# ---- imem_boot_loader ----
imem_boot_loader, met4 routing:
Cells faint in the background.
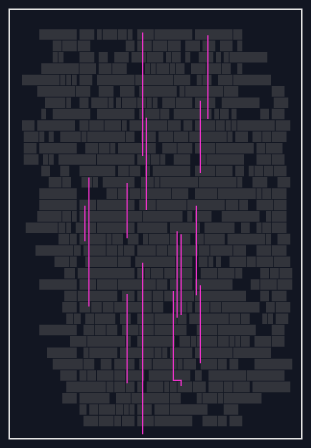

## config.mk

```make
export PLATFORM = sky130hd
export DESIGN_NAME = imem_boot_loader
export DESIGN_NICKNAME = d
export VERILOG_FILES = /design/src/rtl/imem_boot_loader.sv
export SDC_FILE = /design/constraint.sdc
export NUM_CORES = 1
export LEC_CHECK = 0
export ABC_CLOCK_PERIOD_IN_PS = 1600
export CAP_MARGIN = 15
export CORE_ASPECT_RATIO = 1.5
export CORE_MARGIN = 2
export CORE_UTILIZATION = 40
export DETAILED_ROUTE_END_ITERATION = 8
export HOLD_SLACK_MARGIN = 0.02
export PLACE_DENSITY = 0.75
export SLEW_MARGIN = 20
export SYNTH_ARGS = -nofsm -noshare
export SYNTH_HDL_FRONTEND = slang
export SYNTH_SLANG_ARGS = --single-unit
```

## constraint.sdc

```tcl
create_clock -name clk -period 1.6 [get_ports clk]
set_clock_uncertainty 0.2 [all_clocks]
set_input_delay 0.32 -clock clk [delete_from_list [all_inputs] [get_ports clk]]
set_output_delay 0.32 -clock clk [all_outputs]
set_load 0.02 [all_outputs]
```

## src/rtl/imem_boot_loader.sv

```systemverilog
// imem_boot_loader: streams a program image into instruction memory
// while holding the CPU in reset. Optional macro: IMEM_BOOT_FILL_EN.
module imem_boot_loader #(
  parameter int ADDR_WIDTH  = 8,
  parameter int DEPTH       = 256,
  parameter int HOLD_CYCLES = 4
) (
  input  logic                  clk,
  input  logic                  reset,
  input  logic                  in_valid,
  output logic                  in_ready,
  input  logic [31:0]           in_data,
  input  logic                  in_last,
  input  logic                  boot_req,
  output logic                  wr_en,
  output logic [ADDR_WIDTH-1:0] wr_addr,
  output logic [31:0]           wr_data,
  output logic                  cpu_reset,
  output logic                  done,
  output logic                  err_overflow,
  output logic [ADDR_WIDTH:0]   word_count
);

`ifdef IMEM_BOOT_FILL_EN
  typedef enum logic [1:0] {
    LOAD = 2'd0,
    FILL = 2'd1,
    HOLD = 2'd2,
    RUN  = 2'd3
  } state_t;
`else
  typedef enum logic [1:0] {
    LOAD = 2'd0,
    HOLD = 2'd2,
    RUN  = 2'd3
  } state_t;
`endif

  localparam int LAST_INT = DEPTH - 1;
  localparam logic [ADDR_WIDTH:0] LAST_IDX =
    LAST_INT[ADDR_WIDTH:0];
  localparam logic [7:0] HOLD_W = HOLD_CYCLES[7:0];

`ifdef IMEM_BOOT_FILL_EN
  localparam logic [31:0] NOP = 32'h00000013;
  localparam logic [ADDR_WIDTH-1:0] LAST_A =
    LAST_INT[ADDR_WIDTH-1:0];
  logic [ADDR_WIDTH-1:0] fill_addr;
  logic [ADDR_WIDTH-1:0] fill_n;
`endif

  state_t                state;
  state_t                state_n;
  logic [7:0]            hold_cnt;
  logic [7:0]            hold_n;
  logic                  wr_en_n;
  logic [ADDR_WIDTH-1:0] addr_n;
  logic [31:0]           data_n;
  logic [ADDR_WIDTH:0]   wc_n;
  logic                  ovf_n;
  logic                  accept;

  assign in_ready  = (state == LOAD);
  assign accept    = in_valid && in_ready;
  assign cpu_reset = (state != RUN);
  assign done      = (state == RUN);

  // State register; any reset abandons the image and restarts at LOAD.
  always_ff @(posedge clk or negedge reset) begin
    if (!reset) begin
      state <= LOAD;
    end else begin
      state <= state_n;
    end
  end

  // Registered write port, load counters and hold timer.
  always_ff @(posedge clk or negedge reset) begin
    if (!reset) begin
      wr_en        <= 1'b0;
      wr_addr      <= '0;
      wr_data      <= '0;
      word_count   <= '0;
      err_overflow <= 1'b0;
      hold_cnt     <= '0;
`ifdef IMEM_BOOT_FILL_EN
      fill_addr    <= '0;
`endif
    end else begin
      wr_en        <= wr_en_n;
      wr_addr      <= addr_n;
      wr_data      <= data_n;
      word_count   <= wc_n;
      err_overflow <= ovf_n;
      hold_cnt     <= hold_n;
`ifdef IMEM_BOOT_FILL_EN
      fill_addr    <= fill_n;
`endif
    end
  end

  // Next-state and datapath decode.
  always_comb begin
    state_n = state;
    wr_en_n = 1'b0;
    addr_n  = wr_addr;
    data_n  = wr_data;
    wc_n    = word_count;
    ovf_n   = err_overflow;
    hold_n  = hold_cnt;
`ifdef IMEM_BOOT_FILL_EN
    fill_n  = fill_addr;
`endif
    case (state)
      LOAD: begin
        if (accept) begin
          wr_en_n = 1'b1;
          addr_n  = word_count[ADDR_WIDTH-1:0];
          data_n  = in_data;
          wc_n    = word_count + 1'b1;
          hold_n  = '0;
          if (in_last) begin
`ifdef IMEM_BOOT_FILL_EN
            if (word_count == LAST_IDX) begin
              state_n = HOLD;
            end else begin
              state_n = FILL;
              fill_n  = word_count[ADDR_WIDTH-1:0] + 1'b1;
            end
`else
            state_n = HOLD;
`endif
          end else if (word_count == LAST_IDX) begin
            ovf_n   = 1'b1;
            state_n = HOLD;
          end
        end
      end
`ifdef IMEM_BOOT_FILL_EN
      FILL: begin
        wr_en_n = 1'b1;
        addr_n  = fill_addr;
        data_n  = NOP;
        fill_n  = fill_addr + 1'b1;
        if (fill_addr == LAST_A) begin
          state_n = HOLD;
        end
      end
`endif
      HOLD: begin
        if (hold_cnt == HOLD_W) begin
          state_n = RUN;
        end else begin
          hold_n = hold_cnt + 1'b1;
        end
      end
      RUN: begin
        if (boot_req) begin
          state_n = LOAD;
          wc_n    = '0;
          ovf_n   = 1'b0;
        end
      end
      default: begin
        state_n = LOAD;
      end
    endcase
  end

endmodule

```

# ---- fc_argmax_stage ----
## src/rtl/fc_argmax_pkg.sv

```systemverilog
// Shared types and helpers for the FC argmax stage.
// Holds the FSM state encoding and the index-width helper.
// Imported by fc_argmax_tracker and fc_argmax_stage.
package fc_argmax_pkg;

  // Two-state frame FSM: gather elements, then present the result.
  typedef enum logic [0:0] {
    COLLECT = 1'b0,
    EMIT    = 1'b1
  } state_t;

  // Index/counter width; never narrower than one bit.
  function automatic int index_width(input int n);
    if (n <= 2) return 1;
    return $clog2(n);
  endfunction

endpackage

```

## src/rtl/fc_argmax_tracker.sv

```systemverilog
// Running max/index tracker for one frame of signed elements.
// Latency: max/index outputs already reflect the current beat (combinational view); registers update on the edge.
// Backpressure: none; it follows load_first/update_en strobes from the parent.
module fc_argmax_tracker
  import fc_argmax_pkg::*;
#(
  parameter int T    = 16,
  parameter int LOGM = 3
) (
  input  logic                 clk,
  input  logic                 reset,
  input  logic                 load_first,
  input  logic                 update_en,
  input  logic signed [T-1:0]  data,
  input  logic [LOGM-1:0]      idx,
  output logic signed [T-1:0]  max,
  output logic [LOGM-1:0]      index
);

  logic signed [T-1:0] max_q;
  logic [LOGM-1:0]     index_q;

  // Candidate running state including the current beat; strict > keeps the lower index on ties.
  always_comb begin
    max   = max_q;
    index = index_q;
    if (load_first) begin
      max   = data;
      index = '0;
    end else if (update_en && (data > max_q)) begin
      max   = data;
      index = idx;
    end
  end

  // Commit the candidate whenever a beat is accepted.
  always_ff @(posedge clk) begin
    if (reset) begin
      max_q   <= '0;
      index_q <= '0;
    end else if (load_first || update_en) begin
      max_q   <= max;
      index_q <= index;
    end
  end

endmodule

```

## src/rtl/fc_argmax_stage.sv

```systemverilog
// Argmax over an M-element signed frame; emits {index, max} as one result beat.
// Latency: output_valid rises the cycle after the M-th element is accepted.
// Backpressure: output_ready low holds the result; input stalls (FC_ARGMAX_OVERLAP_EN lets the next frame stream in).
module fc_argmax_stage
  import fc_argmax_pkg::*;
#(
  parameter  int M    = 8,
  parameter  int T    = 16,
  localparam int LOGM = index_width(M)
) (
  input  logic                 clk,
  input  logic                 reset,
  input  logic                 input_valid,
  output logic                 input_ready,
  input  logic signed [T-1:0]  input_data,
  output logic                 output_valid,
  input  logic                 output_ready,
  output logic [LOGM-1:0]      output_index,
  output logic signed [T-1:0]  output_max
);

  localparam logic [LOGM-1:0] LAST = LOGM'(M - 1);

  state_t              state;
  logic [LOGM-1:0]     count;
  logic                last_beat;
  logic                beat_acc;
  logic                out_hs;
  logic signed [T-1:0] cand_max;
  logic [LOGM-1:0]     cand_index;

  assign last_beat    = (count == LAST);
  assign output_valid = (state == EMIT);
  assign beat_acc     = input_valid && input_ready;
  assign out_hs       = output_valid && output_ready;

`ifdef FC_ARGMAX_OVERLAP_EN
  // Next frame may stream in while the result waits; only its final beat must wait for the result slot to free.
  assign input_ready = (state == COLLECT) || !last_beat || output_ready;
`else
  assign input_ready = (state == COLLECT);
`endif

  fc_argmax_tracker #(
    .T    (T),
    .LOGM (LOGM)
  ) u_tracker (
    .clk        (clk),
    .reset      (reset),
    .load_first (beat_acc && (count == '0)),
    .update_en  (beat_acc && (count != '0)),
    .data       (input_data),
    .idx        (count),
    .max        (cand_max),
    .index      (cand_index)
  );

  // Beat counter: advances per accepted element, wraps after the last one.
  always_ff @(posedge clk) begin
    if (reset) begin
      count <= '0;
    end else if (beat_acc) begin
      count <= last_beat ? '0 : count + LOGM'(1);
    end
  end

  // Frame FSM: a final beat always (re)enters EMIT, even if the old result leaves in the same cycle.
  always_ff @(posedge clk) begin
    if (reset) begin
      state <= COLLECT;
    end else if (beat_acc && last_beat) begin
      state <= EMIT;
    end else if (out_hs) begin
      state <= COLLECT;
    end
  end

  // Result registers capture the final comparison and hold until the next frame completes.
  always_ff @(posedge clk) begin
    if (reset) begin
      output_index <= '0;
      output_max   <= '0;
    end else if (beat_acc && last_beat) begin
      output_index <= cand_index;
      output_max   <= cand_max;
    end
  end

endmodule

```

## config.mk

```make
export PLATFORM = sky130hd
export DESIGN_NAME = fc_argmax_stage
export DESIGN_NICKNAME = d
export VERILOG_FILES = /design/src/rtl/fc_argmax_pkg.sv /design/src/rtl/fc_argmax_tracker.sv /design/src/rtl/fc_argmax_stage.sv
export SDC_FILE = /design/constraint.sdc
export NUM_CORES = 1
export LEC_CHECK = 0
export CORE_MARGIN = 1
export CORE_UTILIZATION = 54
export CTS_CLUSTER_DIAMETER = 150
export DETAILED_ROUTE_END_ITERATION = 8
export PLACE_DENSITY = 0.77
export SYNTH_ARGS = -nofsm -noshare
export SYNTH_HDL_FRONTEND = slang
export SYNTH_SLANG_ARGS = --single-unit
```

## constraint.sdc

```tcl
create_clock -name clk -period 2.7 [get_ports clk]
set_input_delay 0.54 -clock clk [delete_from_list [all_inputs] [get_ports clk]]
set_output_delay 0.54 -clock clk [all_outputs]
set_load 0.05 [all_outputs]
```

# ---- alu_reservation_station_flat ----
<file path="src/rtl/alu_reservation_station_pkg.sv">
// Shared out-of-order types: ALU op encoding, station operand/entry records and the CDB capture rule.
package alu_reservation_station_pkg;

  localparam int XLEN_MAX = 64;
  localparam int TAG_MAX  = 8;
  localparam int OP_W     = 3;

  typedef enum logic [OP_W-1:0] {
    ALU_ADD = 3'd0,
    ALU_SUB = 3'd1,
    ALU_AND = 3'd2,
    ALU_OR  = 3'd3,
    ALU_XOR = 3'd4,
    ALU_SLT = 3'd5,
    ALU_SLL = 3'd6,
    ALU_SRL = 3'd7
  } alu_op_t;

  // Fields are sized for the widest supported station; narrower instances zero-extend.
  typedef struct packed {
    logic [XLEN_MAX-1:0] val;
    logic [TAG_MAX-1:0]  tag;
    logic                rdy;
  } rs_operand_t;

  typedef struct packed {
    logic               busy;
    alu_op_t            op;
    logic               sign;
    logic [TAG_MAX-1:0] dest_tag;
    rs_operand_t        a;
    rs_operand_t        b;
  } rs_entry_t;

  function automatic rs_operand_t rs_capture(input rs_operand_t opnd,
                                             input logic cdb_v,
                                             input logic [TAG_MAX-1:0] cdb_tag,
                                             input logic [XLEN_MAX-1:0] cdb_val);
    rs_operand_t r_res;
    r_res = opnd;
    if (cdb_v && !opnd.rdy && (opnd.tag == cdb_tag)) begin
      r_res.val = cdb_val;
      r_res.rdy = 1'b1;
    end
    return r_res;
  endfunction

endpackage

</file>
<file path="src/rtl/alu_reservation_station_if.sv">
// Dispatch, CDB, flush and issue signals of the ALU reservation station.
interface alu_reservation_station_if #(
  parameter int XLEN      = 32,
  parameter int TAG_WIDTH = 5
);
  import alu_reservation_station_pkg::*;

  logic                 dispatch_valid;
  logic [OP_W-1:0]      dispatch_op;
  logic                 dispatch_sign;
  logic [XLEN-1:0]      dispatch_a_value;
  logic [XLEN-1:0]      dispatch_b_value;
  logic [TAG_WIDTH-1:0] dispatch_a_tag;
  logic [TAG_WIDTH-1:0] dispatch_b_tag;
  logic                 dispatch_a_ready;
  logic                 dispatch_b_ready;
  logic [TAG_WIDTH-1:0] dispatch_dest_tag;
  logic                 dispatch_ready;

  logic                 cdb_valid;
  logic [TAG_WIDTH-1:0] cdb_tag;
  logic [XLEN-1:0]      cdb_value;
  logic                 flush;

  logic [XLEN-1:0]      a;
  logic [XLEN-1:0]      b;
  logic [OP_W-1:0]      op;
  logic                 sign;
  logic [TAG_WIDTH-1:0] dest_tag;
  logic                 ready_to_execute;
  logic                 accept;

  modport master (
    output dispatch_valid, dispatch_op, dispatch_sign,
           dispatch_a_value, dispatch_b_value, dispatch_a_tag, dispatch_b_tag,
           dispatch_a_ready, dispatch_b_ready, dispatch_dest_tag,
           cdb_valid, cdb_tag, cdb_value, flush, accept,
    input  dispatch_ready, a, b, op, sign, dest_tag, ready_to_execute
  );

  modport slave (
    input  dispatch_valid, dispatch_op, dispatch_sign,
           dispatch_a_value, dispatch_b_value, dispatch_a_tag, dispatch_b_tag,
           dispatch_a_ready, dispatch_b_ready, dispatch_dest_tag,
           cdb_valid, cdb_tag, cdb_value, flush, accept,
    output dispatch_ready, a, b, op, sign, dest_tag, ready_to_execute
  );

endinterface

</file>
<file path="src/rtl/alu_reservation_station_rs_priority_select.sv">
// Lowest-index one-hot grant from a request vector; shared by free-slot and issue selection.
module rs_priority_select #(
  parameter int N = 4
) (
  input  logic [N-1:0] i_req,
  output logic [N-1:0] o_grant,
  output logic         o_valid
);

  // Two's-complement trick isolates the least significant set bit.
  assign o_grant = i_req & (~i_req + N'(1));
  assign o_valid = |i_req;

endmodule

</file>
<file path="src/rtl/alu_reservation_station.sv">
// ALU reservation station: holds dispatched ops until both operands arrive, issues lowest ready entry.
module alu_reservation_station
  import alu_reservation_station_pkg::*;
#(
  parameter int XLEN      = 32,
  parameter int N_ENTRIES = 4,
  parameter int TAG_WIDTH = 5
) (
  input logic                      clk,
  input logic                      reset,
  alu_reservation_station_if.slave io_rs
);

  rs_entry_t r_ent [N_ENTRIES];

  logic [N_ENTRIES-1:0] w_free_req;
  logic [N_ENTRIES-1:0] w_elig;
  logic [N_ENTRIES-1:0] w_free_oh;
  logic [N_ENTRIES-1:0] w_iss_oh;
  logic                 w_free_any;
  logic                 w_iss_any;
  logic                 w_do_disp;
  logic                 w_do_iss;
  logic [TAG_MAX-1:0]   w_cdb_tag;
  logic [XLEN_MAX-1:0]  w_cdb_val;
  rs_entry_t            w_new;
  logic [XLEN_MAX-1:0]  w_sel_a;
  logic [XLEN_MAX-1:0]  w_sel_b;
  alu_op_t              w_sel_op;
  logic                 w_sel_sign;
  logic [TAG_MAX-1:0]   w_sel_tag;

  // Both requests come only from registered state, so a slot freed by issue waits a cycle.
  always_comb begin
    w_free_req = '0;
    w_elig     = '0;
    for (int i = 0; i < N_ENTRIES; i++) begin
      w_free_req[i] = !r_ent[i].busy;
      w_elig[i]     = r_ent[i].busy && r_ent[i].a.rdy && r_ent[i].b.rdy;
    end
  end

  rs_priority_select #(.N(N_ENTRIES)) u_free_sel (
    .i_req   (w_free_req),
    .o_grant (w_free_oh),
    .o_valid (w_free_any)
  );

  rs_priority_select #(.N(N_ENTRIES)) u_issue_sel (
    .i_req   (w_elig),
    .o_grant (w_iss_oh),
    .o_valid (w_iss_any)
  );

  assign w_cdb_tag = TAG_MAX'(io_rs.cdb_tag);
  assign w_cdb_val = XLEN_MAX'(io_rs.cdb_value);
  assign w_do_disp = io_rs.dispatch_valid && w_free_any && !io_rs.flush;
  assign w_do_iss  = w_iss_any && io_rs.accept;

  always_comb begin
    w_new          = '0;
    w_new.busy     = 1'b1;
    w_new.op       = alu_op_t'(io_rs.dispatch_op);
    w_new.sign     = io_rs.dispatch_sign;
    w_new.dest_tag = TAG_MAX'(io_rs.dispatch_dest_tag);
    w_new.a.val    = XLEN_MAX'(io_rs.dispatch_a_value);
    w_new.a.tag    = TAG_MAX'(io_rs.dispatch_a_tag);
    w_new.a.rdy    = io_rs.dispatch_a_ready;
    w_new.b.val    = XLEN_MAX'(io_rs.dispatch_b_value);
    w_new.b.tag    = TAG_MAX'(io_rs.dispatch_b_tag);
    w_new.b.rdy    = io_rs.dispatch_b_ready;
    // Same-cycle bypass so a producer broadcasting now is not missed.
    w_new.a        = rs_capture(w_new.a, io_rs.cdb_valid, w_cdb_tag, w_cdb_val);
    w_new.b        = rs_capture(w_new.b, io_rs.cdb_valid, w_cdb_tag, w_cdb_val);
  end

  always_ff @(posedge clk) begin
    if (reset) begin
      for (int i = 0; i < N_ENTRIES; i++) r_ent[i].busy <= 1'b0;
    end else if (io_rs.flush) begin
      for (int i = 0; i < N_ENTRIES; i++) r_ent[i].busy <= 1'b0;
    end else begin
      for (int i = 0; i < N_ENTRIES; i++) begin
        if (w_do_disp && w_free_oh[i]) begin
          r_ent[i] <= w_new;
        end else if (r_ent[i].busy) begin
          r_ent[i].a <= rs_capture(r_ent[i].a, io_rs.cdb_valid, w_cdb_tag, w_cdb_val);
          r_ent[i].b <= rs_capture(r_ent[i].b, io_rs.cdb_valid, w_cdb_tag, w_cdb_val);
          if (w_do_iss && w_iss_oh[i]) r_ent[i].busy <= 1'b0;
        end
      end
    end
  end

  // One-hot AND-OR mux; yields all zeros when nothing is eligible.
  always_comb begin
    w_sel_a    = '0;
    w_sel_b    = '0;
    w_sel_op   = ALU_ADD;
    w_sel_sign = 1'b0;
    w_sel_tag  = '0;
    for (int i = 0; i < N_ENTRIES; i++) begin
      if (w_iss_oh[i]) begin
        w_sel_a    = r_ent[i].a.val;
        w_sel_b    = r_ent[i].b.val;
        w_sel_op   = r_ent[i].op;
        w_sel_sign = r_ent[i].sign;
        w_sel_tag  = r_ent[i].dest_tag;
      end
    end
  end

  assign io_rs.dispatch_ready   = w_free_any;
  assign io_rs.ready_to_execute = w_iss_any;
  assign io_rs.a                = XLEN'(w_sel_a);
  assign io_rs.b                = XLEN'(w_sel_b);
  assign io_rs.op               = w_sel_op;
  assign io_rs.sign             = w_sel_sign;
  assign io_rs.dest_tag         = TAG_WIDTH'(w_sel_tag);

endmodule

</file>
<file path="src/flat_wrapper.sv">
// flat-port wrapper written by rule: the top's interface ports become plain ports
module alu_reservation_station_flat import alu_reservation_station_pkg::*;
#(
  parameter int XLEN      = 32,
  parameter int N_ENTRIES = 4,
  parameter int TAG_WIDTH = 5
)
  (clk, reset, io_rs_dispatch_valid, io_rs_dispatch_op, io_rs_dispatch_sign, io_rs_dispatch_a_value, io_rs_dispatch_b_value, io_rs_dispatch_a_tag, io_rs_dispatch_b_tag, io_rs_dispatch_a_ready, io_rs_dispatch_b_ready, io_rs_dispatch_dest_tag, io_rs_cdb_valid, io_rs_cdb_tag, io_rs_cdb_value, io_rs_flush, io_rs_accept, io_rs_dispatch_ready, io_rs_a, io_rs_b, io_rs_op, io_rs_sign, io_rs_dest_tag, io_rs_ready_to_execute);
  alu_reservation_station_if #(.XLEN(XLEN), .TAG_WIDTH(TAG_WIDTH)) io_rs_i ();
  input logic clk;
  input logic reset;
  input wire logic [$bits(io_rs_i.dispatch_valid)-1:0] io_rs_dispatch_valid;
  input wire logic [$bits(io_rs_i.dispatch_op)-1:0] io_rs_dispatch_op;
  input wire logic [$bits(io_rs_i.dispatch_sign)-1:0] io_rs_dispatch_sign;
  input wire logic [$bits(io_rs_i.dispatch_a_value)-1:0] io_rs_dispatch_a_value;
  input wire logic [$bits(io_rs_i.dispatch_b_value)-1:0] io_rs_dispatch_b_value;
  input wire logic [$bits(io_rs_i.dispatch_a_tag)-1:0] io_rs_dispatch_a_tag;
  input wire logic [$bits(io_rs_i.dispatch_b_tag)-1:0] io_rs_dispatch_b_tag;
  input wire logic [$bits(io_rs_i.dispatch_a_ready)-1:0] io_rs_dispatch_a_ready;
  input wire logic [$bits(io_rs_i.dispatch_b_ready)-1:0] io_rs_dispatch_b_ready;
  input wire logic [$bits(io_rs_i.dispatch_dest_tag)-1:0] io_rs_dispatch_dest_tag;
  input wire logic [$bits(io_rs_i.cdb_valid)-1:0] io_rs_cdb_valid;
  input wire logic [$bits(io_rs_i.cdb_tag)-1:0] io_rs_cdb_tag;
  input wire logic [$bits(io_rs_i.cdb_value)-1:0] io_rs_cdb_value;
  input wire logic [$bits(io_rs_i.flush)-1:0] io_rs_flush;
  input wire logic [$bits(io_rs_i.accept)-1:0] io_rs_accept;
  output wire logic [$bits(io_rs_i.dispatch_ready)-1:0] io_rs_dispatch_ready;
  output wire logic [$bits(io_rs_i.a)-1:0] io_rs_a;
  output wire logic [$bits(io_rs_i.b)-1:0] io_rs_b;
  output wire logic [$bits(io_rs_i.op)-1:0] io_rs_op;
  output wire logic [$bits(io_rs_i.sign)-1:0] io_rs_sign;
  output wire logic [$bits(io_rs_i.dest_tag)-1:0] io_rs_dest_tag;
  output wire logic [$bits(io_rs_i.ready_to_execute)-1:0] io_rs_ready_to_execute;
  assign io_rs_i.dispatch_valid = io_rs_dispatch_valid;
  assign io_rs_i.dispatch_op = io_rs_dispatch_op;
  assign io_rs_i.dispatch_sign = io_rs_dispatch_sign;
  assign io_rs_i.dispatch_a_value = io_rs_dispatch_a_value;
  assign io_rs_i.dispatch_b_value = io_rs_dispatch_b_value;
  assign io_rs_i.dispatch_a_tag = io_rs_dispatch_a_tag;
  assign io_rs_i.dispatch_b_tag = io_rs_dispatch_b_tag;
  assign io_rs_i.dispatch_a_ready = io_rs_dispatch_a_ready;
  assign io_rs_i.dispatch_b_ready = io_rs_dispatch_b_ready;
  assign io_rs_i.dispatch_dest_tag = io_rs_dispatch_dest_tag;
  assign io_rs_i.cdb_valid = io_rs_cdb_valid;
  assign io_rs_i.cdb_tag = io_rs_cdb_tag;
  assign io_rs_i.cdb_value = io_rs_cdb_value;
  assign io_rs_i.flush = io_rs_flush;
  assign io_rs_i.accept = io_rs_accept;
  assign io_rs_dispatch_ready = io_rs_i.dispatch_ready;
  assign io_rs_a = io_rs_i.a;
  assign io_rs_b = io_rs_i.b;
  assign io_rs_op = io_rs_i.op;
  assign io_rs_sign = io_rs_i.sign;
  assign io_rs_dest_tag = io_rs_i.dest_tag;
  assign io_rs_ready_to_execute = io_rs_i.ready_to_execute;
  alu_reservation_station #(.XLEN(XLEN), .N_ENTRIES(N_ENTRIES), .TAG_WIDTH(TAG_WIDTH)) u_core (.clk(clk), .reset(reset), .io_rs(io_rs_i));
endmodule
</file>
<file path="config.mk">
export PLATFORM = sky130hd
export DESIGN_NAME = alu_reservation_station_flat
export DESIGN_NICKNAME = d
export VERILOG_FILES = /design/src/rtl/alu_reservation_station_pkg.sv /design/src/rtl/alu_reservation_station_if.sv /design/src/rtl/alu_reservation_station_rs_priority_select.sv /design/src/rtl/alu_reservation_station.sv /design/src/flat_wrapper.sv
export SDC_FILE = /design/constraint.sdc
export NUM_CORES = 1
export LEC_CHECK = 0
export ABC_AREA = 0
export CAP_MARGIN = 40
export CELL_PAD_IN_SITES_DETAIL_PLACEMENT = 1
export CELL_PAD_IN_SITES_GLOBAL_PLACEMENT = 1
export CORE_MARGIN = 10
export CORE_UTILIZATION = 47
export CTS_BUF_LIST = sky130_fd_sc_hd__clkbuf_2 sky130_fd_sc_hd__clkbuf_4 sky130_fd_sc_hd__clkbuf_8
export DETAILED_ROUTE_END_ITERATION = 8
export HOLD_SLACK_MARGIN = 0.15
export PLACE_DENSITY_LB_ADDON = 0.1
export SYNTH_ARGS = -nofsm -noshare
export SYNTH_HDL_FRONTEND = slang
export SYNTH_SLANG_ARGS = --single-unit
</file>
<file path="constraint.sdc">
create_clock -name clk -period 5.2 [get_ports clk]
set_input_delay 0.78 -clock clk [delete_from_list [all_inputs] [get_ports clk]]
set_output_delay 0.78 -clock clk [all_outputs]
set_load 0.005 [all_outputs]
</file>

## Gallery

Cell classes on the final placement.
shot_01.png
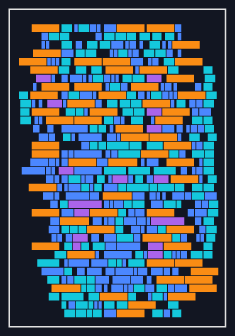
shot_02.png
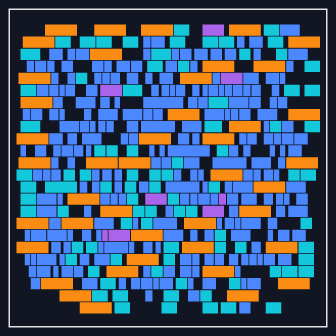
shot_03.png
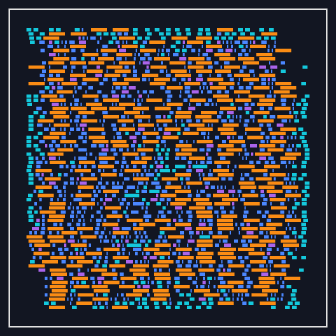
Of these, most cells: shot_03.png
Of these, fewest cells: shot_02.png
- fc_argmax_stage = shot_02.png
- imem_boot_loader = shot_01.png
- alu_reservation_station_flat = shot_03.png

Key to shot_03.png:
colour	class	cells	share of their area
cyan	remaining buffers and delay cells	248	12%
blue	remaining logic cells	845	30%
purple	clock drivers and dummy loads	106	5.5%
orange	sequential cells	344	52%

imem_boot_loader, wiring heat map:
14 x 20 tiles, from dark blue (low) to red (high), scaled to the fullest tile. Values are wire area over tile area, all layers added.
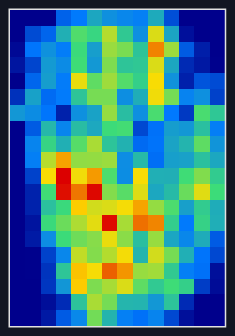
fullest tile	0.53
nearly empty tiles	13%
tiles over half the peak	31%
emptiest ninth of the die	lower left
mean over tiles	0.20
routed len/inst: 17.62 µm
final WL: 8918 µm
DR vias: 2640
GRT Total Usage: 22.79%

## Picture notes: 'met4 routing' of imem_boot_loader
main direction	vertical
longest straight run	40.8 µm
wire length on this layer	304 µm
nets with wire on the layer	14

==> results.py, imem_boot_loader <==
# Generated from Yosys and OpenROAD reports
metrics = {
    "logic_synthesis": {
        "ys.flop_type": "dfrtp_1",
        "mux_share_pct": 0,
        "syn_area_um2": 2584,
        "yosys_warnings": 0,
        "yosysMostFrequentCell": "nand2_1",
        "synthCells": 282,
        "edf_count": 0,
        "numSynthFlops": 61,
        "top_cell_area_share_pct": 59.08,
        "netlist_top_cells_area": "dfrtp_1 (59%), nand2_1 (18%), buf_2 (2.1%)",
    },
    "power": {
        "p_leak_nw": 2.451,
        "power_density_nw_per_um2": 1854,
        "seq_power_share_pct": 31.0,
        "internal-power_mw": 5.243,
        "p_sw_share_pct": 40.90,
        "p_clk_share_pct": 17.9,
    },
    "floorplan": {
        "taps": 74,
        "chipArea_um2": 7131,
    },
    "clocking": {
        "clock_latency_ps": 330,
        "cts_buffers": 9,
        "cts-root-buf": "clkbuf_8",
        "ctsResizeCount": 160,
        "htree_levels": 3,
        "clock-sinks": 61,
    },
    "routing": {
        "firstDrtPassIters": 4,
        "drt_iter0_drc": 214,
        "wl_met1_um": 3228,
    },
    "critical_path": {
        "worstPathArrival_ps": 1860,
        "r2r_cells": 5,
        "rr_endpoint": "word_count[5]$_DFFE_PN0P_",
    },
    "outcome": {
        "violations": "setup timing",
        "outcome": "finished, violations left",
    },
    "cells_and_area": {
        "final_util_pct": 76.94,
        "final-instance-count-excl-fill": 506,
        "antenna_cells": 0,
        "clock_area_share_pct": 4.864,
        "sh_comb_area_pct": 30.26,
        "drive_above_1_share_pct": 42.59,
    },
    "sta": {
        "finalCritPeriodShare_pct": 115.2,
        "finalHoldViolCount": 0,
        "finalSetupTns_ps": -8753,
        "setup_slack_ps": -242.5,
        "setup_violations": 61,
        "fmax_ghz": 0.5427,
    },
    "hold_path": {
        "min_to": "wr_data[14]$_DFFE_PN0P_",
    },
    "placement": {
        "dp_hpwl_um": 4709,
        "numPortBuffers": 90,
    },
    "global_routing": {
        "use_met1_pct": 26.37,
        "grt_pass1_wl_um": 12650,
    },
}
[imem_boot_loader: power groups by stage]
stage | clock (mW) | combinational [mW] | sequential [mW]
floorplan | 0 | 1.11 | 3.37
global placement | 0 | 3.60 | 2.66
detailed placement | 0 | 3.68 | 2.68
CTS | 1.60 | 3.93 | 2.68
global route | 1.68 | 4.82 | 2.82
finish | 1.59 | 4.54 | 2.75
[imem_boot_loader: critical path: cells and delay by family, from the launching register on]
kind          cells  cell delay, ps
xor+xnor          1             150
buf+inv           1             140
flops             1             440
simple gates      3             800
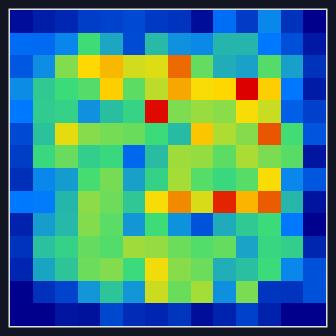
fc_argmax_stage: wiring heat map
14 x 14 tiles, from dark blue (low) to red (high), scaled to the fullest tile. Values are wire area over tile area, all layers added.
nearly empty tiles	3.6%
mean over tiles	0.24
densest ninth of the die	centre
fullest tile	0.59
tiles over half the peak	37%

==> results.py, fc_argmax_stage <==
# Generated from Yosys and OpenROAD reports
metrics = {
    "outcome": {
        "outcome": "finished, violations left",
        "violations": "DRC, setup timing",
    },
    "sta": {
        "setup_slack_ps": -13.39,
        "setup_violations": 2,
    },
    "clocking": {
        "path_clk_slew_ps": 80,
        "clock-sinks": 42,
        "clockBufferDepth": 2,
    },
    "power": {
        "p_sw_share_pct": 31.28,
        "internal-power_mw": 1.020,
    },
    "routing": {
        "wl_met2_um": 3669,
        "drc_errors": 5,
    },
    "logic_synthesis": {
        "synth-compound-area-share_pct": 26.10,
        "ys_sh_simple_pct": 22.57,
        "syn_avg_cell_area_um2": 8.255,
    },
    "global_routing": {
        "grtUsageMet2_pct": 49.10,
        "grt_pass1_wl_um": 11670,
    },
    "critical_path": {
        "slowest_stage": "clkdlybuf4s50_1",
        "r2r_cells": 9,
    },
    "floorplan": {
        "taps": 52,
    },
    "cells_and_area": {
        "buf_share_pct": 22.49,
        "seq_share_pct": 24.42,
    },
    "placement": {
        "numPortBuffers": 40,
    },
}
## fc_argmax_stage: layout by cell type (no fill, tap or decap), drive strengths merged, types with 2 or more instances in the layout
cell type      instances
o21ai                  7
nand2                 14
inv                   20
dlymetal6s2s           5
o31ai                 17
nor3                   4
ha                    19
nor2                   8
a21o                   2
a32oi                 16
buf                   46
nand2b                 3
clkbuf                 7
clkdlybuf4s50         35
o211ai                16
a221o                  2
dfxtp                 42
nor2b                  3
nand3                 27
nor4                  18
a21oi                 28
nand4                 23
alu_reservation_station_flat, met4 routing:
Cells faint in the background.
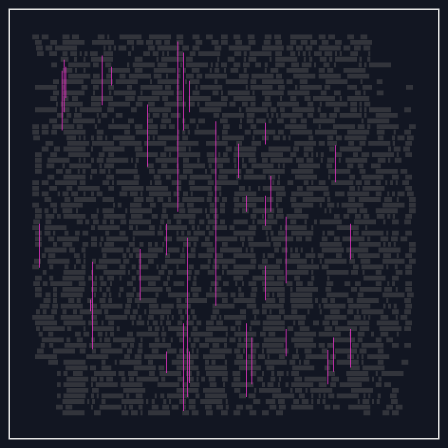
share of all routed wire	1.6%
longest straight run	89.1 µm
final WL: 54090 µm
DR vias: 12339

alu_reservation_station_flat, wiring heat map:
21 x 21 tiles, from dark blue (low) to red (high), scaled to the fullest tile. Values are wire area over tile area, all layers added.
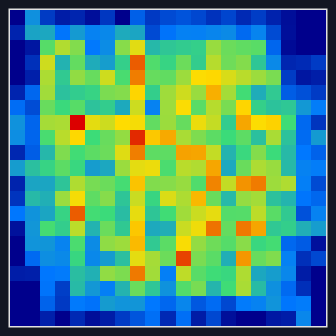
emptiest ninth of the die	lower left
fullest tile	0.48
mean over tiles	0.20
densest ninth of the die	centre
nearly empty tiles	5.9%
GRT Total Usage: 24.28%
routed len/inst: 27.06 µm

==> results.py, alu_reservation_station_flat <==
# Generated from Yosys and OpenROAD reports
metrics = {
    "logic_synthesis": {
        "yosys_warnings": 0,
        "top_logic_kind": "AND-OR/OR-AND gates",
        "mux_share_pct": 8.242,
        "edf_count": 342,
        "syn_area_um2": 16520,
        "synthCells": 1291,
        "synth_cell_types": 51,
        "synth-compound-area-share_pct": 14.32,
        "ys_area_um2": 16520,
        "numSynthFlops": 344,
    },
    "power": {
        "power_mw": 5.979,
        "power_leader": "registers",
        "p_comb_share_pct": 9.3,
        "internal-power_mw": 4.559,
    },
    "sta": {
        "fmax_ghz": 0.2139,
        "skew_ps": 23.81,
        "hold-worst-slack_ps": 683.2,
        "finalCritPeriodShare_pct": 89.90,
        "finalHoldViolCount": 0,
    },
    "outcome": {
        "outcome": "completed",
    },
    "hold_path": {
        "hold_class": "reg2reg",
    },
    "critical_path": {
        "crit_path_start_kind": "register",
        "startpoint": "u_core.r_ent[1][155]$_SDFFCE_PP0P_",
        "slowest_stage": "clkdlybuf4s50_1",
        "rr_endpoint": "u_core.r_ent[0][102]$_DFFE_PP_",
        "timing.rr.start": "u_core.r_ent[1][155]$_SDFFCE_PP0P_",
    },
    "cells_and_area": {
        "sh_comb_area_pct": 29.02,
        "largest_class": "flip-flops and latches",
        "final-instance-count-excl-fill": 1999,
        "num-nonclk-inverters": 14,
        "top_regs": "u_core.r_ent: 344 flops",
        "largest_register_ffs": 344,
        "antenna_cells": 1,
        "logic_gates": 831,
        "final_util_pct": 58.99,
        "syn_to_final_growth_pct": 23.67,
    },
    "routing": {
        "wl_met1_um": 22710,
        "wl_met2_um": 26790,
        "ant_nets": 0,
        "highest_layer": "met4",
        "vias_per_cell": 6.173,
    },
    "global_routing": {
        "top_usage_layer": "met2",
        "grt.overflow.total": 0,
        "grt_pass1_vias": 13217,
    },
    "run": {
        "drv_cap": 0,
    },
    "placement": {
        "dp_hpwl_um": 35150,
    },
    "floorplan": {
        "die_w_um": 207.5,
        "initCoreUtil_pct": 47.70,
    },
    "clocking": {
        "cts_tree": "yes",
        "htree_levels": 2,
        "cts-root-buf": "clkbuf_8",
        "clock_latency_ps": 620,
    },
}
==> alu_reservation_station_flat: kinds of logic after synthesis <==
kind of cell           Yosys count
multiplexers                   128
buffers and inverters          116
XOR/XNOR                        41
AND-OR/OR-AND                  309
flip-flops                     344
AND/OR/NAND/NOR                353
==> alu_reservation_station_flat: worst max-delay path: cells and delay by family, from the launching register on <==
family | cells | cell delay [ps]
simple gates | 2 | 490
flops | 1 | 540
compound gates | 2 | 760
buf+inv | 3 | 1460

# ---- apb_master_bridge_flat ----
**config.mk**
```make
export PLATFORM = sky130hd
export DESIGN_NAME = apb_master_bridge_flat
export DESIGN_NICKNAME = d
export VERILOG_FILES = /design/src/rtl/apb_pkg.sv /design/src/rtl/apb_master_bridge_if.sv /design/src/rtl/apb_master_bridge.sv /design/src/flat_wrapper.sv
export SDC_FILE = /design/constraint.sdc
export NUM_CORES = 1
export LEC_CHECK = 0
export ABC_AREA = 1
export CAP_MARGIN = 20
export CORE_AREA = 2 2 93 95
export DETAILED_ROUTE_END_ITERATION = 12
export DIE_AREA = 0 0 95 97
export GPL_ROUTABILITY_DRIVEN = 0
export PLACE_DENSITY = 0.77
export SYNTH_ARGS = -nofsm -noshare
export SYNTH_HDL_FRONTEND = slang
export SYNTH_SLANG_ARGS = --single-unit
```
**constraint.sdc**
```tcl
create_clock -name clk -period 1.4 [get_ports clk]
set_clock_uncertainty 0.05 [all_clocks]
set_input_delay 0.28 -clock clk [delete_from_list [all_inputs] [get_ports clk]]
set_output_delay 0.28 -clock clk [all_outputs]
set_load 0.02 [all_outputs]
```
**src/rtl/apb_pkg.sv**
```systemverilog
// Shared APB bridge types: FSM state encoding and default bus widths.
package apb_pkg;

    localparam int unsigned APB_ADDR_W = 8;
    localparam int unsigned APB_DATA_W = 32;

    typedef enum logic [1:0] {
        IDLE,
        SETUP,
        ACCESS
    } apb_state_e;

endpackage

```
**src/rtl/apb_master_bridge_if.sv**
```systemverilog
// Request/response port plus APB initiator signals for apb_master_bridge.
interface apb_master_bridge_if
    import apb_pkg::*;
#(
    parameter int unsigned ADDR_W = APB_ADDR_W,
    parameter int unsigned DATA_W = APB_DATA_W
) ();

    logic              req_valid;
    logic              req_ready;
    logic              req_write;
    logic [ADDR_W-1:0] req_addr;
    logic [DATA_W-1:0] req_wdata;
    logic              rsp_valid;
    logic [DATA_W-1:0] rsp_rdata;
    logic              rsp_err;
    logic              psel;
    logic              penable;
    logic              pwrite;
    logic [ADDR_W-1:0] paddr;
    logic [DATA_W-1:0] pwdata;
    logic [DATA_W-1:0] prdata;
    logic              pready;

    // Bridge side
    modport master (
        input  req_valid, req_write, req_addr, req_wdata, prdata, pready,
        output req_ready, rsp_valid, rsp_rdata, rsp_err,
        output psel, penable, pwrite, paddr, pwdata
    );

    // Requester plus APB responder side
    modport slave (
        output req_valid, req_write, req_addr, req_wdata, prdata, pready,
        input  req_ready, rsp_valid, rsp_rdata, rsp_err,
        input  psel, penable, pwrite, paddr, pwdata
    );

endinterface

```
**src/rtl/apb_master_bridge.sv**
```systemverilog
// Single-outstanding valid/ready to APB initiator with registered one-cycle response.
// Define APB_MASTER_TIMEOUT_EN to abort stalled ACCESS phases with rsp_err.
module apb_master_bridge
    import apb_pkg::*;
#(
    parameter int unsigned ADDR_W         = APB_ADDR_W,
    parameter int unsigned DATA_W         = APB_DATA_W,
    parameter int unsigned TIMEOUT_CYCLES = 16
) (
    input logic                 clk,
    input logic                 resetn,
    apb_master_bridge_if.master bus
);

    if (TIMEOUT_CYCLES < 1 || TIMEOUT_CYCLES > 255) begin : gen_timeout_range
        $error("TIMEOUT_CYCLES must be in 1..255");
    end

    apb_state_e        state_q, state_d;
    logic              pwrite_q, pwrite_d;
    logic [ADDR_W-1:0] paddr_q, paddr_d;
    logic [DATA_W-1:0] pwdata_q, pwdata_d;
    logic              rsp_valid_q, rsp_valid_d;
    logic [DATA_W-1:0] rsp_rdata_q, rsp_rdata_d;

`ifdef APB_MASTER_TIMEOUT_EN
    localparam logic [7:0] TimeoutLast = 8'(TIMEOUT_CYCLES - 1);
    logic [7:0] cnt_q, cnt_d;
    logic       rsp_err_q, rsp_err_d;
`endif

    always_ff @(posedge clk or negedge resetn) begin
        if (!resetn) begin
            state_q     <= IDLE;
            pwrite_q    <= 1'b0;
            paddr_q     <= '0;
            pwdata_q    <= '0;
            rsp_valid_q <= 1'b0;
            rsp_rdata_q <= '0;
`ifdef APB_MASTER_TIMEOUT_EN
            cnt_q       <= '0;
            rsp_err_q   <= 1'b0;
`endif
        end else begin
            state_q     <= state_d;
            pwrite_q    <= pwrite_d;
            paddr_q     <= paddr_d;
            pwdata_q    <= pwdata_d;
            rsp_valid_q <= rsp_valid_d;
            rsp_rdata_q <= rsp_rdata_d;
`ifdef APB_MASTER_TIMEOUT_EN
            cnt_q       <= cnt_d;
            rsp_err_q   <= rsp_err_d;
`endif
        end
    end

    always_comb begin
        state_d     = state_q;
        pwrite_d    = pwrite_q;
        paddr_d     = paddr_q;
        pwdata_d    = pwdata_q;
        rsp_valid_d = 1'b0;
        rsp_rdata_d = rsp_rdata_q;
`ifdef APB_MASTER_TIMEOUT_EN
        cnt_d       = cnt_q;
        rsp_err_d   = rsp_err_q;
`endif
        unique case (state_q)
            IDLE: begin
                if (bus.req_valid) begin
                    state_d  = SETUP;
                    pwrite_d = bus.req_write;
                    paddr_d  = bus.req_addr;
                    pwdata_d = bus.req_wdata;
                end
            end
            SETUP: begin
                state_d = ACCESS;
`ifdef APB_MASTER_TIMEOUT_EN
                cnt_d   = '0;
`endif
            end
            ACCESS: begin
                // pready wins over a timeout landing on the same edge
                if (bus.pready) begin
                    state_d     = IDLE;
                    rsp_valid_d = 1'b1;
                    rsp_rdata_d = pwrite_q ? '0 : bus.prdata;
`ifdef APB_MASTER_TIMEOUT_EN
                    rsp_err_d   = 1'b0;
                end else if (cnt_q == TimeoutLast) begin
                    state_d     = IDLE;
                    rsp_valid_d = 1'b1;
                    rsp_rdata_d = '0;
                    rsp_err_d   = 1'b1;
                end else begin
                    cnt_d = cnt_q + 8'd1;
`endif
                end
            end
            default: state_d = IDLE;
        endcase
    end

    // psel/penable decode straight from state so reset drops them immediately
    assign bus.req_ready = (state_q == IDLE);
    assign bus.psel      = (state_q == SETUP) || (state_q == ACCESS);
    assign bus.penable   = (state_q == ACCESS);
    assign bus.pwrite    = pwrite_q;
    assign bus.paddr     = paddr_q;
    assign bus.pwdata    = pwdata_q;
    assign bus.rsp_valid = rsp_valid_q;
    assign bus.rsp_rdata = rsp_rdata_q;
`ifdef APB_MASTER_TIMEOUT_EN
    assign bus.rsp_err   = rsp_err_q;
`else
    assign bus.rsp_err   = 1'b0;
`endif

endmodule

```
**src/flat_wrapper.sv**
```systemverilog
// flat-port wrapper written by rule: the top's interface ports become plain ports
module apb_master_bridge_flat import apb_pkg::*;
#(
    parameter int unsigned ADDR_W         = APB_ADDR_W,
    parameter int unsigned DATA_W         = APB_DATA_W,
    parameter int unsigned TIMEOUT_CYCLES = 16
)
  (clk, resetn, bus_req_valid, bus_req_write, bus_req_addr, bus_req_wdata, bus_prdata, bus_pready, bus_req_ready, bus_rsp_valid, bus_rsp_rdata, bus_rsp_err, bus_psel, bus_penable, bus_pwrite, bus_paddr, bus_pwdata);
  apb_master_bridge_if #(.ADDR_W(ADDR_W), .DATA_W(DATA_W)) bus_i ();
  input logic clk;
  input logic resetn;
  input wire logic [$bits(bus_i.req_valid)-1:0] bus_req_valid;
  input wire logic [$bits(bus_i.req_write)-1:0] bus_req_write;
  input wire logic [$bits(bus_i.req_addr)-1:0] bus_req_addr;
  input wire logic [$bits(bus_i.req_wdata)-1:0] bus_req_wdata;
  input wire logic [$bits(bus_i.prdata)-1:0] bus_prdata;
  input wire logic [$bits(bus_i.pready)-1:0] bus_pready;
  output wire logic [$bits(bus_i.req_ready)-1:0] bus_req_ready;
  output wire logic [$bits(bus_i.rsp_valid)-1:0] bus_rsp_valid;
  output wire logic [$bits(bus_i.rsp_rdata)-1:0] bus_rsp_rdata;
  output wire logic [$bits(bus_i.rsp_err)-1:0] bus_rsp_err;
  output wire logic [$bits(bus_i.psel)-1:0] bus_psel;
  output wire logic [$bits(bus_i.penable)-1:0] bus_penable;
  output wire logic [$bits(bus_i.pwrite)-1:0] bus_pwrite;
  output wire logic [$bits(bus_i.paddr)-1:0] bus_paddr;
  output wire logic [$bits(bus_i.pwdata)-1:0] bus_pwdata;
  assign bus_i.req_valid = bus_req_valid;
  assign bus_i.req_write = bus_req_write;
  assign bus_i.req_addr = bus_req_addr;
  assign bus_i.req_wdata = bus_req_wdata;
  assign bus_i.prdata = bus_prdata;
  assign bus_i.pready = bus_pready;
  assign bus_req_ready = bus_i.req_ready;
  assign bus_rsp_valid = bus_i.rsp_valid;
  assign bus_rsp_rdata = bus_i.rsp_rdata;
  assign bus_rsp_err = bus_i.rsp_err;
  assign bus_psel = bus_i.psel;
  assign bus_penable = bus_i.penable;
  assign bus_pwrite = bus_i.pwrite;
  assign bus_paddr = bus_i.paddr;
  assign bus_pwdata = bus_i.pwdata;
  apb_master_bridge #(.ADDR_W(ADDR_W), .DATA_W(DATA_W), .TIMEOUT_CYCLES(TIMEOUT_CYCLES)) u_core (.clk(clk), .resetn(resetn), .bus(bus_i));
endmodule
```
# ---- dcache_traffic_gen ----
<file path="config.mk">
export PLATFORM = sky130hd
export DESIGN_NAME = dcache_traffic_gen
export DESIGN_NICKNAME = d
export VERILOG_FILES = /design/src/rtl/dcache_tg_pkg.sv /design/src/rtl/dcache_tg_lfsr.sv /design/src/rtl/dcache_traffic_gen.sv
export SDC_FILE = /design/constraint.sdc
export NUM_CORES = 1
export LEC_CHECK = 0
export CAP_MARGIN = 0
export CORE_MARGIN = 1.5
export CORE_UTILIZATION = 43
export CTS_BUF_LIST = sky130_fd_sc_hd__clkbuf_16
export DETAILED_ROUTE_END_ITERATION = 16
export MAX_ROUTING_LAYER = met4
export PLACE_DENSITY_LB_ADDON = 0.15
export REMOVE_ABC_BUFFERS = 1
export SYNTH_ARGS = -nofsm -noshare
export SYNTH_HDL_FRONTEND = slang
export SYNTH_SLANG_ARGS = --single-unit
</file>
<file path="constraint.sdc">
create_clock -name clk -period 2.34 [get_ports clk]
set_input_delay 0.702 -clock clk [delete_from_list [all_inputs] [get_ports clk]]
set_output_delay 0.702 -clock clk [all_outputs]
set_load 0.02 [all_outputs]
</file>
<file path="src/rtl/dcache_tg_pkg.sv">
// Shared types and helpers for the Dcache traffic generator.
// Holds the FSM state enum, the LFSR polynomial and its step function.
package dcache_tg_pkg;

    typedef enum logic [2:0] {
        S_IDLE,
        S_WR,
        S_RD,
        S_WAIT,
        S_CHK,
        S_DONE
    } tg_state_e;

    localparam logic [31:0] LFSR_POLY = 32'h8020_0003;

    // One step of the right-shifting Galois LFSR.
    function automatic logic [31:0] lfsr_next(input logic [31:0] s);
        return {1'b0, s[31:1]} ^ (s[0] ? LFSR_POLY : 32'h0);
    endfunction

endpackage

</file>
<file path="src/rtl/dcache_tg_lfsr.sv">
// Seedable 32-bit Galois LFSR; a zero seed is replaced by 1.
// Ports: clk_i, rst_ni (async, active-low), load_i, advance_i, value_o.
module dcache_tg_lfsr
    import dcache_tg_pkg::*;
#(
    parameter logic [31:0] SEED = 32'h1
) (
    input  logic        clk_i,
    input  logic        rst_ni,
    input  logic        load_i,
    input  logic        advance_i,
    output logic [31:0] value_o
);

    localparam logic [31:0] SEED_EFF = (SEED == 32'h0) ? 32'h1 : SEED;

    logic [31:0] lfsr_q;
    logic [31:0] lfsr_d;

    always_comb begin
        lfsr_d = lfsr_q;
        if (load_i) begin
            lfsr_d = SEED_EFF;
        end else if (advance_i) begin
            lfsr_d = lfsr_next(lfsr_q);
        end
    end

    always_ff @(posedge clk_i or negedge rst_ni) begin
        if (!rst_ni) begin
            lfsr_q <= SEED_EFF;
        end else begin
            lfsr_q <= lfsr_d;
        end
    end

    assign value_o = lfsr_q;

endmodule

</file>
<file path="src/rtl/dcache_traffic_gen.sv">
// Dcache CPU-port stimulus generator and read-back checker.
// Ports: clk, rst (async, active-low), start_i, mode_i, dcache_stall_i,
//   dcache_data_i; request outputs dcache_{r,w}addr_o, dcache_wdata_o,
//   dcache_{w,r}req_o, dcache_wsel_o; status busy_o, done_o, pass_o,
//   err_cnt_o, first_err_addr_o.
// Option: DCACHE_TG_STOP_ON_ERR_EN ends the run at the first mismatch.
module dcache_traffic_gen
    import dcache_tg_pkg::*;
#(
    parameter int unsigned NUM_WORDS   = 16,
    parameter logic [31:0] BASE_ADDR   = 32'h0,
    parameter int unsigned ADDR_STRIDE = 4,
    parameter int unsigned RD_LAT      = 1,
    parameter logic [31:0] SEED        = 32'h1
) (
    input  logic        clk,
    input  logic        rst,
    input  logic        start_i,
    input  logic        mode_i,
    input  logic        dcache_stall_i,
    input  logic [31:0] dcache_data_i,
    output logic [31:0] dcache_raddr_o,
    output logic [31:0] dcache_waddr_o,
    output logic [31:0] dcache_wdata_o,
    output logic        dcache_wreq_o,
    output logic        dcache_rreq_o,
    output logic [3:0]  dcache_wsel_o,
    output logic        busy_o,
    output logic        done_o,
    output logic        pass_o,
    output logic [15:0] err_cnt_o,
    output logic [31:0] first_err_addr_o
);

    localparam int IDX_W  = $clog2(NUM_WORDS + 1);
    localparam int WAIT_W = $clog2(RD_LAT + 1);
    localparam logic [IDX_W-1:0] LAST_IDX = IDX_W'(NUM_WORDS - 1);
    localparam logic [WAIT_W-1:0] WAIT_LAST =
        WAIT_W'((RD_LAT > 1) ? RD_LAT - 2 : 0);

    tg_state_e         state_q, state_d;
    logic [IDX_W-1:0]  idx_q, idx_d;
    logic [WAIT_W-1:0] wcnt_q, wcnt_d;
    logic              mode_q, mode_d;
    logic [15:0]       err_q, err_d;
    logic [31:0]       ferr_q, ferr_d;

    logic        lfsr_load;
    logic        lfsr_adv;
    logic [31:0] lfsr_val;
    logic [31:0] addr;
    logic        mismatch;

    assign addr     = BASE_ADDR + 32'(idx_q) * ADDR_STRIDE;
    assign mismatch = (dcache_data_i != lfsr_val);

    dcache_tg_lfsr #(
        .SEED(SEED)
    ) u_lfsr (
        .clk_i    (clk),
        .rst_ni   (rst),
        .load_i   (lfsr_load),
        .advance_i(lfsr_adv),
        .value_o  (lfsr_val)
    );

    always_ff @(posedge clk or negedge rst) begin
        if (!rst) begin
            state_q <= S_IDLE;
            idx_q   <= '0;
            wcnt_q  <= '0;
            mode_q  <= 1'b0;
            err_q   <= '0;
            ferr_q  <= '0;
        end else begin
            state_q <= state_d;
            idx_q   <= idx_d;
            wcnt_q  <= wcnt_d;
            mode_q  <= mode_d;
            err_q   <= err_d;
            ferr_q  <= ferr_d;
        end
    end

    always_comb begin
        state_d   = state_q;
        idx_d     = idx_q;
        wcnt_d    = wcnt_q;
        mode_d    = mode_q;
        err_d     = err_q;
        ferr_d    = ferr_q;
        lfsr_load = 1'b0;
        lfsr_adv  = 1'b0;
        unique case (state_q)
            S_IDLE, S_DONE: begin
                if (start_i) begin
                    state_d   = S_WR;
                    idx_d     = '0;
                    mode_d    = mode_i;
                    err_d     = '0;
                    ferr_d    = '0;
                    lfsr_load = 1'b1;
                end
            end
            S_WR: begin
                if (!dcache_stall_i) begin
                    if (!mode_q) begin
                        state_d = S_RD;
                    end else if (idx_q == LAST_IDX) begin
                        // Burst read phase replays the sequence from SEED.
                        state_d   = S_RD;
                        idx_d     = '0;
                        lfsr_load = 1'b1;
                    end else begin
                        idx_d    = idx_q + 1'b1;
                        lfsr_adv = 1'b1;
                    end
                end
            end
            S_RD: begin
                if (!dcache_stall_i) begin
                    wcnt_d  = '0;
                    state_d = (RD_LAT > 1) ? S_WAIT : S_CHK;
                end
            end
            S_WAIT: begin
                if (wcnt_q == WAIT_LAST) begin
                    state_d = S_CHK;
                end else begin
                    wcnt_d = wcnt_q + 1'b1;
                end
            end
            S_CHK: begin
                lfsr_adv = 1'b1;
                if (mismatch) begin
                    if (err_q != 16'hFFFF) begin
                        err_d = err_q + 16'd1;
                    end
                    if (err_q == 16'h0) begin
                        ferr_d = addr;
                    end
                end
                if (idx_q == LAST_IDX) begin
                    state_d = S_DONE;
                end else begin
                    idx_d   = idx_q + 1'b1;
                    state_d = mode_q ? S_RD : S_WR;
                end
`ifdef DCACHE_TG_STOP_ON_ERR_EN
                if (mismatch) begin
                    state_d = S_DONE;
                end
`endif
            end
            default: state_d = S_IDLE;
        endcase
    end

    always_comb begin
        dcache_wreq_o    = (state_q == S_WR);
        dcache_rreq_o    = (state_q == S_RD);
        dcache_waddr_o   = dcache_wreq_o ? addr : 32'h0;
        dcache_raddr_o   = dcache_rreq_o ? addr : 32'h0;
        dcache_wdata_o   = dcache_wreq_o ? lfsr_val : 32'h0;
        dcache_wsel_o    = dcache_wreq_o ? 4'hF : 4'h0;
        busy_o           = (state_q == S_WR) || (state_q == S_RD) ||
                           (state_q == S_WAIT) || (state_q == S_CHK);
        done_o           = (state_q == S_DONE);
        pass_o           = done_o && (err_q == 16'h0);
        err_cnt_o        = err_q;
        first_err_addr_o = ferr_q;
    end

`ifdef DCACHE_TG_STOP_ON_ERR_EN
`ifndef SYNTHESIS
    always_ff @(posedge clk) begin
        if (state_q == S_CHK && mismatch) begin
            $display("dcache_tg: stopping, mismatch at idx %0d addr %h",
                     idx_q, addr);
        end
    end
`endif
`endif

endmodule
</file>
# ---- lcd_cmd_arbiter_flat ----
[src/rtl/lcd_arb_pkg.sv]
// Shared definitions for the LCD command arbiter: command codes, FSM states, id width.
package lcd_arb_pkg;

  localparam int unsigned ID_W = 1;

  typedef logic [2:0]      cmd_t;
  typedef logic [ID_W-1:0] id_t;

  localparam cmd_t CMD_WRITE = 3'd0;
  localparam cmd_t CMD_SHUP  = 3'd1;
  localparam cmd_t CMD_SHDN  = 3'd2;
  localparam cmd_t CMD_SHLT  = 3'd3;
  localparam cmd_t CMD_SHRT  = 3'd4;
  localparam cmd_t CMD_AVG   = 3'd5;
  localparam cmd_t CMD_MIRX  = 3'd6;
  localparam cmd_t CMD_MIRY  = 3'd7;

  typedef enum logic [2:0] {
    INIT,
    IDLE,
    ISSUE,
    WAIT_ACK,
    WAIT_IDLE,
    FIN
  } state_t;

  function automatic logic is_write(input cmd_t c);
    return c == CMD_WRITE;
  endfunction

endpackage

[src/rtl/lcd_cmd_arbiter_if.sv]
// Requester and LCD-controller handshake bundle for lcd_cmd_arbiter.
interface lcd_cmd_arbiter_if;
  import lcd_arb_pkg::*;

  logic req0_valid;
  cmd_t req0_cmd;
  logic req0_ready;
  logic req1_valid;
  cmd_t req1_cmd;
  logic req1_ready;
  logic cpl_valid;
  id_t  cpl_id;
  cmd_t lcd_cmd;
  logic lcd_cmd_valid;
  logic lcd_busy;
  logic lcd_done;
  logic arb_done;
  logic ack_err;

  modport master (
    output req0_valid, req0_cmd, req1_valid, req1_cmd, lcd_busy, lcd_done,
    input  req0_ready, req1_ready, cpl_valid, cpl_id, lcd_cmd, lcd_cmd_valid,
           arb_done, ack_err
  );

  modport slave (
    input  req0_valid, req0_cmd, req1_valid, req1_cmd, lcd_busy, lcd_done,
    output req0_ready, req1_ready, cpl_valid, cpl_id, lcd_cmd, lcd_cmd_valid,
           arb_done, ack_err
  );

endinterface

[src/rtl/lcd_cmd_fifo.sv]
// Small per-requester command FIFO with full/empty flags and synchronous flush.
module lcd_cmd_fifo
  import lcd_arb_pkg::*;
#(
  parameter int unsigned DEPTH = 4
) (
  input  logic clk,
  input  logic rst_n,
  input  logic flush,
  input  logic push,
  input  cmd_t din,
  input  logic pop,
  output cmd_t dout,
  output logic full,
  output logic empty
);

  localparam int unsigned AW = $clog2(DEPTH);

  cmd_t        mem [DEPTH];
  logic [AW:0] wptr;
  logic [AW:0] rptr;
  logic        wr_en;
  logic        rd_en;

  // Extra pointer bit distinguishes full from empty when the indices match.
  assign full  = (wptr[AW] != rptr[AW]) && (wptr[AW-1:0] == rptr[AW-1:0]);
  assign empty = (wptr == rptr);
  assign wr_en = push && !full;
  assign rd_en = pop && !empty;
  assign dout  = mem[rptr[AW-1:0]];

  always_ff @(posedge clk or negedge rst_n) begin
    if (!rst_n) begin
      wptr <= '0;
      rptr <= '0;
    end else if (flush) begin
      wptr <= '0;
      rptr <= '0;
    end else begin
      if (wr_en) wptr <= wptr + 1'b1;
      if (rd_en) rptr <= rptr + 1'b1;
    end
  end

  always_ff @(posedge clk) begin
    if (wr_en) mem[wptr[AW-1:0]] <= din;
  end

endmodule

[src/rtl/lcd_cmd_arbiter.sv]
// Two-requester arbiter for the single LCD controller command port.
// Define LCD_ARB_FIXED_PRIO_EN for fixed priority (requester 0 wins) instead of round-robin.
module lcd_cmd_arbiter
  import lcd_arb_pkg::*;
#(
  parameter int unsigned DEPTH  = 4,
  parameter int unsigned ACK_TO = 8
) (
  input logic              clk,
  input logic              reset,
  lcd_cmd_arbiter_if.slave arb
);

  localparam int unsigned CNT_W = $clog2(ACK_TO + 1);

  state_t           state;
  state_t           state_nx;
  cmd_t             head0;
  cmd_t             head1;
  cmd_t             cmd_q;
  logic             full0;
  logic             full1;
  logic             empty0;
  logic             empty1;
  logic             pop0;
  logic             pop1;
  logic             flush;
  logic             accepting;
  logic             ready0;
  logic             ready1;
  id_t              grant;
  id_t              owner_q;
  id_t              cpl_id_q;
  logic             wr_flag;
  logic             cpl_sent;
  logic             cpl_fire;
  logic             ack_fire;
  logic             cpl_valid_q;
  logic             arb_done_q;
  logic             ack_err_q;
  logic [CNT_W-1:0] ack_cnt;

  assign accepting = (state != INIT) && (state != FIN);
  assign ready0    = accepting && !full0;
  assign ready1    = accepting && !full1;
  assign flush     = (state == FIN);

  lcd_cmd_fifo #(.DEPTH(DEPTH)) u_fifo0 (
    .clk   (clk),
    .rst_n (reset),
    .flush (flush),
    .push  (arb.req0_valid && ready0),
    .din   (arb.req0_cmd),
    .pop   (pop0),
    .dout  (head0),
    .full  (full0),
    .empty (empty0)
  );

  lcd_cmd_fifo #(.DEPTH(DEPTH)) u_fifo1 (
    .clk   (clk),
    .rst_n (reset),
    .flush (flush),
    .push  (arb.req1_valid && ready1),
    .din   (arb.req1_cmd),
    .pop   (pop1),
    .dout  (head1),
    .full  (full1),
    .empty (empty1)
  );

`ifdef LCD_ARB_FIXED_PRIO_EN
  always_comb begin
    grant = id_t'(empty0);
  end
`else
  id_t last_q;

  always_comb begin
    grant = id_t'(empty0);
    if (!empty0 && !empty1) grant = ~last_q;
  end

  always_ff @(posedge clk or negedge reset) begin
    if (!reset) begin
      last_q <= id_t'(1);
    end else if (state == IDLE && state_nx == ISSUE) begin
      last_q <= grant;
    end
  end
`endif

  always_comb begin
    state_nx = state;
    cpl_fire = 1'b0;
    ack_fire = 1'b0;
    pop0     = 1'b0;
    pop1     = 1'b0;
    case (state)
      INIT: if (!arb.lcd_busy) state_nx = IDLE;
      IDLE: begin
        if (arb.lcd_done) state_nx = FIN;
        else if ((!empty0 || !empty1) && !arb.lcd_busy) state_nx = ISSUE;
      end
      ISSUE: begin
        pop0     = (owner_q == id_t'(0));
        pop1     = (owner_q == id_t'(1));
        state_nx = WAIT_ACK;
      end
      WAIT_ACK: begin
        if (arb.lcd_busy) begin
          state_nx = WAIT_IDLE;
        end else if (ack_cnt == CNT_W'(ACK_TO - 1)) begin
          cpl_fire = 1'b1;
          ack_fire = 1'b1;
          state_nx = (wr_flag || arb.lcd_done) ? FIN : IDLE;
        end
      end
      WAIT_IDLE: begin
        // A write completion may precede lcd_done; hold here without re-pulsing.
        if (!cpl_sent && !arb.lcd_busy) begin
          cpl_fire = 1'b1;
          if (arb.lcd_done) state_nx = FIN;
          else if (!wr_flag) state_nx = IDLE;
        end else if (cpl_sent && arb.lcd_done) begin
          state_nx = FIN;
        end
      end
      FIN:     state_nx = FIN;
      default: state_nx = INIT;
    endcase
  end

  always_ff @(posedge clk or negedge reset) begin
    if (!reset) begin
      state       <= INIT;
      cmd_q       <= '0;
      owner_q     <= '0;
      wr_flag     <= 1'b0;
      cpl_sent    <= 1'b0;
      ack_cnt     <= '0;
      cpl_valid_q <= 1'b0;
      cpl_id_q    <= '0;
      arb_done_q  <= 1'b0;
      ack_err_q   <= 1'b0;
    end else begin
      state       <= state_nx;
      cpl_valid_q <= cpl_fire;
      if (state == IDLE && state_nx == ISSUE) begin
        cmd_q   <= (grant == id_t'(1)) ? head1 : head0;
        owner_q <= grant;
      end
      if (state == ISSUE) begin
        wr_flag  <= is_write(cmd_q);
        ack_cnt  <= '0;
        cpl_sent <= 1'b0;
      end else begin
        if (state == WAIT_ACK) ack_cnt <= ack_cnt + 1'b1;
        if (cpl_fire) cpl_sent <= 1'b1;
      end
      if (cpl_fire) cpl_id_q <= owner_q;
      if (ack_fire) ack_err_q <= 1'b1;
      if (state_nx == FIN) arb_done_q <= 1'b1;
    end
  end

  assign arb.req0_ready    = ready0;
  assign arb.req1_ready    = ready1;
  assign arb.lcd_cmd       = cmd_q;
  assign arb.lcd_cmd_valid = (state == ISSUE);
  assign arb.cpl_valid     = cpl_valid_q;
  assign arb.cpl_id        = cpl_id_q;
  assign arb.arb_done      = arb_done_q;
  assign arb.ack_err       = ack_err_q;

endmodule

[src/flat_wrapper.sv]
// flat-port wrapper written by rule: the top's interface ports become plain ports
module lcd_cmd_arbiter_flat import lcd_arb_pkg::*;
#(
  parameter int unsigned DEPTH  = 4,
  parameter int unsigned ACK_TO = 8
)
  (clk, reset, arb_req0_valid, arb_req0_cmd, arb_req1_valid, arb_req1_cmd, arb_lcd_busy, arb_lcd_done, arb_req0_ready, arb_req1_ready, arb_cpl_valid, arb_cpl_id, arb_lcd_cmd, arb_lcd_cmd_valid, arb_arb_done, arb_ack_err);
  lcd_cmd_arbiter_if arb_i ();
  input logic clk;
  input logic reset;
  input wire logic [$bits(arb_i.req0_valid)-1:0] arb_req0_valid;
  input wire logic [$bits(arb_i.req0_cmd)-1:0] arb_req0_cmd;
  input wire logic [$bits(arb_i.req1_valid)-1:0] arb_req1_valid;
  input wire logic [$bits(arb_i.req1_cmd)-1:0] arb_req1_cmd;
  input wire logic [$bits(arb_i.lcd_busy)-1:0] arb_lcd_busy;
  input wire logic [$bits(arb_i.lcd_done)-1:0] arb_lcd_done;
  output wire logic [$bits(arb_i.req0_ready)-1:0] arb_req0_ready;
  output wire logic [$bits(arb_i.req1_ready)-1:0] arb_req1_ready;
  output wire logic [$bits(arb_i.cpl_valid)-1:0] arb_cpl_valid;
  output wire logic [$bits(arb_i.cpl_id)-1:0] arb_cpl_id;
  output wire logic [$bits(arb_i.lcd_cmd)-1:0] arb_lcd_cmd;
  output wire logic [$bits(arb_i.lcd_cmd_valid)-1:0] arb_lcd_cmd_valid;
  output wire logic [$bits(arb_i.arb_done)-1:0] arb_arb_done;
  output wire logic [$bits(arb_i.ack_err)-1:0] arb_ack_err;
  assign arb_i.req0_valid = arb_req0_valid;
  assign arb_i.req0_cmd = arb_req0_cmd;
  assign arb_i.req1_valid = arb_req1_valid;
  assign arb_i.req1_cmd = arb_req1_cmd;
  assign arb_i.lcd_busy = arb_lcd_busy;
  assign arb_i.lcd_done = arb_lcd_done;
  assign arb_req0_ready = arb_i.req0_ready;
  assign arb_req1_ready = arb_i.req1_ready;
  assign arb_cpl_valid = arb_i.cpl_valid;
  assign arb_cpl_id = arb_i.cpl_id;
  assign arb_lcd_cmd = arb_i.lcd_cmd;
  assign arb_lcd_cmd_valid = arb_i.lcd_cmd_valid;
  assign arb_arb_done = arb_i.arb_done;
  assign arb_ack_err = arb_i.ack_err;
  lcd_cmd_arbiter #(.DEPTH(DEPTH), .ACK_TO(ACK_TO)) u_core (.clk(clk), .reset(reset), .arb(arb_i));
endmodule
[config.mk]
export PLATFORM = sky130hd
export DESIGN_NAME = lcd_cmd_arbiter_flat
export DESIGN_NICKNAME = d
export VERILOG_FILES = /design/src/rtl/lcd_arb_pkg.sv /design/src/rtl/lcd_cmd_arbiter_if.sv /design/src/rtl/lcd_cmd_fifo.sv /design/src/rtl/lcd_cmd_arbiter.sv /design/src/flat_wrapper.sv
export SDC_FILE = /design/constraint.sdc
export NUM_CORES = 1
export LEC_CHECK = 0
export CAP_MARGIN = 5
export CORE_MARGIN = 2
export CORE_UTILIZATION = 45
export CTS_CLUSTER_DIAMETER = 120
export DETAILED_ROUTE_END_ITERATION = 16
export HOLD_SLACK_MARGIN = 0.08
export PLACE_DENSITY = 0.6
export SLEW_MARGIN = 20
export SYNTH_ARGS = -nofsm -noshare
export SYNTH_HDL_FRONTEND = slang
export SYNTH_SLANG_ARGS = --single-unit
[constraint.sdc]
create_clock -name clk -period 4.1 [get_ports clk]
set_input_delay 0.41 -clock clk [delete_from_list [all_inputs] [get_ports clk]]
set_output_delay 0.41 -clock clk [all_outputs]
set_load 0.02 [all_outputs]
dcache_traffic_gen, clock distribution:
Scale bar: 20 µm.
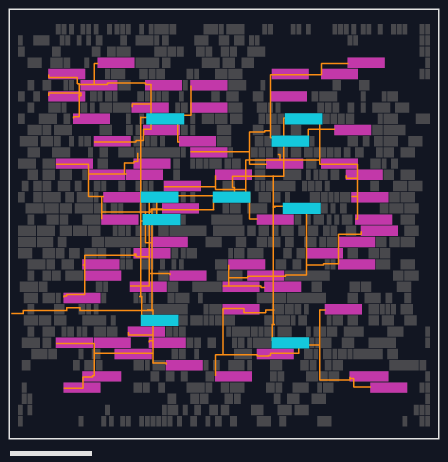
[cyan] clock-net drivers | count: 9
[magenta] flip-flops | count: 62
[orange] clock wires | length: 909 µm
flops lie	all over the die
routed clock nets	10
share of total power in the clock network: 27.4%
Final Skew: 6.199 ps

dcache_traffic_gen, wiring heat map:
21 x 21 tiles, from dark blue (low) to red (high), scaled to the fullest tile. Values are wire area over tile area, all layers added.
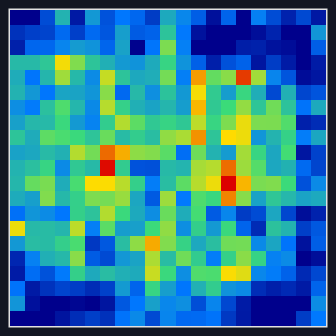
fullest tile	0.51
nearly empty tiles	6.6%
tiles over half the peak	21%
mean over tiles	0.17

==> results.py, dcache_traffic_gen <==
# Generated from Yosys and OpenROAD reports
metrics = {
    "outcome": {
        "outcome": "finished, violations left",
        "violations": "setup timing",
    },
    "critical_path": {
        "cp_data_required_time_ps": 1640,
        "worstPathMaxFanout": 2,
        "slowest_delay_ps": 370,
    },
    "placement": {
        "numPortBuffers": 108,
    },
    "floorplan": {
        "initCoreUtil_pct": 44.62,
        "die_w_um": 103.9,
    },
    "logic_synthesis": {
        "edf_count": 0,
        "synthCells": 530,
    },
    "sta": {
        "setup_violations": 1,
        "setup_slack_ps": -10.24,
    },
    "power": {
        "power_mw": 5.682,
    },
    "routing": {
        "wire_per_inst_um": 14.67,
        "highest_layer": "met4",
    },
    "cells_and_area": {
        "final-instance-count-excl-fill": 813,
    },
}
==> dcache_traffic_gen: synth_stat cells (all sizes together), types with 7 or more instances <==
cell type	count	area, µm²
inv	11	41.29
clkbuf	15	56.30
o21ai	31	155.1
nand2b	7	43.79
nor2	15	56.30
o31ai	10	93.84
dfrtp	61	1526
xor2	31	271.5
nand3	12	65.06
nand2	89	334.1
buf	93	683.2
and2	38	237.7
a21oi	33	168.9
nor4	9	56.30
nor3	14	80.08
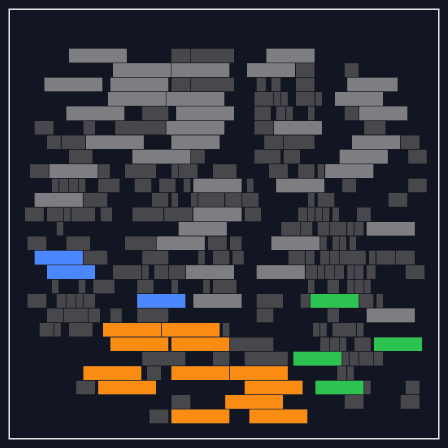
lcd_cmd_arbiter_flat: where the registers sit
Other sequential cells in the stronger grey, the rest of the logic in the fainter grey.
colour	netlist name	flops
orange	`u_core.u_fifo1.mem`	12
blue	`u_core.u_fifo1.wptr`	3
green	`u_core.ack_cnt`	4

lcd_cmd_arbiter_flat, the clock network:
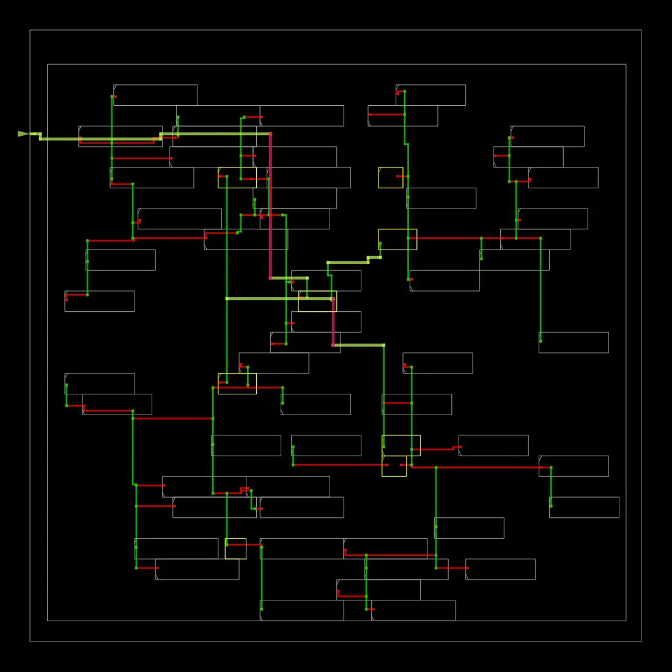
Layout clock buffers: 5
total CTS buffers: 5
clk latency of the worst-skew pair: 310 ps
clk pwr: 0.300 mW

==> results.py, lcd_cmd_arbiter_flat <==
# Generated from Yosys and OpenROAD reports
metrics = {
    "outcome": {
        "outcome": "completed",
    },
    "power": {
        "power_density_nw_per_um2": 373.7,
        "p_sw_share_pct": 26.70,
    },
    "sta": {
        "fmax_ghz": 0.4000,
        "finalSetupTns_ps": 0,
        "rsz0062_at_grt": "false",
    },
    "cells_and_area": {
        "sh_comb_area_pct": 36.00,
    },
    "clocking": {
        "cts_tree": "yes",
    },
    "routing": {
        "vias": 1619,
        "wl_met1_um": 2083,
        "wire_per_inst_um": 15.84,
    },
    "floorplan": {
        "rows": 27,
    },
    "critical_path": {
        "crit_type": "reg2out",
    },
    "logic_synthesis": {
        "top_cell_area_share_pct": 27.42,
    },
    "placement": {
        "numPortBuffers": 21,
    },
}
-- lcd_cmd_arbiter_flat: cells by family (layout without fill, tap and decap cells) --
logic type | Yosys count | in the layout | synth area share, %
adders and majority gates | 11 | 11 | 5.201
xor gates and xnor gates | 13 | 13 | 4.870
AOI/OAI and AO/OA | 32 | 32 | 8.795
buffers and inverters | 18 | 42 | 3.546
DFF | 54 | 54 | 55.65
and+or+nand+nor | 65 | 65 | 12.86
muxes | 15 | 15 | 9.078
apb_master_bridge_flat, clock distribution:
Scale bar: 20 µm.
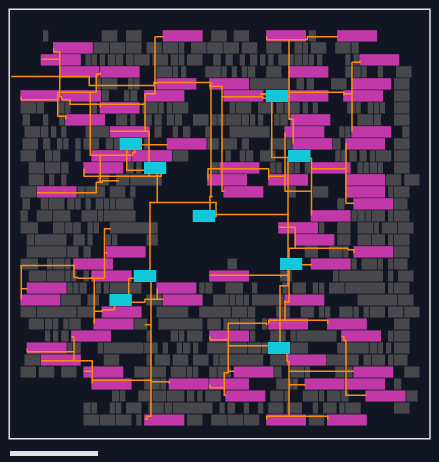
[cyan] clock-net drivers | count: 9
[magenta] flip-flops | count: 76
[orange] clock wires | length: 999 µm
routed clock nets	10
flops lie	all over the die
share of total power in the clock network: 14.8%
clk latency of the worst-skew pair: 340 ps

==> results.py, apb_master_bridge_flat <==
# Generated from Yosys and OpenROAD reports
metrics = {
    "outcome": {
        "violations": "setup timing",
        "outcome": "finished, violations left",
    },
    "logic_synthesis": {
        "ys_area_um2": 3172,
        "netlist_top_cells_area": "dfrtp_1 (60%), nand2_1 (18%), nand3_1 (6.6%)",
        "synth-async-reset-ratio_pct": 100.0,
    },
    "clocking": {
        "cts_buffers": 9,
    },
    "global_routing": {
        "top_usage_layer": "met2",
    },
    "routing": {
        "ant_nets": 0,
    },
    "critical_path": {
        "cp_num_buf_inv": 3,
        "critical_path_depth": 4,
    },
    "placement": {
        "dp_hpwl_um": 6101,
        "postPlaceCellArea_um2": 4868,
    },
    "sta": {
        "setup_violations": 32,
        "setup_slack_ps": -113.5,
    },
    "power": {
        "seq_cell_power_mw": 3.65,
        "p_clk_mw": 1.67,
        "seq_power_share_pct": 32.3,
    },
}
apb_master_bridge_flat: flip-flops by register name (all words and copies together) (netlist names):
register / count
u_core.bus.pwrite: 1
u_core.bus.rsp_rdata: 32
u_core.state_q: 2
u_core.bus.paddr: 8
u_core.bus.pwdata: 32
u_core.bus.rsp_valid: 1
apb_master_bridge_flat: cell type report:
cell class | count | share of cell area [%]
repair buffers | 188 | 36.66
flip-flops and latches | 76 | 35.27
well taps | 105 | 2.436
clock buffers | 10 | 2.367
inverters | 6 | 0.4176
clock inverters | 6 | 1.206
multi-input cells | 235 | 21.65

# ---- spin_judge ----
spin_judge, clock distribution:
Scale bar: 20 µm.
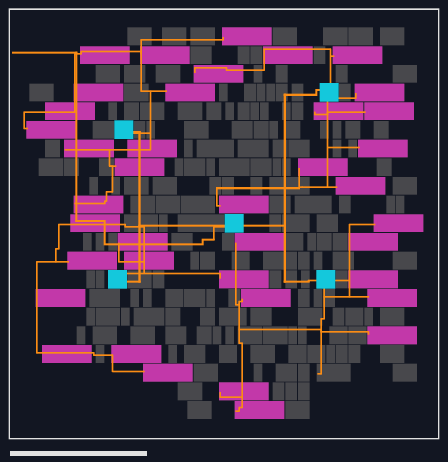

$ cat src/rtl/spin_pkg.sv
// Shared definitions for the spinning-LED reaction game and its HEX animation stages.
package spin_pkg;

  typedef enum logic [2:0] {
    S_IDLE  = 3'd0,
    S_SPIN  = 3'd1,
    S_JUDGE = 3'd2,
    S_PAUSE = 3'd3,
    S_WON   = 3'd4,
    S_LOST  = 3'd5
  } state_t;

  localparam int DEF_NUM_POS     = 10;
  localparam int DEF_TARGET      = 5;
  localparam int DEF_LIVES       = 3;
  localparam int DEF_WIN_HITS    = 3;
  localparam int DEF_PAUSE_TICKS = 4;

  // Bit positions of the two push-buttons in the key vector.
  localparam int NUM_KEYS  = 2;
  localparam int KEY_START = 0;
  localparam int KEY_STOP  = 1;

  // Active-low 7-segment codes {g,f,e,d,c,b,a} used by the win/lose animations.
  localparam logic [6:0] HEX_OFF = 7'b1111111;
  localparam logic [6:0] HEX_L   = 7'b1000111;
  localparam logic [6:0] HEX_O   = 7'b1000000;
  localparam logic [6:0] HEX_S   = 7'b0010010;
  localparam logic [6:0] HEX_E   = 7'b0000110;
  localparam logic [6:0] HEX_U   = 7'b1000001;
  localparam logic [6:0] HEX_N   = 7'b0101011;

endpackage

$ cat src/rtl/key_pulse.sv
// Push-button conditioner: two-flop synchronizer followed by a registered
// falling-edge detector. A held button yields exactly one press pulse.
module key_pulse (
  input  logic clock,
  input  logic reset,
  input  logic btn_n,
  output logic press
);

  // sync_pipe[0..1] is the synchronizer, sync_pipe[2] the previous synced level.
  logic [2:0] sync_pipe;

  // Shift the raw pin in and flag a high->low transition of the synced level.
  always_ff @(posedge clock) begin
    if (reset) begin
      sync_pipe <= 3'b111;
      press     <= 1'b0;
    end else begin
      sync_pipe <= {sync_pipe[1:0], btn_n};
      press     <= sync_pipe[2] & ~sync_pipe[1];
    end
  end

endmodule

$ cat src/rtl/spin_judge.sv
// Reaction-game controller: one-hot spinner, stop capture, hit/miss scoring,
// pause between rounds and level win/lose flags for the animation stages.
module spin_judge
  import spin_pkg::*;
#(
  parameter int NUM_POS     = DEF_NUM_POS,
  parameter int TARGET      = DEF_TARGET,
  parameter int LIVES       = DEF_LIVES,
  parameter int WIN_HITS    = DEF_WIN_HITS,
  parameter int PAUSE_TICKS = DEF_PAUSE_TICKS
) (
  input  logic                          clock,
  input  logic                          reset,
  input  logic                          tick,
  input  logic                          start_n,
  input  logic                          stop_n,
  output logic [NUM_POS-1:0]            led,
  output logic [$clog2(WIN_HITS+1)-1:0] hits,
  output logic [$clog2(LIVES+1)-1:0]    lives,
  output logic                          playing,
  output logic                          win,
  output logic                          lose
);

  localparam int PW = (NUM_POS > 1) ? $clog2(NUM_POS) : 1;
  localparam int HW = $clog2(WIN_HITS+1);
  localparam int LW = $clog2(LIVES+1);
  localparam int CW = $clog2(PAUSE_TICKS+1);

  state_t            state;
  logic [PW-1:0]     pos, cap, pos_inc;
  logic [HW-1:0]     hits_inc;
  logic [LW-1:0]     lives_dec;
  logic [CW-1:0]     pcnt;
  logic [NUM_KEYS-1:0] btn_n, press;
  logic              start_p, stop_p;

  assign btn_n = {stop_n, start_n};

  genvar k;
  generate
    for (k = 0; k < NUM_KEYS; k++) begin : g_key
      key_pulse u_kp (
        .clock (clock),
        .reset (reset),
        .btn_n (btn_n[k]),
        .press (press[k])
      );
    end
  endgenerate

  assign start_p = press[KEY_START];
  assign stop_p  = press[KEY_STOP];

  // Wrapping position step and non-wrapping score counters.
  assign pos_inc   = (pos == PW'(NUM_POS-1)) ? '0 : pos + 1'b1;
  assign hits_inc  = (hits == HW'(WIN_HITS)) ? hits : hits + 1'b1;
  assign lives_dec = (lives == '0) ? '0 : lives - 1'b1;

  function automatic logic [NUM_POS-1:0] onehot(input logic [PW-1:0] p);
    logic [NUM_POS-1:0] one;
    one = '0;
    one[0] = 1'b1;
    return one << p;
  endfunction

  // Game FSM; led/playing/win/lose are updated together with the state so they stay registered.
  always_ff @(posedge clock) begin
    if (reset) begin
      state   <= S_IDLE;
      pos     <= '0;
      cap     <= '0;
      led     <= onehot('0);
      hits    <= '0;
      lives   <= LW'(LIVES);
      pcnt    <= '0;
      playing <= 1'b0;
      win     <= 1'b0;
      lose    <= 1'b0;
    end else begin
      case (state)
        S_IDLE, S_WON, S_LOST: begin
          // Spinner frozen; only a start press matters, and it begins a fresh game.
          if (start_p) begin
            state   <= S_SPIN;
            pos     <= '0;
            led     <= onehot('0);
            hits    <= '0;
            lives   <= LW'(LIVES);
            playing <= 1'b1;
            win     <= 1'b0;
            lose    <= 1'b0;
          end
        end
        S_SPIN: begin
          // Stop has priority over a coincident tick: capture the un-advanced position.
          if (stop_p) begin
            cap   <= pos;
            state <= S_JUDGE;
          end else if (tick) begin
            pos <= pos_inc;
            led <= onehot(pos_inc);
          end
        end
        S_JUDGE: begin
          pcnt <= '0;
          if (cap == PW'(TARGET)) begin
            hits <= hits_inc;
            if (hits_inc == HW'(WIN_HITS)) begin
              state   <= S_WON;
              playing <= 1'b0;
              win     <= 1'b1;
            end else begin
              state <= S_PAUSE;
            end
          end else begin
            lives <= lives_dec;
            if (lives_dec == '0) begin
              state   <= S_LOST;
              playing <= 1'b0;
              lose    <= 1'b1;
            end else begin
              state <= S_PAUSE;
            end
          end
        end
        S_PAUSE: begin
          // Presses are dropped here; resume spinning from the same position.
          if (tick) begin
            if (pcnt == CW'(PAUSE_TICKS-1)) state <= S_SPIN;
            else                            pcnt  <= pcnt + 1'b1;
          end
        end
        default: begin
          state   <= S_IDLE;
          playing <= 1'b0;
          win     <= 1'b0;
          lose    <= 1'b0;
        end
      endcase
    end
  end

endmodule

$ cat config.mk
export PLATFORM = sky130hd
export DESIGN_NAME = spin_judge
export DESIGN_NICKNAME = d
export VERILOG_FILES = /design/src/rtl/spin_pkg.sv /design/src/rtl/key_pulse.sv /design/src/rtl/spin_judge.sv
export SDC_FILE = /design/constraint.sdc
export NUM_CORES = 1
export LEC_CHECK = 0
export ABC_CLOCK_PERIOD_IN_PS = 2000
export CAP_MARGIN = 40
export CORE_MARGIN = 2
export CORE_UTILIZATION = 52
export CTS_CLUSTER_DIAMETER = 30
export CTS_CLUSTER_SIZE = 8
export DETAILED_ROUTE_END_ITERATION = 8
export GPL_TIMING_DRIVEN = 0
export PLACE_DENSITY = 0.81
export SLEW_MARGIN = 20
export SYNTH_ARGS = -nofsm -noshare
export SYNTH_HDL_FRONTEND = slang
export SYNTH_SLANG_ARGS = --single-unit
export TNS_END_PERCENT = 50
$ cat constraint.sdc
create_clock -name clock -period 2 [get_ports clock]
set_input_delay 0.3 -clock clock [delete_from_list [all_inputs] [get_ports clock]]
set_output_delay 0.3 -clock clock [all_outputs]
set_load 0.03 [all_outputs]
# ---- ahb_bridge_arbiter ----
[src/rtl/ahb_bridge_arbiter.sv]
`default_nettype none
// ============================================================================
// Module      : ahb_bridge_arbiter
// Description : Round-robin arbiter and single-beat AHB-lite transfer
//               sequencer that shares the AHB slave port of the AHB-to-APB
//               bridge among NUM_REQ requesters.
//               Optional feature macro: ARB_BRIDGE_TIMEOUT_EN (DATA-phase
//               stall watchdog plus sticky timeout_flag output).
// Revision    : 1.0 - initial release
// ============================================================================
module ahb_bridge_arbiter #(
    parameter int NUM_REQ        = 3,
    parameter int AW             = 32,
    parameter int DW             = 32,
    parameter int TIMEOUT_CYCLES = 255
) (
    input  logic                       Hclk,
    input  logic                       Hreset,
    input  logic [NUM_REQ-1:0]         req_valid,
    input  logic [NUM_REQ-1:0]         req_write,
    input  logic [NUM_REQ*AW-1:0]      req_addr,
    input  logic [NUM_REQ*DW-1:0]      req_wdata,
    output logic [NUM_REQ-1:0]         req_ready,
    output logic [NUM_REQ-1:0]         rsp_valid,
    output logic [DW-1:0]              rsp_rdata,
    output logic                       rsp_err,
    output logic                       busy,
    output logic [$clog2(NUM_REQ)-1:0] grant_id,
`ifdef ARB_BRIDGE_TIMEOUT_EN
    output logic                       timeout_flag,
`endif
    output logic                       Hwrite,
    output logic                       Hreadyin,
    output logic [1:0]                 Htrans,
    output logic [AW-1:0]              Haddr,
    output logic [DW-1:0]              Hwdata,
    input  logic                       Hreadyout,
    input  logic [1:0]                 Hresp,
    input  logic [DW-1:0]              Hrdata
);

    localparam int         c_gw      = $clog2(NUM_REQ);
    localparam logic [1:0] c_idle    = 2'b00;
    localparam logic [1:0] c_nonseq  = 2'b10;
    localparam logic [1:0] c_err     = 2'b01;

    typedef enum logic [1:0] {
        S_IDLE = 2'd0,
        S_ADDR = 2'd1,
        S_DATA = 2'd2,
        S_RESP = 2'd3
    } state_t;

    state_t            r_state;
    state_t            w_next;
    logic [c_gw-1:0]   r_grant;
    logic [c_gw-1:0]   r_ptr;
    logic              r_write;
    logic [AW-1:0]     r_addr;
    logic [DW-1:0]     r_wdata;
    logic [DW-1:0]     r_rdata;
    logic              r_err;
    logic              w_found;
    logic [c_gw-1:0]   w_win;
    logic              w_timeout;

    // Round-robin search: first valid requester after the pointer, wrapping.
    always_comb begin
        int idx;
        w_found = 1'b0;
        w_win   = '0;
        idx     = 0;
        for (int k = 1; k <= NUM_REQ; k++) begin
            idx = (int'(r_ptr) + k) % NUM_REQ;
            if (!w_found && req_valid[idx]) begin
                w_found = 1'b1;
                w_win   = c_gw'(idx);
            end
        end
    end

`ifdef ARB_BRIDGE_TIMEOUT_EN
    logic [15:0] r_stall;
    logic        r_timeout_flag;

    assign w_timeout    = (r_state == S_DATA) && !Hreadyout &&
                          (r_stall == 16'(TIMEOUT_CYCLES - 1));
    assign timeout_flag = r_timeout_flag;

    // Stall counter cleared on DATA entry; sticky flag set on watchdog expiry.
    always_ff @(posedge Hclk or posedge Hreset) begin
        if (Hreset) begin
            r_stall        <= '0;
            r_timeout_flag <= 1'b0;
        end else begin
            if (r_state == S_ADDR && Hreadyout)
                r_stall <= '0;
            else if (r_state == S_DATA && !Hreadyout)
                r_stall <= r_stall + 16'd1;
            if (w_timeout)
                r_timeout_flag <= 1'b1;
        end
    end
`else
    assign w_timeout = 1'b0;
`endif

    // State register and per-transfer capture of request and response.
    always_ff @(posedge Hclk or posedge Hreset) begin
        if (Hreset) begin
            r_state <= S_IDLE;
            r_grant <= '0;
            r_ptr   <= c_gw'(NUM_REQ - 1);
            r_write <= 1'b0;
            r_addr  <= '0;
            r_wdata <= '0;
            r_rdata <= '0;
            r_err   <= 1'b0;
        end else begin
            r_state <= w_next;
            case (r_state)
                S_IDLE: if (w_found) begin
                    r_grant <= w_win;
                    r_write <= req_write[w_win];
                    r_addr  <= req_addr[w_win*AW +: AW];
                    r_wdata <= req_wdata[w_win*DW +: DW];
                end
                S_ADDR: if (Hreadyout) r_ptr <= r_grant;
                S_DATA: if (Hreadyout) begin
                    r_rdata <= Hrdata;
                    r_err   <= (Hresp == c_err);
                end else if (w_timeout) begin
                    r_rdata <= '0;
                    r_err   <= 1'b1;
                end
                default: ;
            endcase
        end
    end

    // Next-state logic and bus/handshake outputs decoded from the state.
    always_comb begin
        w_next    = r_state;
        req_ready = '0;
        rsp_valid = '0;
        Htrans    = c_idle;
        Hreadyin  = 1'b1;
        case (r_state)
            S_IDLE: if (w_found) w_next = S_ADDR;
            S_ADDR: begin
                Htrans = c_nonseq;
                if (Hreadyout) begin
                    req_ready[r_grant] = 1'b1;
                    w_next             = S_DATA;
                end
            end
            S_DATA: begin
                Hreadyin = Hreadyout;
                if (Hreadyout || w_timeout) w_next = S_RESP;
            end
            S_RESP: begin
                rsp_valid[r_grant] = 1'b1;
                w_next             = S_IDLE;
            end
            default: w_next = S_IDLE;
        endcase
    end

    assign busy      = (r_state != S_IDLE);
    assign grant_id  = r_grant;
    assign Hwrite    = r_write;
    assign Haddr     = r_addr;
    assign Hwdata    = r_wdata;
    assign rsp_rdata = r_rdata;
    assign rsp_err   = r_err;

endmodule
`default_nettype wire
[config.mk]
export PLATFORM = sky130hd
export DESIGN_NAME = ahb_bridge_arbiter
export DESIGN_NICKNAME = d
export VERILOG_FILES = /design/src/rtl/ahb_bridge_arbiter.sv
export SDC_FILE = /design/constraint.sdc
export NUM_CORES = 1
export LEC_CHECK = 0
export CORE_MARGIN = 2
export CORE_UTILIZATION = 35
export CTS_CLUSTER_SIZE = 12
export DETAILED_ROUTE_END_ITERATION = 12
export GPL_TIMING_DRIVEN = 0
export PLACE_DENSITY = 0.78
export SETUP_SLACK_MARGIN = 0.15
export SLEW_MARGIN = 15
export SYNTH_ARGS = -nofsm -noshare
export SYNTH_HDL_FRONTEND = slang
export SYNTH_SLANG_ARGS = --single-unit
[constraint.sdc]
create_clock -name Hclk -period 3 [get_ports Hclk]
set_input_delay 0.45 -clock Hclk [delete_from_list [all_inputs] [get_ports Hclk]]
set_output_delay 0.45 -clock Hclk [all_outputs]
set_load 0.005 [all_outputs]
# ---- uart_tx_serializer_flat ----
`src/rtl/uart_tx_if.sv`:
```
// Byte-stream handshake between the controller's output FSM and the UART transmitter.
// The controller (master) presents a word on tx_data/tx_valid, and the transmitter (slave) reports busy_tx and drives the line.
interface uart_tx_if #(parameter int DATA_WIDTH = 8);
    logic [DATA_WIDTH-1:0] tx_data;
    logic                  tx_valid;
    logic                  par_en;
    logic                  par_typ;
    logic                  tx_out;
    logic                  busy_tx;

    modport master (
        output tx_data,
        output tx_valid,
        output par_en,
        output par_typ,
        input  tx_out,
        input  busy_tx
    );

    modport slave (
        input  tx_data,
        input  tx_valid,
        input  par_en,
        input  par_typ,
        output tx_out,
        output busy_tx
    );
endinterface

```
`src/rtl/uart_tx_serializer.sv`:
```
// UART transmit serializer: start bit, LSB-first data, optional even/odd parity bit, stop bit.
// tx_out and busy_tx are registered from the current state, so they trail the FSM by one clock.
//
//   state    | meaning
//   S_IDLE   | line high, not busy, waiting for tx_valid
//   S_START  | start bit (low) for CLKS_PER_BIT cycles
//   S_DATA   | data bits LSB first, each CLKS_PER_BIT cycles
//   S_PARITY | latched parity bit (only when par_en was set at acceptance)
//   S_STOP   | stop bit (high), then return to S_IDLE
module uart_tx_serializer #(
    parameter int DATA_WIDTH   = 8,
    parameter int CLKS_PER_BIT = 1
) (
    input logic      clck,
    input logic      rst,
    uart_tx_if.slave tx_bus
);
    localparam int CNT_W = (CLKS_PER_BIT > 1) ? $clog2(CLKS_PER_BIT) : 1;
    localparam int BIT_W = (DATA_WIDTH > 1) ? $clog2(DATA_WIDTH) : 1;
    localparam logic [CNT_W-1:0] CNT_LAST = CNT_W'(CLKS_PER_BIT - 1);
    localparam logic [BIT_W-1:0] BIT_LAST = BIT_W'(DATA_WIDTH - 1);

    typedef enum logic [2:0] {
        S_IDLE,
        S_START,
        S_DATA,
        S_PARITY,
        S_STOP
    } state_t;

    state_t                state, state_nxt;
    logic [DATA_WIDTH-1:0] shreg, shreg_nxt;
    logic [BIT_W-1:0]      bit_idx, bit_idx_nxt;
    logic [CNT_W-1:0]      cnt, cnt_nxt;
    logic                  par_bit, par_bit_nxt;
    logic                  par_on, par_on_nxt;
    logic                  line_nxt;
    logic                  wrap;
    logic                  line_q;
    logic                  busy_q;

    always_ff @(posedge clck or posedge rst) begin
        if (rst) begin
            state   <= S_IDLE;
            shreg   <= '0;
            bit_idx <= '0;
            cnt     <= '0;
            par_bit <= 1'b0;
            par_on  <= 1'b0;
        end else begin
            state   <= state_nxt;
            shreg   <= shreg_nxt;
            bit_idx <= bit_idx_nxt;
            cnt     <= cnt_nxt;
            par_bit <= par_bit_nxt;
            par_on  <= par_on_nxt;
        end
    end

    always_comb begin
        state_nxt   = state;
        shreg_nxt   = shreg;
        bit_idx_nxt = bit_idx;
        par_bit_nxt = par_bit;
        par_on_nxt  = par_on;
        line_nxt    = 1'b1;
        wrap        = (cnt == CNT_LAST);
        cnt_nxt     = wrap ? '0 : cnt + CNT_W'(1);

        case (state)
            S_IDLE: begin
                cnt_nxt = '0;
                if (tx_bus.tx_valid) begin
                    state_nxt   = S_START;
                    shreg_nxt   = tx_bus.tx_data;
                    par_on_nxt  = tx_bus.par_en;
                    par_bit_nxt = (^tx_bus.tx_data) ^ tx_bus.par_typ;
                    bit_idx_nxt = '0;
                end
            end
            S_START: begin
                line_nxt = 1'b0;
                if (wrap) begin
                    state_nxt   = S_DATA;
                    bit_idx_nxt = '0;
                end
            end
            S_DATA: begin
                line_nxt = shreg[0];
                if (wrap) begin
                    if (bit_idx == BIT_LAST) begin
                        state_nxt = par_on ? S_PARITY : S_STOP;
                    end else begin
                        bit_idx_nxt = bit_idx + BIT_W'(1);
                        shreg_nxt   = shreg >> 1;
                    end
                end
            end
            S_PARITY: begin
                line_nxt = par_bit;
                if (wrap) state_nxt = S_STOP;
            end
            S_STOP: begin
                line_nxt = 1'b1;
                if (wrap) state_nxt = S_IDLE;
            end
            default: begin
                state_nxt = S_IDLE;
                cnt_nxt   = '0;
            end
        endcase
    end

    // Output flops reset asynchronously so an abort returns the line high without waiting for a clock.
    always_ff @(posedge clck or posedge rst) begin
        if (rst) begin
            line_q <= 1'b1;
            busy_q <= 1'b0;
        end else begin
            line_q <= line_nxt;
            busy_q <= (state != S_IDLE);
        end
    end

    assign tx_bus.tx_out  = line_q;
    assign tx_bus.busy_tx = busy_q;
endmodule

```
`src/flat_wrapper.sv`:
```
// flat-port wrapper written by rule: the top's interface ports become plain ports
module uart_tx_serializer_flat 
#(
    parameter int DATA_WIDTH   = 8,
    parameter int CLKS_PER_BIT = 1
)
  (clck, rst, tx_bus_tx_data, tx_bus_tx_valid, tx_bus_par_en, tx_bus_par_typ, tx_bus_tx_out, tx_bus_busy_tx);
  uart_tx_if #(.DATA_WIDTH(DATA_WIDTH)) tx_bus_i ();
  input logic clck;
  input logic rst;
  input wire logic [$bits(tx_bus_i.tx_data)-1:0] tx_bus_tx_data;
  input wire logic [$bits(tx_bus_i.tx_valid)-1:0] tx_bus_tx_valid;
  input wire logic [$bits(tx_bus_i.par_en)-1:0] tx_bus_par_en;
  input wire logic [$bits(tx_bus_i.par_typ)-1:0] tx_bus_par_typ;
  output wire logic [$bits(tx_bus_i.tx_out)-1:0] tx_bus_tx_out;
  output wire logic [$bits(tx_bus_i.busy_tx)-1:0] tx_bus_busy_tx;
  assign tx_bus_i.tx_data = tx_bus_tx_data;
  assign tx_bus_i.tx_valid = tx_bus_tx_valid;
  assign tx_bus_i.par_en = tx_bus_par_en;
  assign tx_bus_i.par_typ = tx_bus_par_typ;
  assign tx_bus_tx_out = tx_bus_i.tx_out;
  assign tx_bus_busy_tx = tx_bus_i.busy_tx;
  uart_tx_serializer #(.DATA_WIDTH(DATA_WIDTH), .CLKS_PER_BIT(CLKS_PER_BIT)) u_core (.clck(clck), .rst(rst), .tx_bus(tx_bus_i));
endmodule
```
`config.mk`:
```
export PLATFORM = sky130hd
export DESIGN_NAME = uart_tx_serializer_flat
export DESIGN_NICKNAME = d
export VERILOG_FILES = /design/src/rtl/uart_tx_if.sv /design/src/rtl/uart_tx_serializer.sv /design/src/flat_wrapper.sv
export SDC_FILE = /design/constraint.sdc
export NUM_CORES = 1
export LEC_CHECK = 0
export ABC_AREA = 0
export ABC_CLOCK_PERIOD_IN_PS = 3700
export CAP_MARGIN = 40
export CORE_MARGIN = 2
export CORE_UTILIZATION = 55
export DETAILED_ROUTE_END_ITERATION = 8
export PLACE_DENSITY_LB_ADDON = 0.25
export RECOVER_POWER = 50
export SLEW_MARGIN = 20
export SYNTH_ARGS = -nofsm -noshare
export SYNTH_HDL_FRONTEND = slang
export SYNTH_SLANG_ARGS = --single-unit
```
`constraint.sdc`:
```
create_clock -name clck -period 3.7 [get_ports clck]
set_input_delay 0.74 -clock clck [delete_from_list [all_inputs] [get_ports clck]]
set_output_delay 0.74 -clock clck [all_outputs]
set_load 0.03 [all_outputs]
```
ahb_bridge_arbiter, the clock network:
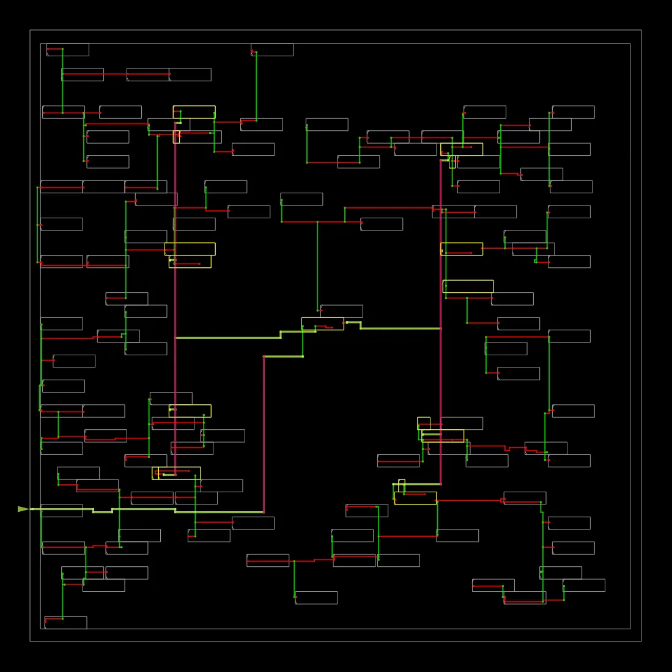
clk pwr: 1.26 mW
Sink Count: 104
seq_cells: 104
Final Skew: 6.025 ps

==> results.py, ahb_bridge_arbiter <==
# Generated from Yosys and OpenROAD reports
metrics = {
    "critical_path": {
        "slowest_delay_ps": 550,
        "path_cells": "inv_1, ha_1, mux2i_1, o22ai_2, nor3b_2, nor2_4, buf_12, clkbuf_1, nor2_1, a221oi_2",
    },
    "floorplan": {
        "io_pins": 345,
        "initCoreUtil_pct": 35.66,
        "taps": 220,
        "chipArea_um2": 17830,
    },
    "outcome": {
        "outcome": "completed",
    },
    "power": {
        "power_mw": 11.51,
        "power_density_nw_per_um2": 1154,
        "power_switching_mw": 4.604,
        "seq_power_share_pct": 22.2,
        "power_leader": "combinational logic",
    },
    "cells_and_area": {
        "logic_gates": 356,
        "sh_comb_area_pct": 29.30,
        "antenna_cells": 0,
        "fillCellCount": 1388,
    },
    "hold_path": {
        "hold_class": "reg2reg",
        "whs_path_depth": 1,
    },
    "global_routing": {
        "top_usage_layer": "met2",
        "grt_max_degree": 31,
        "use_met3_pct": 8.143,
        "grt.overflow.total": 0,
    },
    "logic_synthesis": {
        "synth-compound-area-share_pct": 18.33,
        "synth-async-reset-ratio_pct": 100.0,
    },
    "run": {
        "warnings": 34,
    },
    "sta": {
        "hold-worst-slack_ps": 503.3,
        "min_period_ps": 2653,
        "fmax_ghz": 0.3769,
        "finalSetupTns_ps": 0,
    },
    "clocking": {
        "clock_latency_ps": 350,
    },
    "routing": {
        "wl_met2_um": 10560,
    },
}
[ahb_bridge_arbiter: sequential cells by signal, indices dropped and copies added (netlist names)]
register	cells
Haddr	32
Hwdata	32
rsp_rdata	32
grant_id	2
r_ptr	2
r_state	2
Hwrite	1
rsp_err	1
[ahb_bridge_arbiter: timing repair]
item / in CTS / in global routing
setup endpoints to repair: 0 / 6
hold buffers: 0 / 0
buffers inserted: 0 / 1
endpoints found under the hold margin: 0 / 0
resized: 0 / 3
uart_tx_serializer_flat, cell classes on the final placement:
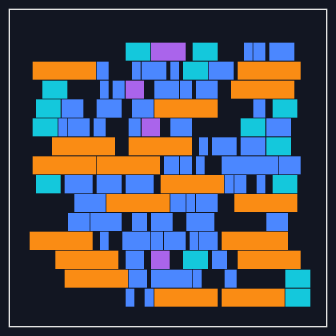
colour	class	cells	share of their area
purple	clock drivers and dummy loads	4	3.4%
blue	remaining logic cells	61	42%
cyan	remaining buffers and delay cells	14	13%
orange	sequential cells	18	42%

uart_tx_serializer_flat, wiring heat map:
9 x 9 tiles, from dark blue (low) to red (high), scaled to the fullest tile. Values are wire area over tile area, all layers added.
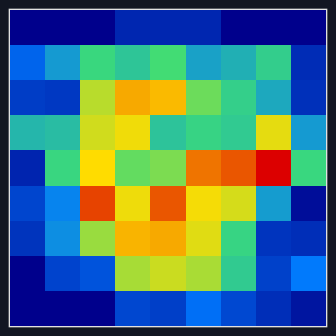
tiles over half the peak	32%
fullest tile	0.34
nearly empty tiles	12%
densest ninth of the die	centre

==> results.py, uart_tx_serializer_flat <==
# Generated from Yosys and OpenROAD reports
metrics = {
    "critical_path": {
        "critical_path_depth": 1,
        "rr_endpoint": "u_core.bit_idx[0]$_DFFE_PP0P_",
        "end_kind": "output pin",
        "cp_data_required_time_ps": 2960,
        "path_cells": "clkdlybuf4s50_1",
        "cp_num_buf_inv": 1,
    },
    "clocking": {
        "cts_tree": "yes",
        "htree_levels": 1,
    },
    "floorplan": {
        "die_y_um": 45.45,
        "core_um2": 1559,
        "taps": 16,
    },
    "logic_synthesis": {
        "yosysMostFrequentCell": "dfrtp_1",
        "ys_area_um2": 944.7,
        "top_cell_area_share_pct": 45.03,
        "netlist_top_cells_area": "dfrtp_1 (45%), mux2i_1 (7.4%), o21ai_0 (4.2%)",
        "synth_cell_types": 33,
        "synthCells": 82,
        "syn_avg_cell_area_um2": 11.52,
        "yosys_cells": 82,
        "numSynthFlops": 18,
    },
    "power": {
        "p_comb_mw": 0.395,
        "p_leak_nw": 0.4909,
        "seq_power_share_pct": 41.1,
        "p_sw_share_pct": 38.55,
        "power_leader": "combinational logic",
    },
    "run": {
        "warnings": 26,
    },
    "cells_and_area": {
        "num-nonclk-inverters": 4,
        "logic_gates": 57,
        "clock_area_share_pct": 3.292,
        "drive_above_1_share_pct": 12.37,
        "layout.nets": 113,
        "top_regs": "u_core.shreg: 8 flops, u_core.bit_idx: 3 flops, u_core.state: 3 flops",
        "fillCellCount": 127,
        "buf_share_pct": 12.71,
    },
    "routing": {
        "vias_per_cell": 5.655,
    },
    "hold_path": {
        "hp-start": "u_core.shreg[2]$_DFFE_PP0P_",
        "min_to": "u_core.shreg[2]$_DFFE_PP0P_",
        "hold_class": "reg2reg",
        "whs_path_depth": 2,
    },
    "placement": {
        "numPortBuffers": 14,
    },
    "global_routing": {
        "grt_pass1_wl_um": 2994,
        "use_met1_pct": 25.91,
        "top_usage_layer": "met2",
    },
    "outcome": {
        "outcome": "completed",
    },
}
uart_tx_serializer_flat: routing by layer:
metal / up-vias / part of all wire [%]
li1: 314 / -
met1: 308 / 44
met2: 14 / 50
met3: 3 / 3.9
met4: 0 / 1.3
met5: - / 0
uart_tx_serializer_flat: kinds of logic after synthesis:
logic type      synth area share, %
simple gates                  11.52
buf+inv                       5.695
mux                           10.99
xor+xnor                      7.947
flops                         47.82
fa+ha+maj                     2.649
compound gates                13.38
spin_judge, where the registers sit:
Other sequential cells in the stronger grey, the rest of the logic in the fainter grey.
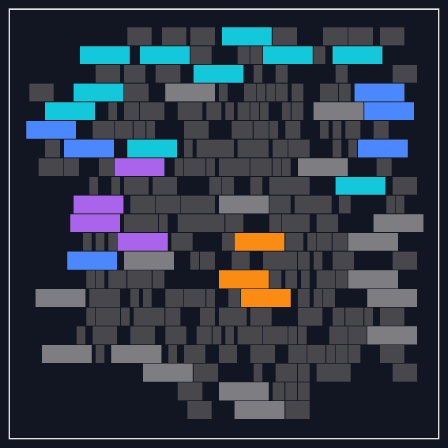
colour	netlist name	flops
cyan	`led`	10
orange	`state`	3
purple	`cap`	4
blue	`g_key.u_kp.sync_pipe`	6
not coloured	16

spin_judge, wiring heat map:
12 x 12 tiles, from dark blue (low) to red (high), scaled to the fullest tile. Values are wire area over tile area, all layers added.
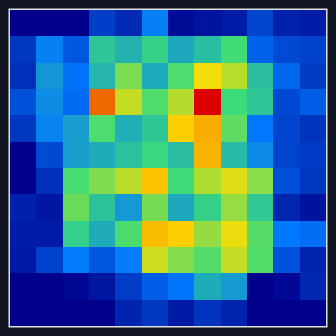
tiles over half the peak	26%
densest ninth of the die	centre
mean over tiles	0.15

## Picture notes: 'clock distribution' of spin_judge
[orange] clock wires | length: 502 µm
[cyan] clock-net drivers | count: 5
[magenta] flip-flops | count: 39
flops lie	all over the die

==> results.py, spin_judge <==
# Generated from Yosys and OpenROAD reports
metrics = {
    "logic_synthesis": {
        "synth-async-reset-ratio_pct": 0,
        "mux_share_pct": 5.941,
        "ys_area_um2": 1769,
        "edf_count": 0,
        "adder_share_pct": 1.414,
        "synth_cell_types": 48,
        "syn_area_um2": 1769,
        "syn_avg_cell_area_um2": 9.263,
    },
    "cells_and_area": {
        "seq_area_um2": 780.7,
        "lay_top_count": "dfxtp_1",
        "layout.nets": 226,
        "n_all_buffers": 35,
        "largest_class": "logic gates",
        "finish.instance_area_um2": 2106,
        "final-instance-count-excl-fill": 266,
        "logic_gates": 127,
        "syn_to_final_growth_pct": 19.02,
        "final_util_pct": 63.61,
        "nFlopsAndLatches": 39,
    },
    "global_routing": {
        "grt_pass1_wl_um": 6285,
        "antenna_found_initial": 0,
    },
    "sta": {
        "tightest_slew_ps": 532.7,
        "min_period_ps": 1806,
        "hold-worst-slack_ps": 422.1,
    },
    "outcome": {
        "outcome": "completed",
    },
    "placement": {
        "dp_hpwl_um": 2456,
    },
    "critical_path": {
        "slowest_stage": "clkdlybuf4s50_1",
        "slowest_delay_ps": 710,
        "rrSetupSlack_ps": 370,
        "cp_data_required_time_ps": 1700,
        "timing.rr.start": "cap[2]$_SDFFE_PP0P_",
        "crit_path_start_kind": "register",
        "cp_num_buf_inv": 1,
    },
    "floorplan": {
        "io_pins": 22,
        "taps": 46,
    },
    "hold_path": {
        "min_to": "g_key[0].u_kp.press$_SDFF_PP0_",
        "hold_class": "reg2reg",
        "hp-start": "g_key[0].u_kp.sync_pipe[2]$_SDFF_PP1_",
    },
    "routing": {
        "wl_met1_um": 1723,
        "vias_per_cell": 5.492,
        "drt_iter0_drc": 66,
    },
    "clocking": {
        "postCtsSetupBuffers": 0,
        "htree_levels": 2,
        "clock-sinks": 39,
    },
    "power": {
        "p_leak_nw": 0.7489,
    },
}
==> spin_judge: registers in the layout, indices dropped and copies added, names as in the netlist, 2 cells and up <==
signal,count
hits,2
g_key.u_kp.press,2
cap,4
pcnt,3
led,10
g_key.u_kp.sync_pipe,6
state,3
pos,4
lives,2
==> spin_judge: where the power goes <==
part | total, mW | switching, mW | internal (mW)
registers | 0.794 | 0.00640 | 0.788
logic | 0.0964 | 0.0568 | 0.0396
clock network | 0.466 | 0.259 | 0.207
total | 1.36 | 0.322 | 1.03

# ---- uart_rx_flat ----
<file path="src/rtl/uart_pkg.sv">
// Shared UART definitions.
package uart_pkg;

  localparam int unsigned OVERSAMPLE = 16;

  // Tick indices within one oversampled bit period.
  localparam logic [3:0] MID_TICK  = 4'(OVERSAMPLE / 2 - 1);
  localparam logic [3:0] LAST_TICK = 4'(OVERSAMPLE - 1);

  typedef enum logic [2:0] {
    S_IDLE,
    S_START,
    S_DATA,
    S_STOP,
    S_BREAK
  } uart_rx_state_e;

  // Clocks per oversample tick, never below one.
  function automatic int unsigned baud_div(input int unsigned clk_hz,
                                           input int unsigned baud,
                                           input int unsigned os);
    int unsigned d;
    d = clk_hz / (baud * os);
    return (d == 0) ? 1 : d;
  endfunction

endpackage

</file>
<file path="src/rtl/axi_stream_if.sv">
// Minimal AXI4-Stream bundle.
interface axi_stream_if #(
  parameter int unsigned DATA_W = 8
);
  logic [DATA_W-1:0] tdata;
  logic              tvalid;
  logic              tready;

  modport master (output tdata, output tvalid, input tready);
  modport slave  (input tdata, input tvalid, output tready);
endinterface

</file>
<file path="src/rtl/byte_fifo.sv">
// Synchronous FIFO, count-based full/empty.
module byte_fifo #(
  parameter int unsigned WIDTH = 8,
  parameter int unsigned DEPTH = 4
) (
  input  logic             clk,
  input  logic             rst,
  input  logic             push,
  input  logic [WIDTH-1:0] din,
  input  logic             pop,
  output logic [WIDTH-1:0] dout,
  output logic             full,
  output logic             empty
);

  localparam int unsigned AW = (DEPTH > 1) ? $clog2(DEPTH) : 1;
  localparam int unsigned CW = $clog2(DEPTH + 1);

  logic [WIDTH-1:0] mem [DEPTH];
  logic [AW-1:0]    wr_ptr;
  logic [AW-1:0]    rd_ptr;
  logic [CW-1:0]    count;
  logic             do_pop;
  logic             do_push;

  function automatic logic [AW-1:0] next_ptr(input logic [AW-1:0] p);
    return (p == AW'(DEPTH - 1)) ? '0 : p + AW'(1);
  endfunction

  assign full    = (count == CW'(DEPTH));
  assign empty   = (count == '0);
  // A full FIFO still takes a push when the head leaves on the same edge.
  assign do_pop  = pop && !empty;
  assign do_push = push && (!full || do_pop);
  assign dout    = mem[rd_ptr];

  // Pointer and occupancy tracking.
  always_ff @(posedge clk or posedge rst) begin
    if (rst) begin
      wr_ptr <= '0;
      rd_ptr <= '0;
      count  <= '0;
    end else begin
      if (do_push) wr_ptr <= next_ptr(wr_ptr);
      if (do_pop)  rd_ptr <= next_ptr(rd_ptr);
      case ({do_push, do_pop})
        2'b10:   count <= count + CW'(1);
        2'b01:   count <= count - CW'(1);
        default: count <= count;
      endcase
    end
  end

  // Storage write.
  always_ff @(posedge clk) begin
    if (do_push) mem[wr_ptr] <= din;
  end

endmodule

</file>
<file path="src/rtl/uart_rx.sv">
// 8N1 UART receiver with 16x oversampling and AXI4-Stream output FIFO.
module uart_rx
  import uart_pkg::*;
#(
  parameter int unsigned CLK_FREQ_HZ = 50_000_000,
  parameter int unsigned BAUD        = 115200,
  parameter int unsigned OVERSAMPLE  = 16,
  parameter int unsigned FIFO_DEPTH  = 4
) (
  input  logic         clk,
  input  logic         rst,
  input  logic         rx_i,
  axi_stream_if.master rx_axis,
  output logic         frame_err,
  output logic         overrun
);

  localparam int unsigned DIV = baud_div(CLK_FREQ_HZ, BAUD, OVERSAMPLE);
  localparam int unsigned DW  = $clog2(DIV + 1);

  logic [1:0]     sync;
  logic           rxs;
  logic [DW-1:0]  div_cnt;
  logic           tick;

  uart_rx_state_e state, state_nxt;
  logic [3:0]     tcnt, tcnt_nxt;
  logic [2:0]     bidx, bidx_nxt;
  logic [7:0]     shreg, shreg_nxt;
  logic           push;
  logic           ferr_nxt;

  logic [7:0]     fifo_dout;
  logic           fifo_full;
  logic           fifo_empty;
  logic           pop;

  assign rxs = sync[1];

  // Two-flop synchroniser, idles high.
  always_ff @(posedge clk or posedge rst) begin
    if (rst) sync <= '1;
    else     sync <= {sync[0], rx_i};
  end

  assign tick = (div_cnt == DW'(DIV - 1));

  // Free-running oversample tick divider.
  always_ff @(posedge clk or posedge rst) begin
    if (rst)       div_cnt <= '0;
    else if (tick) div_cnt <= '0;
    else           div_cnt <= div_cnt + DW'(1);
  end

  // Receiver state registers.
  always_ff @(posedge clk or posedge rst) begin
    if (rst) begin
      state <= S_IDLE;
      tcnt  <= '0;
      bidx  <= '0;
      shreg <= '0;
    end else begin
      state <= state_nxt;
      tcnt  <= tcnt_nxt;
      bidx  <= bidx_nxt;
      shreg <= shreg_nxt;
    end
  end

  // Frame recovery: next state, sampling, push and error strobes.
  always_comb begin
    state_nxt = state;
    tcnt_nxt  = tcnt;
    bidx_nxt  = bidx;
    shreg_nxt = shreg;
    push      = 1'b0;
    ferr_nxt  = 1'b0;
    if (tick) begin
      case (state)
        S_IDLE: begin
          if (!rxs) begin
            tcnt_nxt  = '0;
            state_nxt = S_START;
          end
        end
        S_START: begin
          if (tcnt == MID_TICK) begin
            if (!rxs) begin
              tcnt_nxt  = '0;
              bidx_nxt  = '0;
              state_nxt = S_DATA;
            end else begin
              state_nxt = S_IDLE;
            end
          end else begin
            tcnt_nxt = tcnt + 4'd1;
          end
        end
        S_DATA: begin
          if (tcnt == LAST_TICK) begin
            shreg_nxt = {rxs, shreg[7:1]};
            tcnt_nxt  = '0;
            if (bidx == 3'd7) state_nxt = S_STOP;
            else              bidx_nxt  = bidx + 3'd1;
          end else begin
            tcnt_nxt = tcnt + 4'd1;
          end
        end
        S_STOP: begin
          if (tcnt == LAST_TICK) begin
            tcnt_nxt = '0;
            if (rxs) begin
              push      = 1'b1;
              state_nxt = S_IDLE;
            end else begin
              ferr_nxt  = 1'b1;
              state_nxt = S_BREAK;
            end
          end else begin
            tcnt_nxt = tcnt + 4'd1;
          end
        end
        S_BREAK: begin
          if (rxs) state_nxt = S_IDLE;
        end
        default: state_nxt = S_IDLE;
      endcase
    end
  end

  assign pop = !fifo_empty && rx_axis.tready;

  // Registered single-cycle status pulses.
  always_ff @(posedge clk or posedge rst) begin
    if (rst) begin
      frame_err <= 1'b0;
      overrun   <= 1'b0;
    end else begin
      frame_err <= ferr_nxt;
      overrun   <= push && fifo_full && !pop;
    end
  end

  byte_fifo #(
    .WIDTH (8),
    .DEPTH (FIFO_DEPTH)
  ) u_fifo (
    .clk   (clk),
    .rst   (rst),
    .push  (push),
    .din   (shreg),
    .pop   (pop),
    .dout  (fifo_dout),
    .full  (fifo_full),
    .empty (fifo_empty)
  );

  assign rx_axis.tvalid = !fifo_empty;
  assign rx_axis.tdata  = fifo_dout;

endmodule

</file>
<file path="src/flat_wrapper.sv">
// flat-port wrapper written by rule: the top's interface ports become plain ports
module uart_rx_flat import uart_pkg::*;
#(
  parameter int unsigned CLK_FREQ_HZ = 50_000_000,
  parameter int unsigned BAUD        = 115200,
  parameter int unsigned OVERSAMPLE  = 16,
  parameter int unsigned FIFO_DEPTH  = 4
)
  (clk, rst, rx_i, frame_err, overrun, rx_axis_tdata, rx_axis_tvalid, rx_axis_tready);
  axi_stream_if #(.DATA_W(8)) rx_axis_i ();
  input  logic clk;
  input  logic rst;
  input  logic rx_i;
  output logic frame_err;
  output logic overrun;
  output wire logic [$bits(rx_axis_i.tdata)-1:0] rx_axis_tdata;
  output wire logic [$bits(rx_axis_i.tvalid)-1:0] rx_axis_tvalid;
  input wire logic [$bits(rx_axis_i.tready)-1:0] rx_axis_tready;
  assign rx_axis_tdata = rx_axis_i.tdata;
  assign rx_axis_tvalid = rx_axis_i.tvalid;
  assign rx_axis_i.tready = rx_axis_tready;
  uart_rx #(.CLK_FREQ_HZ(CLK_FREQ_HZ), .BAUD(BAUD), .OVERSAMPLE(OVERSAMPLE), .FIFO_DEPTH(FIFO_DEPTH)) u_core (.clk(clk), .rst(rst), .rx_i(rx_i), .rx_axis(rx_axis_i), .frame_err(frame_err), .overrun(overrun));
endmodule
</file>
<file path="config.mk">
export PLATFORM = sky130hd
export DESIGN_NAME = uart_rx_flat
export DESIGN_NICKNAME = d
export VERILOG_FILES = /design/src/rtl/uart_pkg.sv /design/src/rtl/axi_stream_if.sv /design/src/rtl/byte_fifo.sv /design/src/rtl/uart_rx.sv /design/src/flat_wrapper.sv
export SDC_FILE = /design/constraint.sdc
export NUM_CORES = 1
export LEC_CHECK = 0
export ABC_CLOCK_PERIOD_IN_PS = 2200
export CELL_PAD_IN_SITES_DETAIL_PLACEMENT = 0
export CELL_PAD_IN_SITES_GLOBAL_PLACEMENT = 2
export CORE_MARGIN = 4
export CORE_UTILIZATION = 39
export CTS_CLUSTER_SIZE = 20
export DETAILED_ROUTE_END_ITERATION = 12
export PLACE_DENSITY = 0.83
export REMOVE_ABC_BUFFERS = 1
export SYNTH_ARGS = -nofsm -noshare
export SYNTH_HDL_FRONTEND = slang
export SYNTH_SLANG_ARGS = --single-unit
</file>
<file path="constraint.sdc">
create_clock -name clk -period 2.2 [get_ports clk]
set_input_delay 0.22 -clock clk [delete_from_list [all_inputs] [get_ports clk]]
set_output_delay 0.22 -clock clk [all_outputs]
set_load 0.05 [all_outputs]
</file>
uart_rx_flat, the clock network:
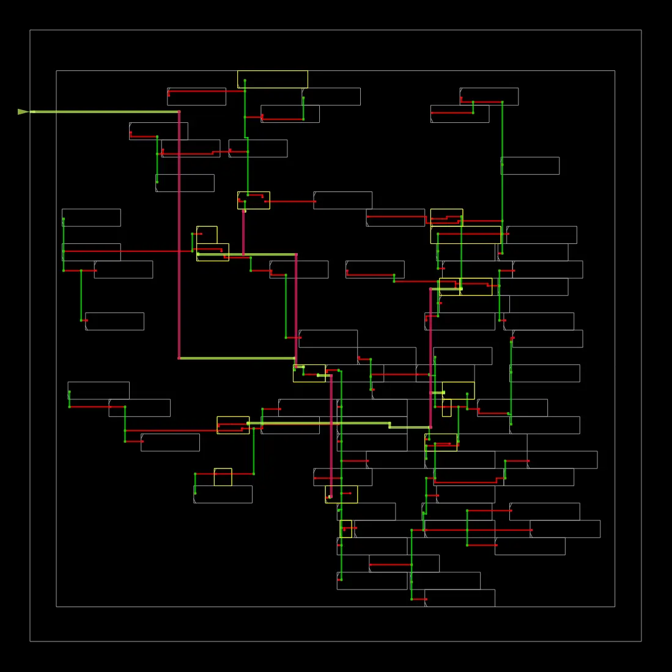
clk latency of the worst-skew pair: 340 ps
seq_cells: 66

uart_rx_flat, clock distribution:
Scale bar: 20 µm.
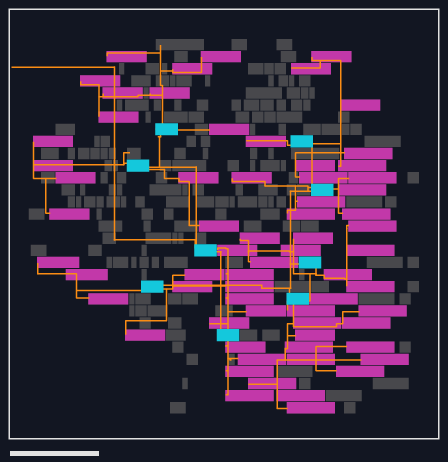
[orange] clock wires | length: 810 µm
[cyan] clock-net drivers | count: 9
[magenta] flip-flops | count: 66
routed clock nets	10
flops lie	all over the die
Final Skew: 8.632 ps
share of total power in the clock network: 45.1%
clk pwr: 1.10 mW

final cells by class:
cell class	count	area, µm²	share of cell area, %
clock buffer	9	123.9	3.483
inverter	6	22.52	0.6334
sequential	66	1814	51.02
multi-input combinational	129	1145	32.20
tap	99	123.9	3.483
clock inverter	7	93.84	2.639
timing repair buffer	29	232.7	6.545
worst min-delay path, stage by stage:
cell and delay [ps]:
clkdlybuf4s50_1 400, inv_1 50, buf_4 380
==> results.py <==
# Generated from Yosys and OpenROAD reports
metrics = {
    "logic_synthesis": {
        "edf_count": 32,
        "yosys.area.top_type": "edfxtp_1",
        "yosys_cells": 210,
        "mux_share_pct": 12.13,
        "syn_avg_cell_area_um2": 14.44,
        "top_logic_kind": "multiplexers",
        "ys.flop_type": "edfxtp_1",
        "adder_share_pct": 4.787,
        "synth-xor-area-share_pct": 2.559,
    },
    "power": {
        "vdd_drop_max_mv": 0.2695,
        "seq_cell_power_mw": 1.29,
        "power_leader": "registers",
    },
    "critical_path": {
        "path_delay_family": "buffers and inverters",
        "path_cells": "or3_1, clkdlybuf4s50_1",
        "cp_num_buf_inv": 1,
        "crit_path_start_kind": "register",
        "critical_path.endpoint": "rx_axis_tvalid",
        "rr_endpoint": "u_core.u_fifo.count[2]$_DFFE_PP0P_",
        "r2r_cells": 9,
        "timing.rr.start": "u_core.div_cnt[0]$_DFF_PP0_",
        "crit_type": "reg2out",
    },
    "clocking": {
        "cts_hold_buf": 0,
        "cts-root-buf": "clkbuf_8",
        "path_clk_slew_ps": 70,
    },
    "cells_and_area": {
        "layout.nets": 256,
        "final-instance-count-excl-fill": 345,
        "regMostFlops": "u_core.u_fifo.mem",
        "largest_register_ffs": 32,
        "final_util_pct": 48.00,
    },
    "global_routing": {
        "grt_pass1_vias": 1776,
        "grtUsageMet2_pct": 18.75,
        "grt_usage_pct": 12.45,
    },
    "routing": {
        "firstDrtPassIters": 4,
        "wl_um": 4886,
        "drc_errors": 0,
        "ant_nets": 0,
        "vias": 1743,
    },
    "run": {
        "drv_cap": 0,
    },
    "sta": {
        "rsz0062_at_grt": "false",
        "finalSetupTns_ps": 0,
    },
    "floorplan": {
        "initCoreUtil_pct": 40.92,
        "die_y_um": 96.17,
    },
    "outcome": {
        "outcome": "completed",
    },
    "placement": {
        "dp_hpwl_um": 3369,
    },
}


==> screenshots <==
Met4 routing.
Cells faint in the background.
panel A
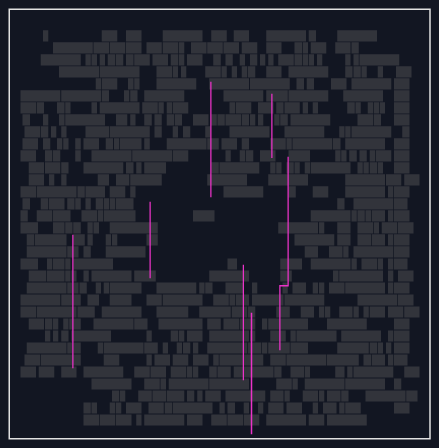
panel B
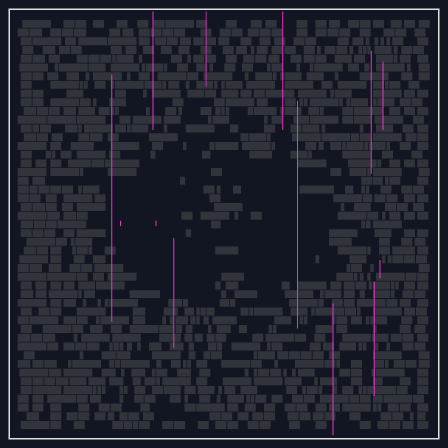
panel C
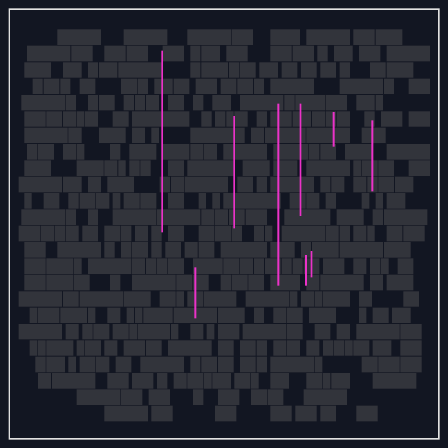
ahb_bridge_arbiter: panel B
fc_argmax_stage: panel C
apb_master_bridge_flat: panel A

Key to panel B:
share of all routed wire	2.1%
longest straight run	76.8 µm
wire length on this layer	422 µm


==> notes/layouts.md <==
Pictures saved along the way, in no particular order.

Where the registers sit.
Other sequential cells in the stronger grey, the rest of the logic in the fainter grey.
image #1
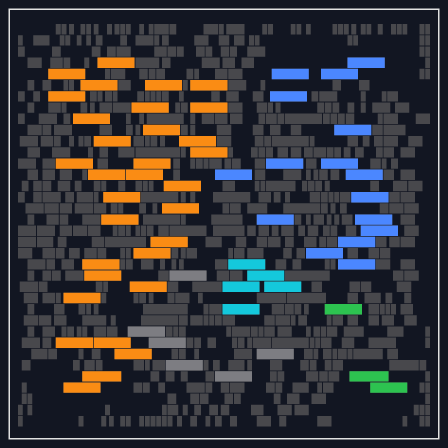
image #2
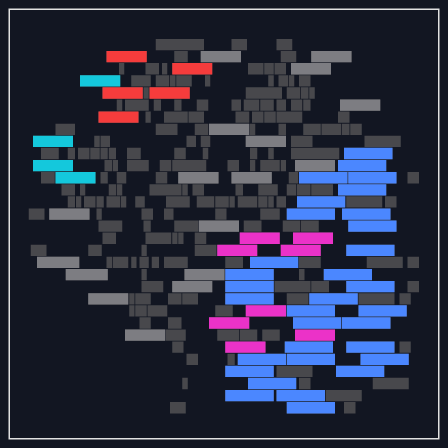
image #3
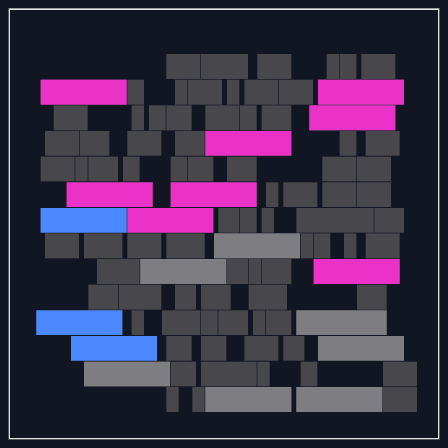
Image #3 is uart_tx_serializer_flat.
Image #2 is uart_rx_flat.
Image #1 is dcache_traffic_gen.
The one with the most cells is image #1.
The one with the fewest sequential cells is image #3.

Key to image #3:
colour	netlist name	flops
blue	`u_core.bit_idx`	3
magenta	`u_core.shreg`	8
not coloured	7

Power figures rest on the tool's default switching activity, not on a simulated workload.
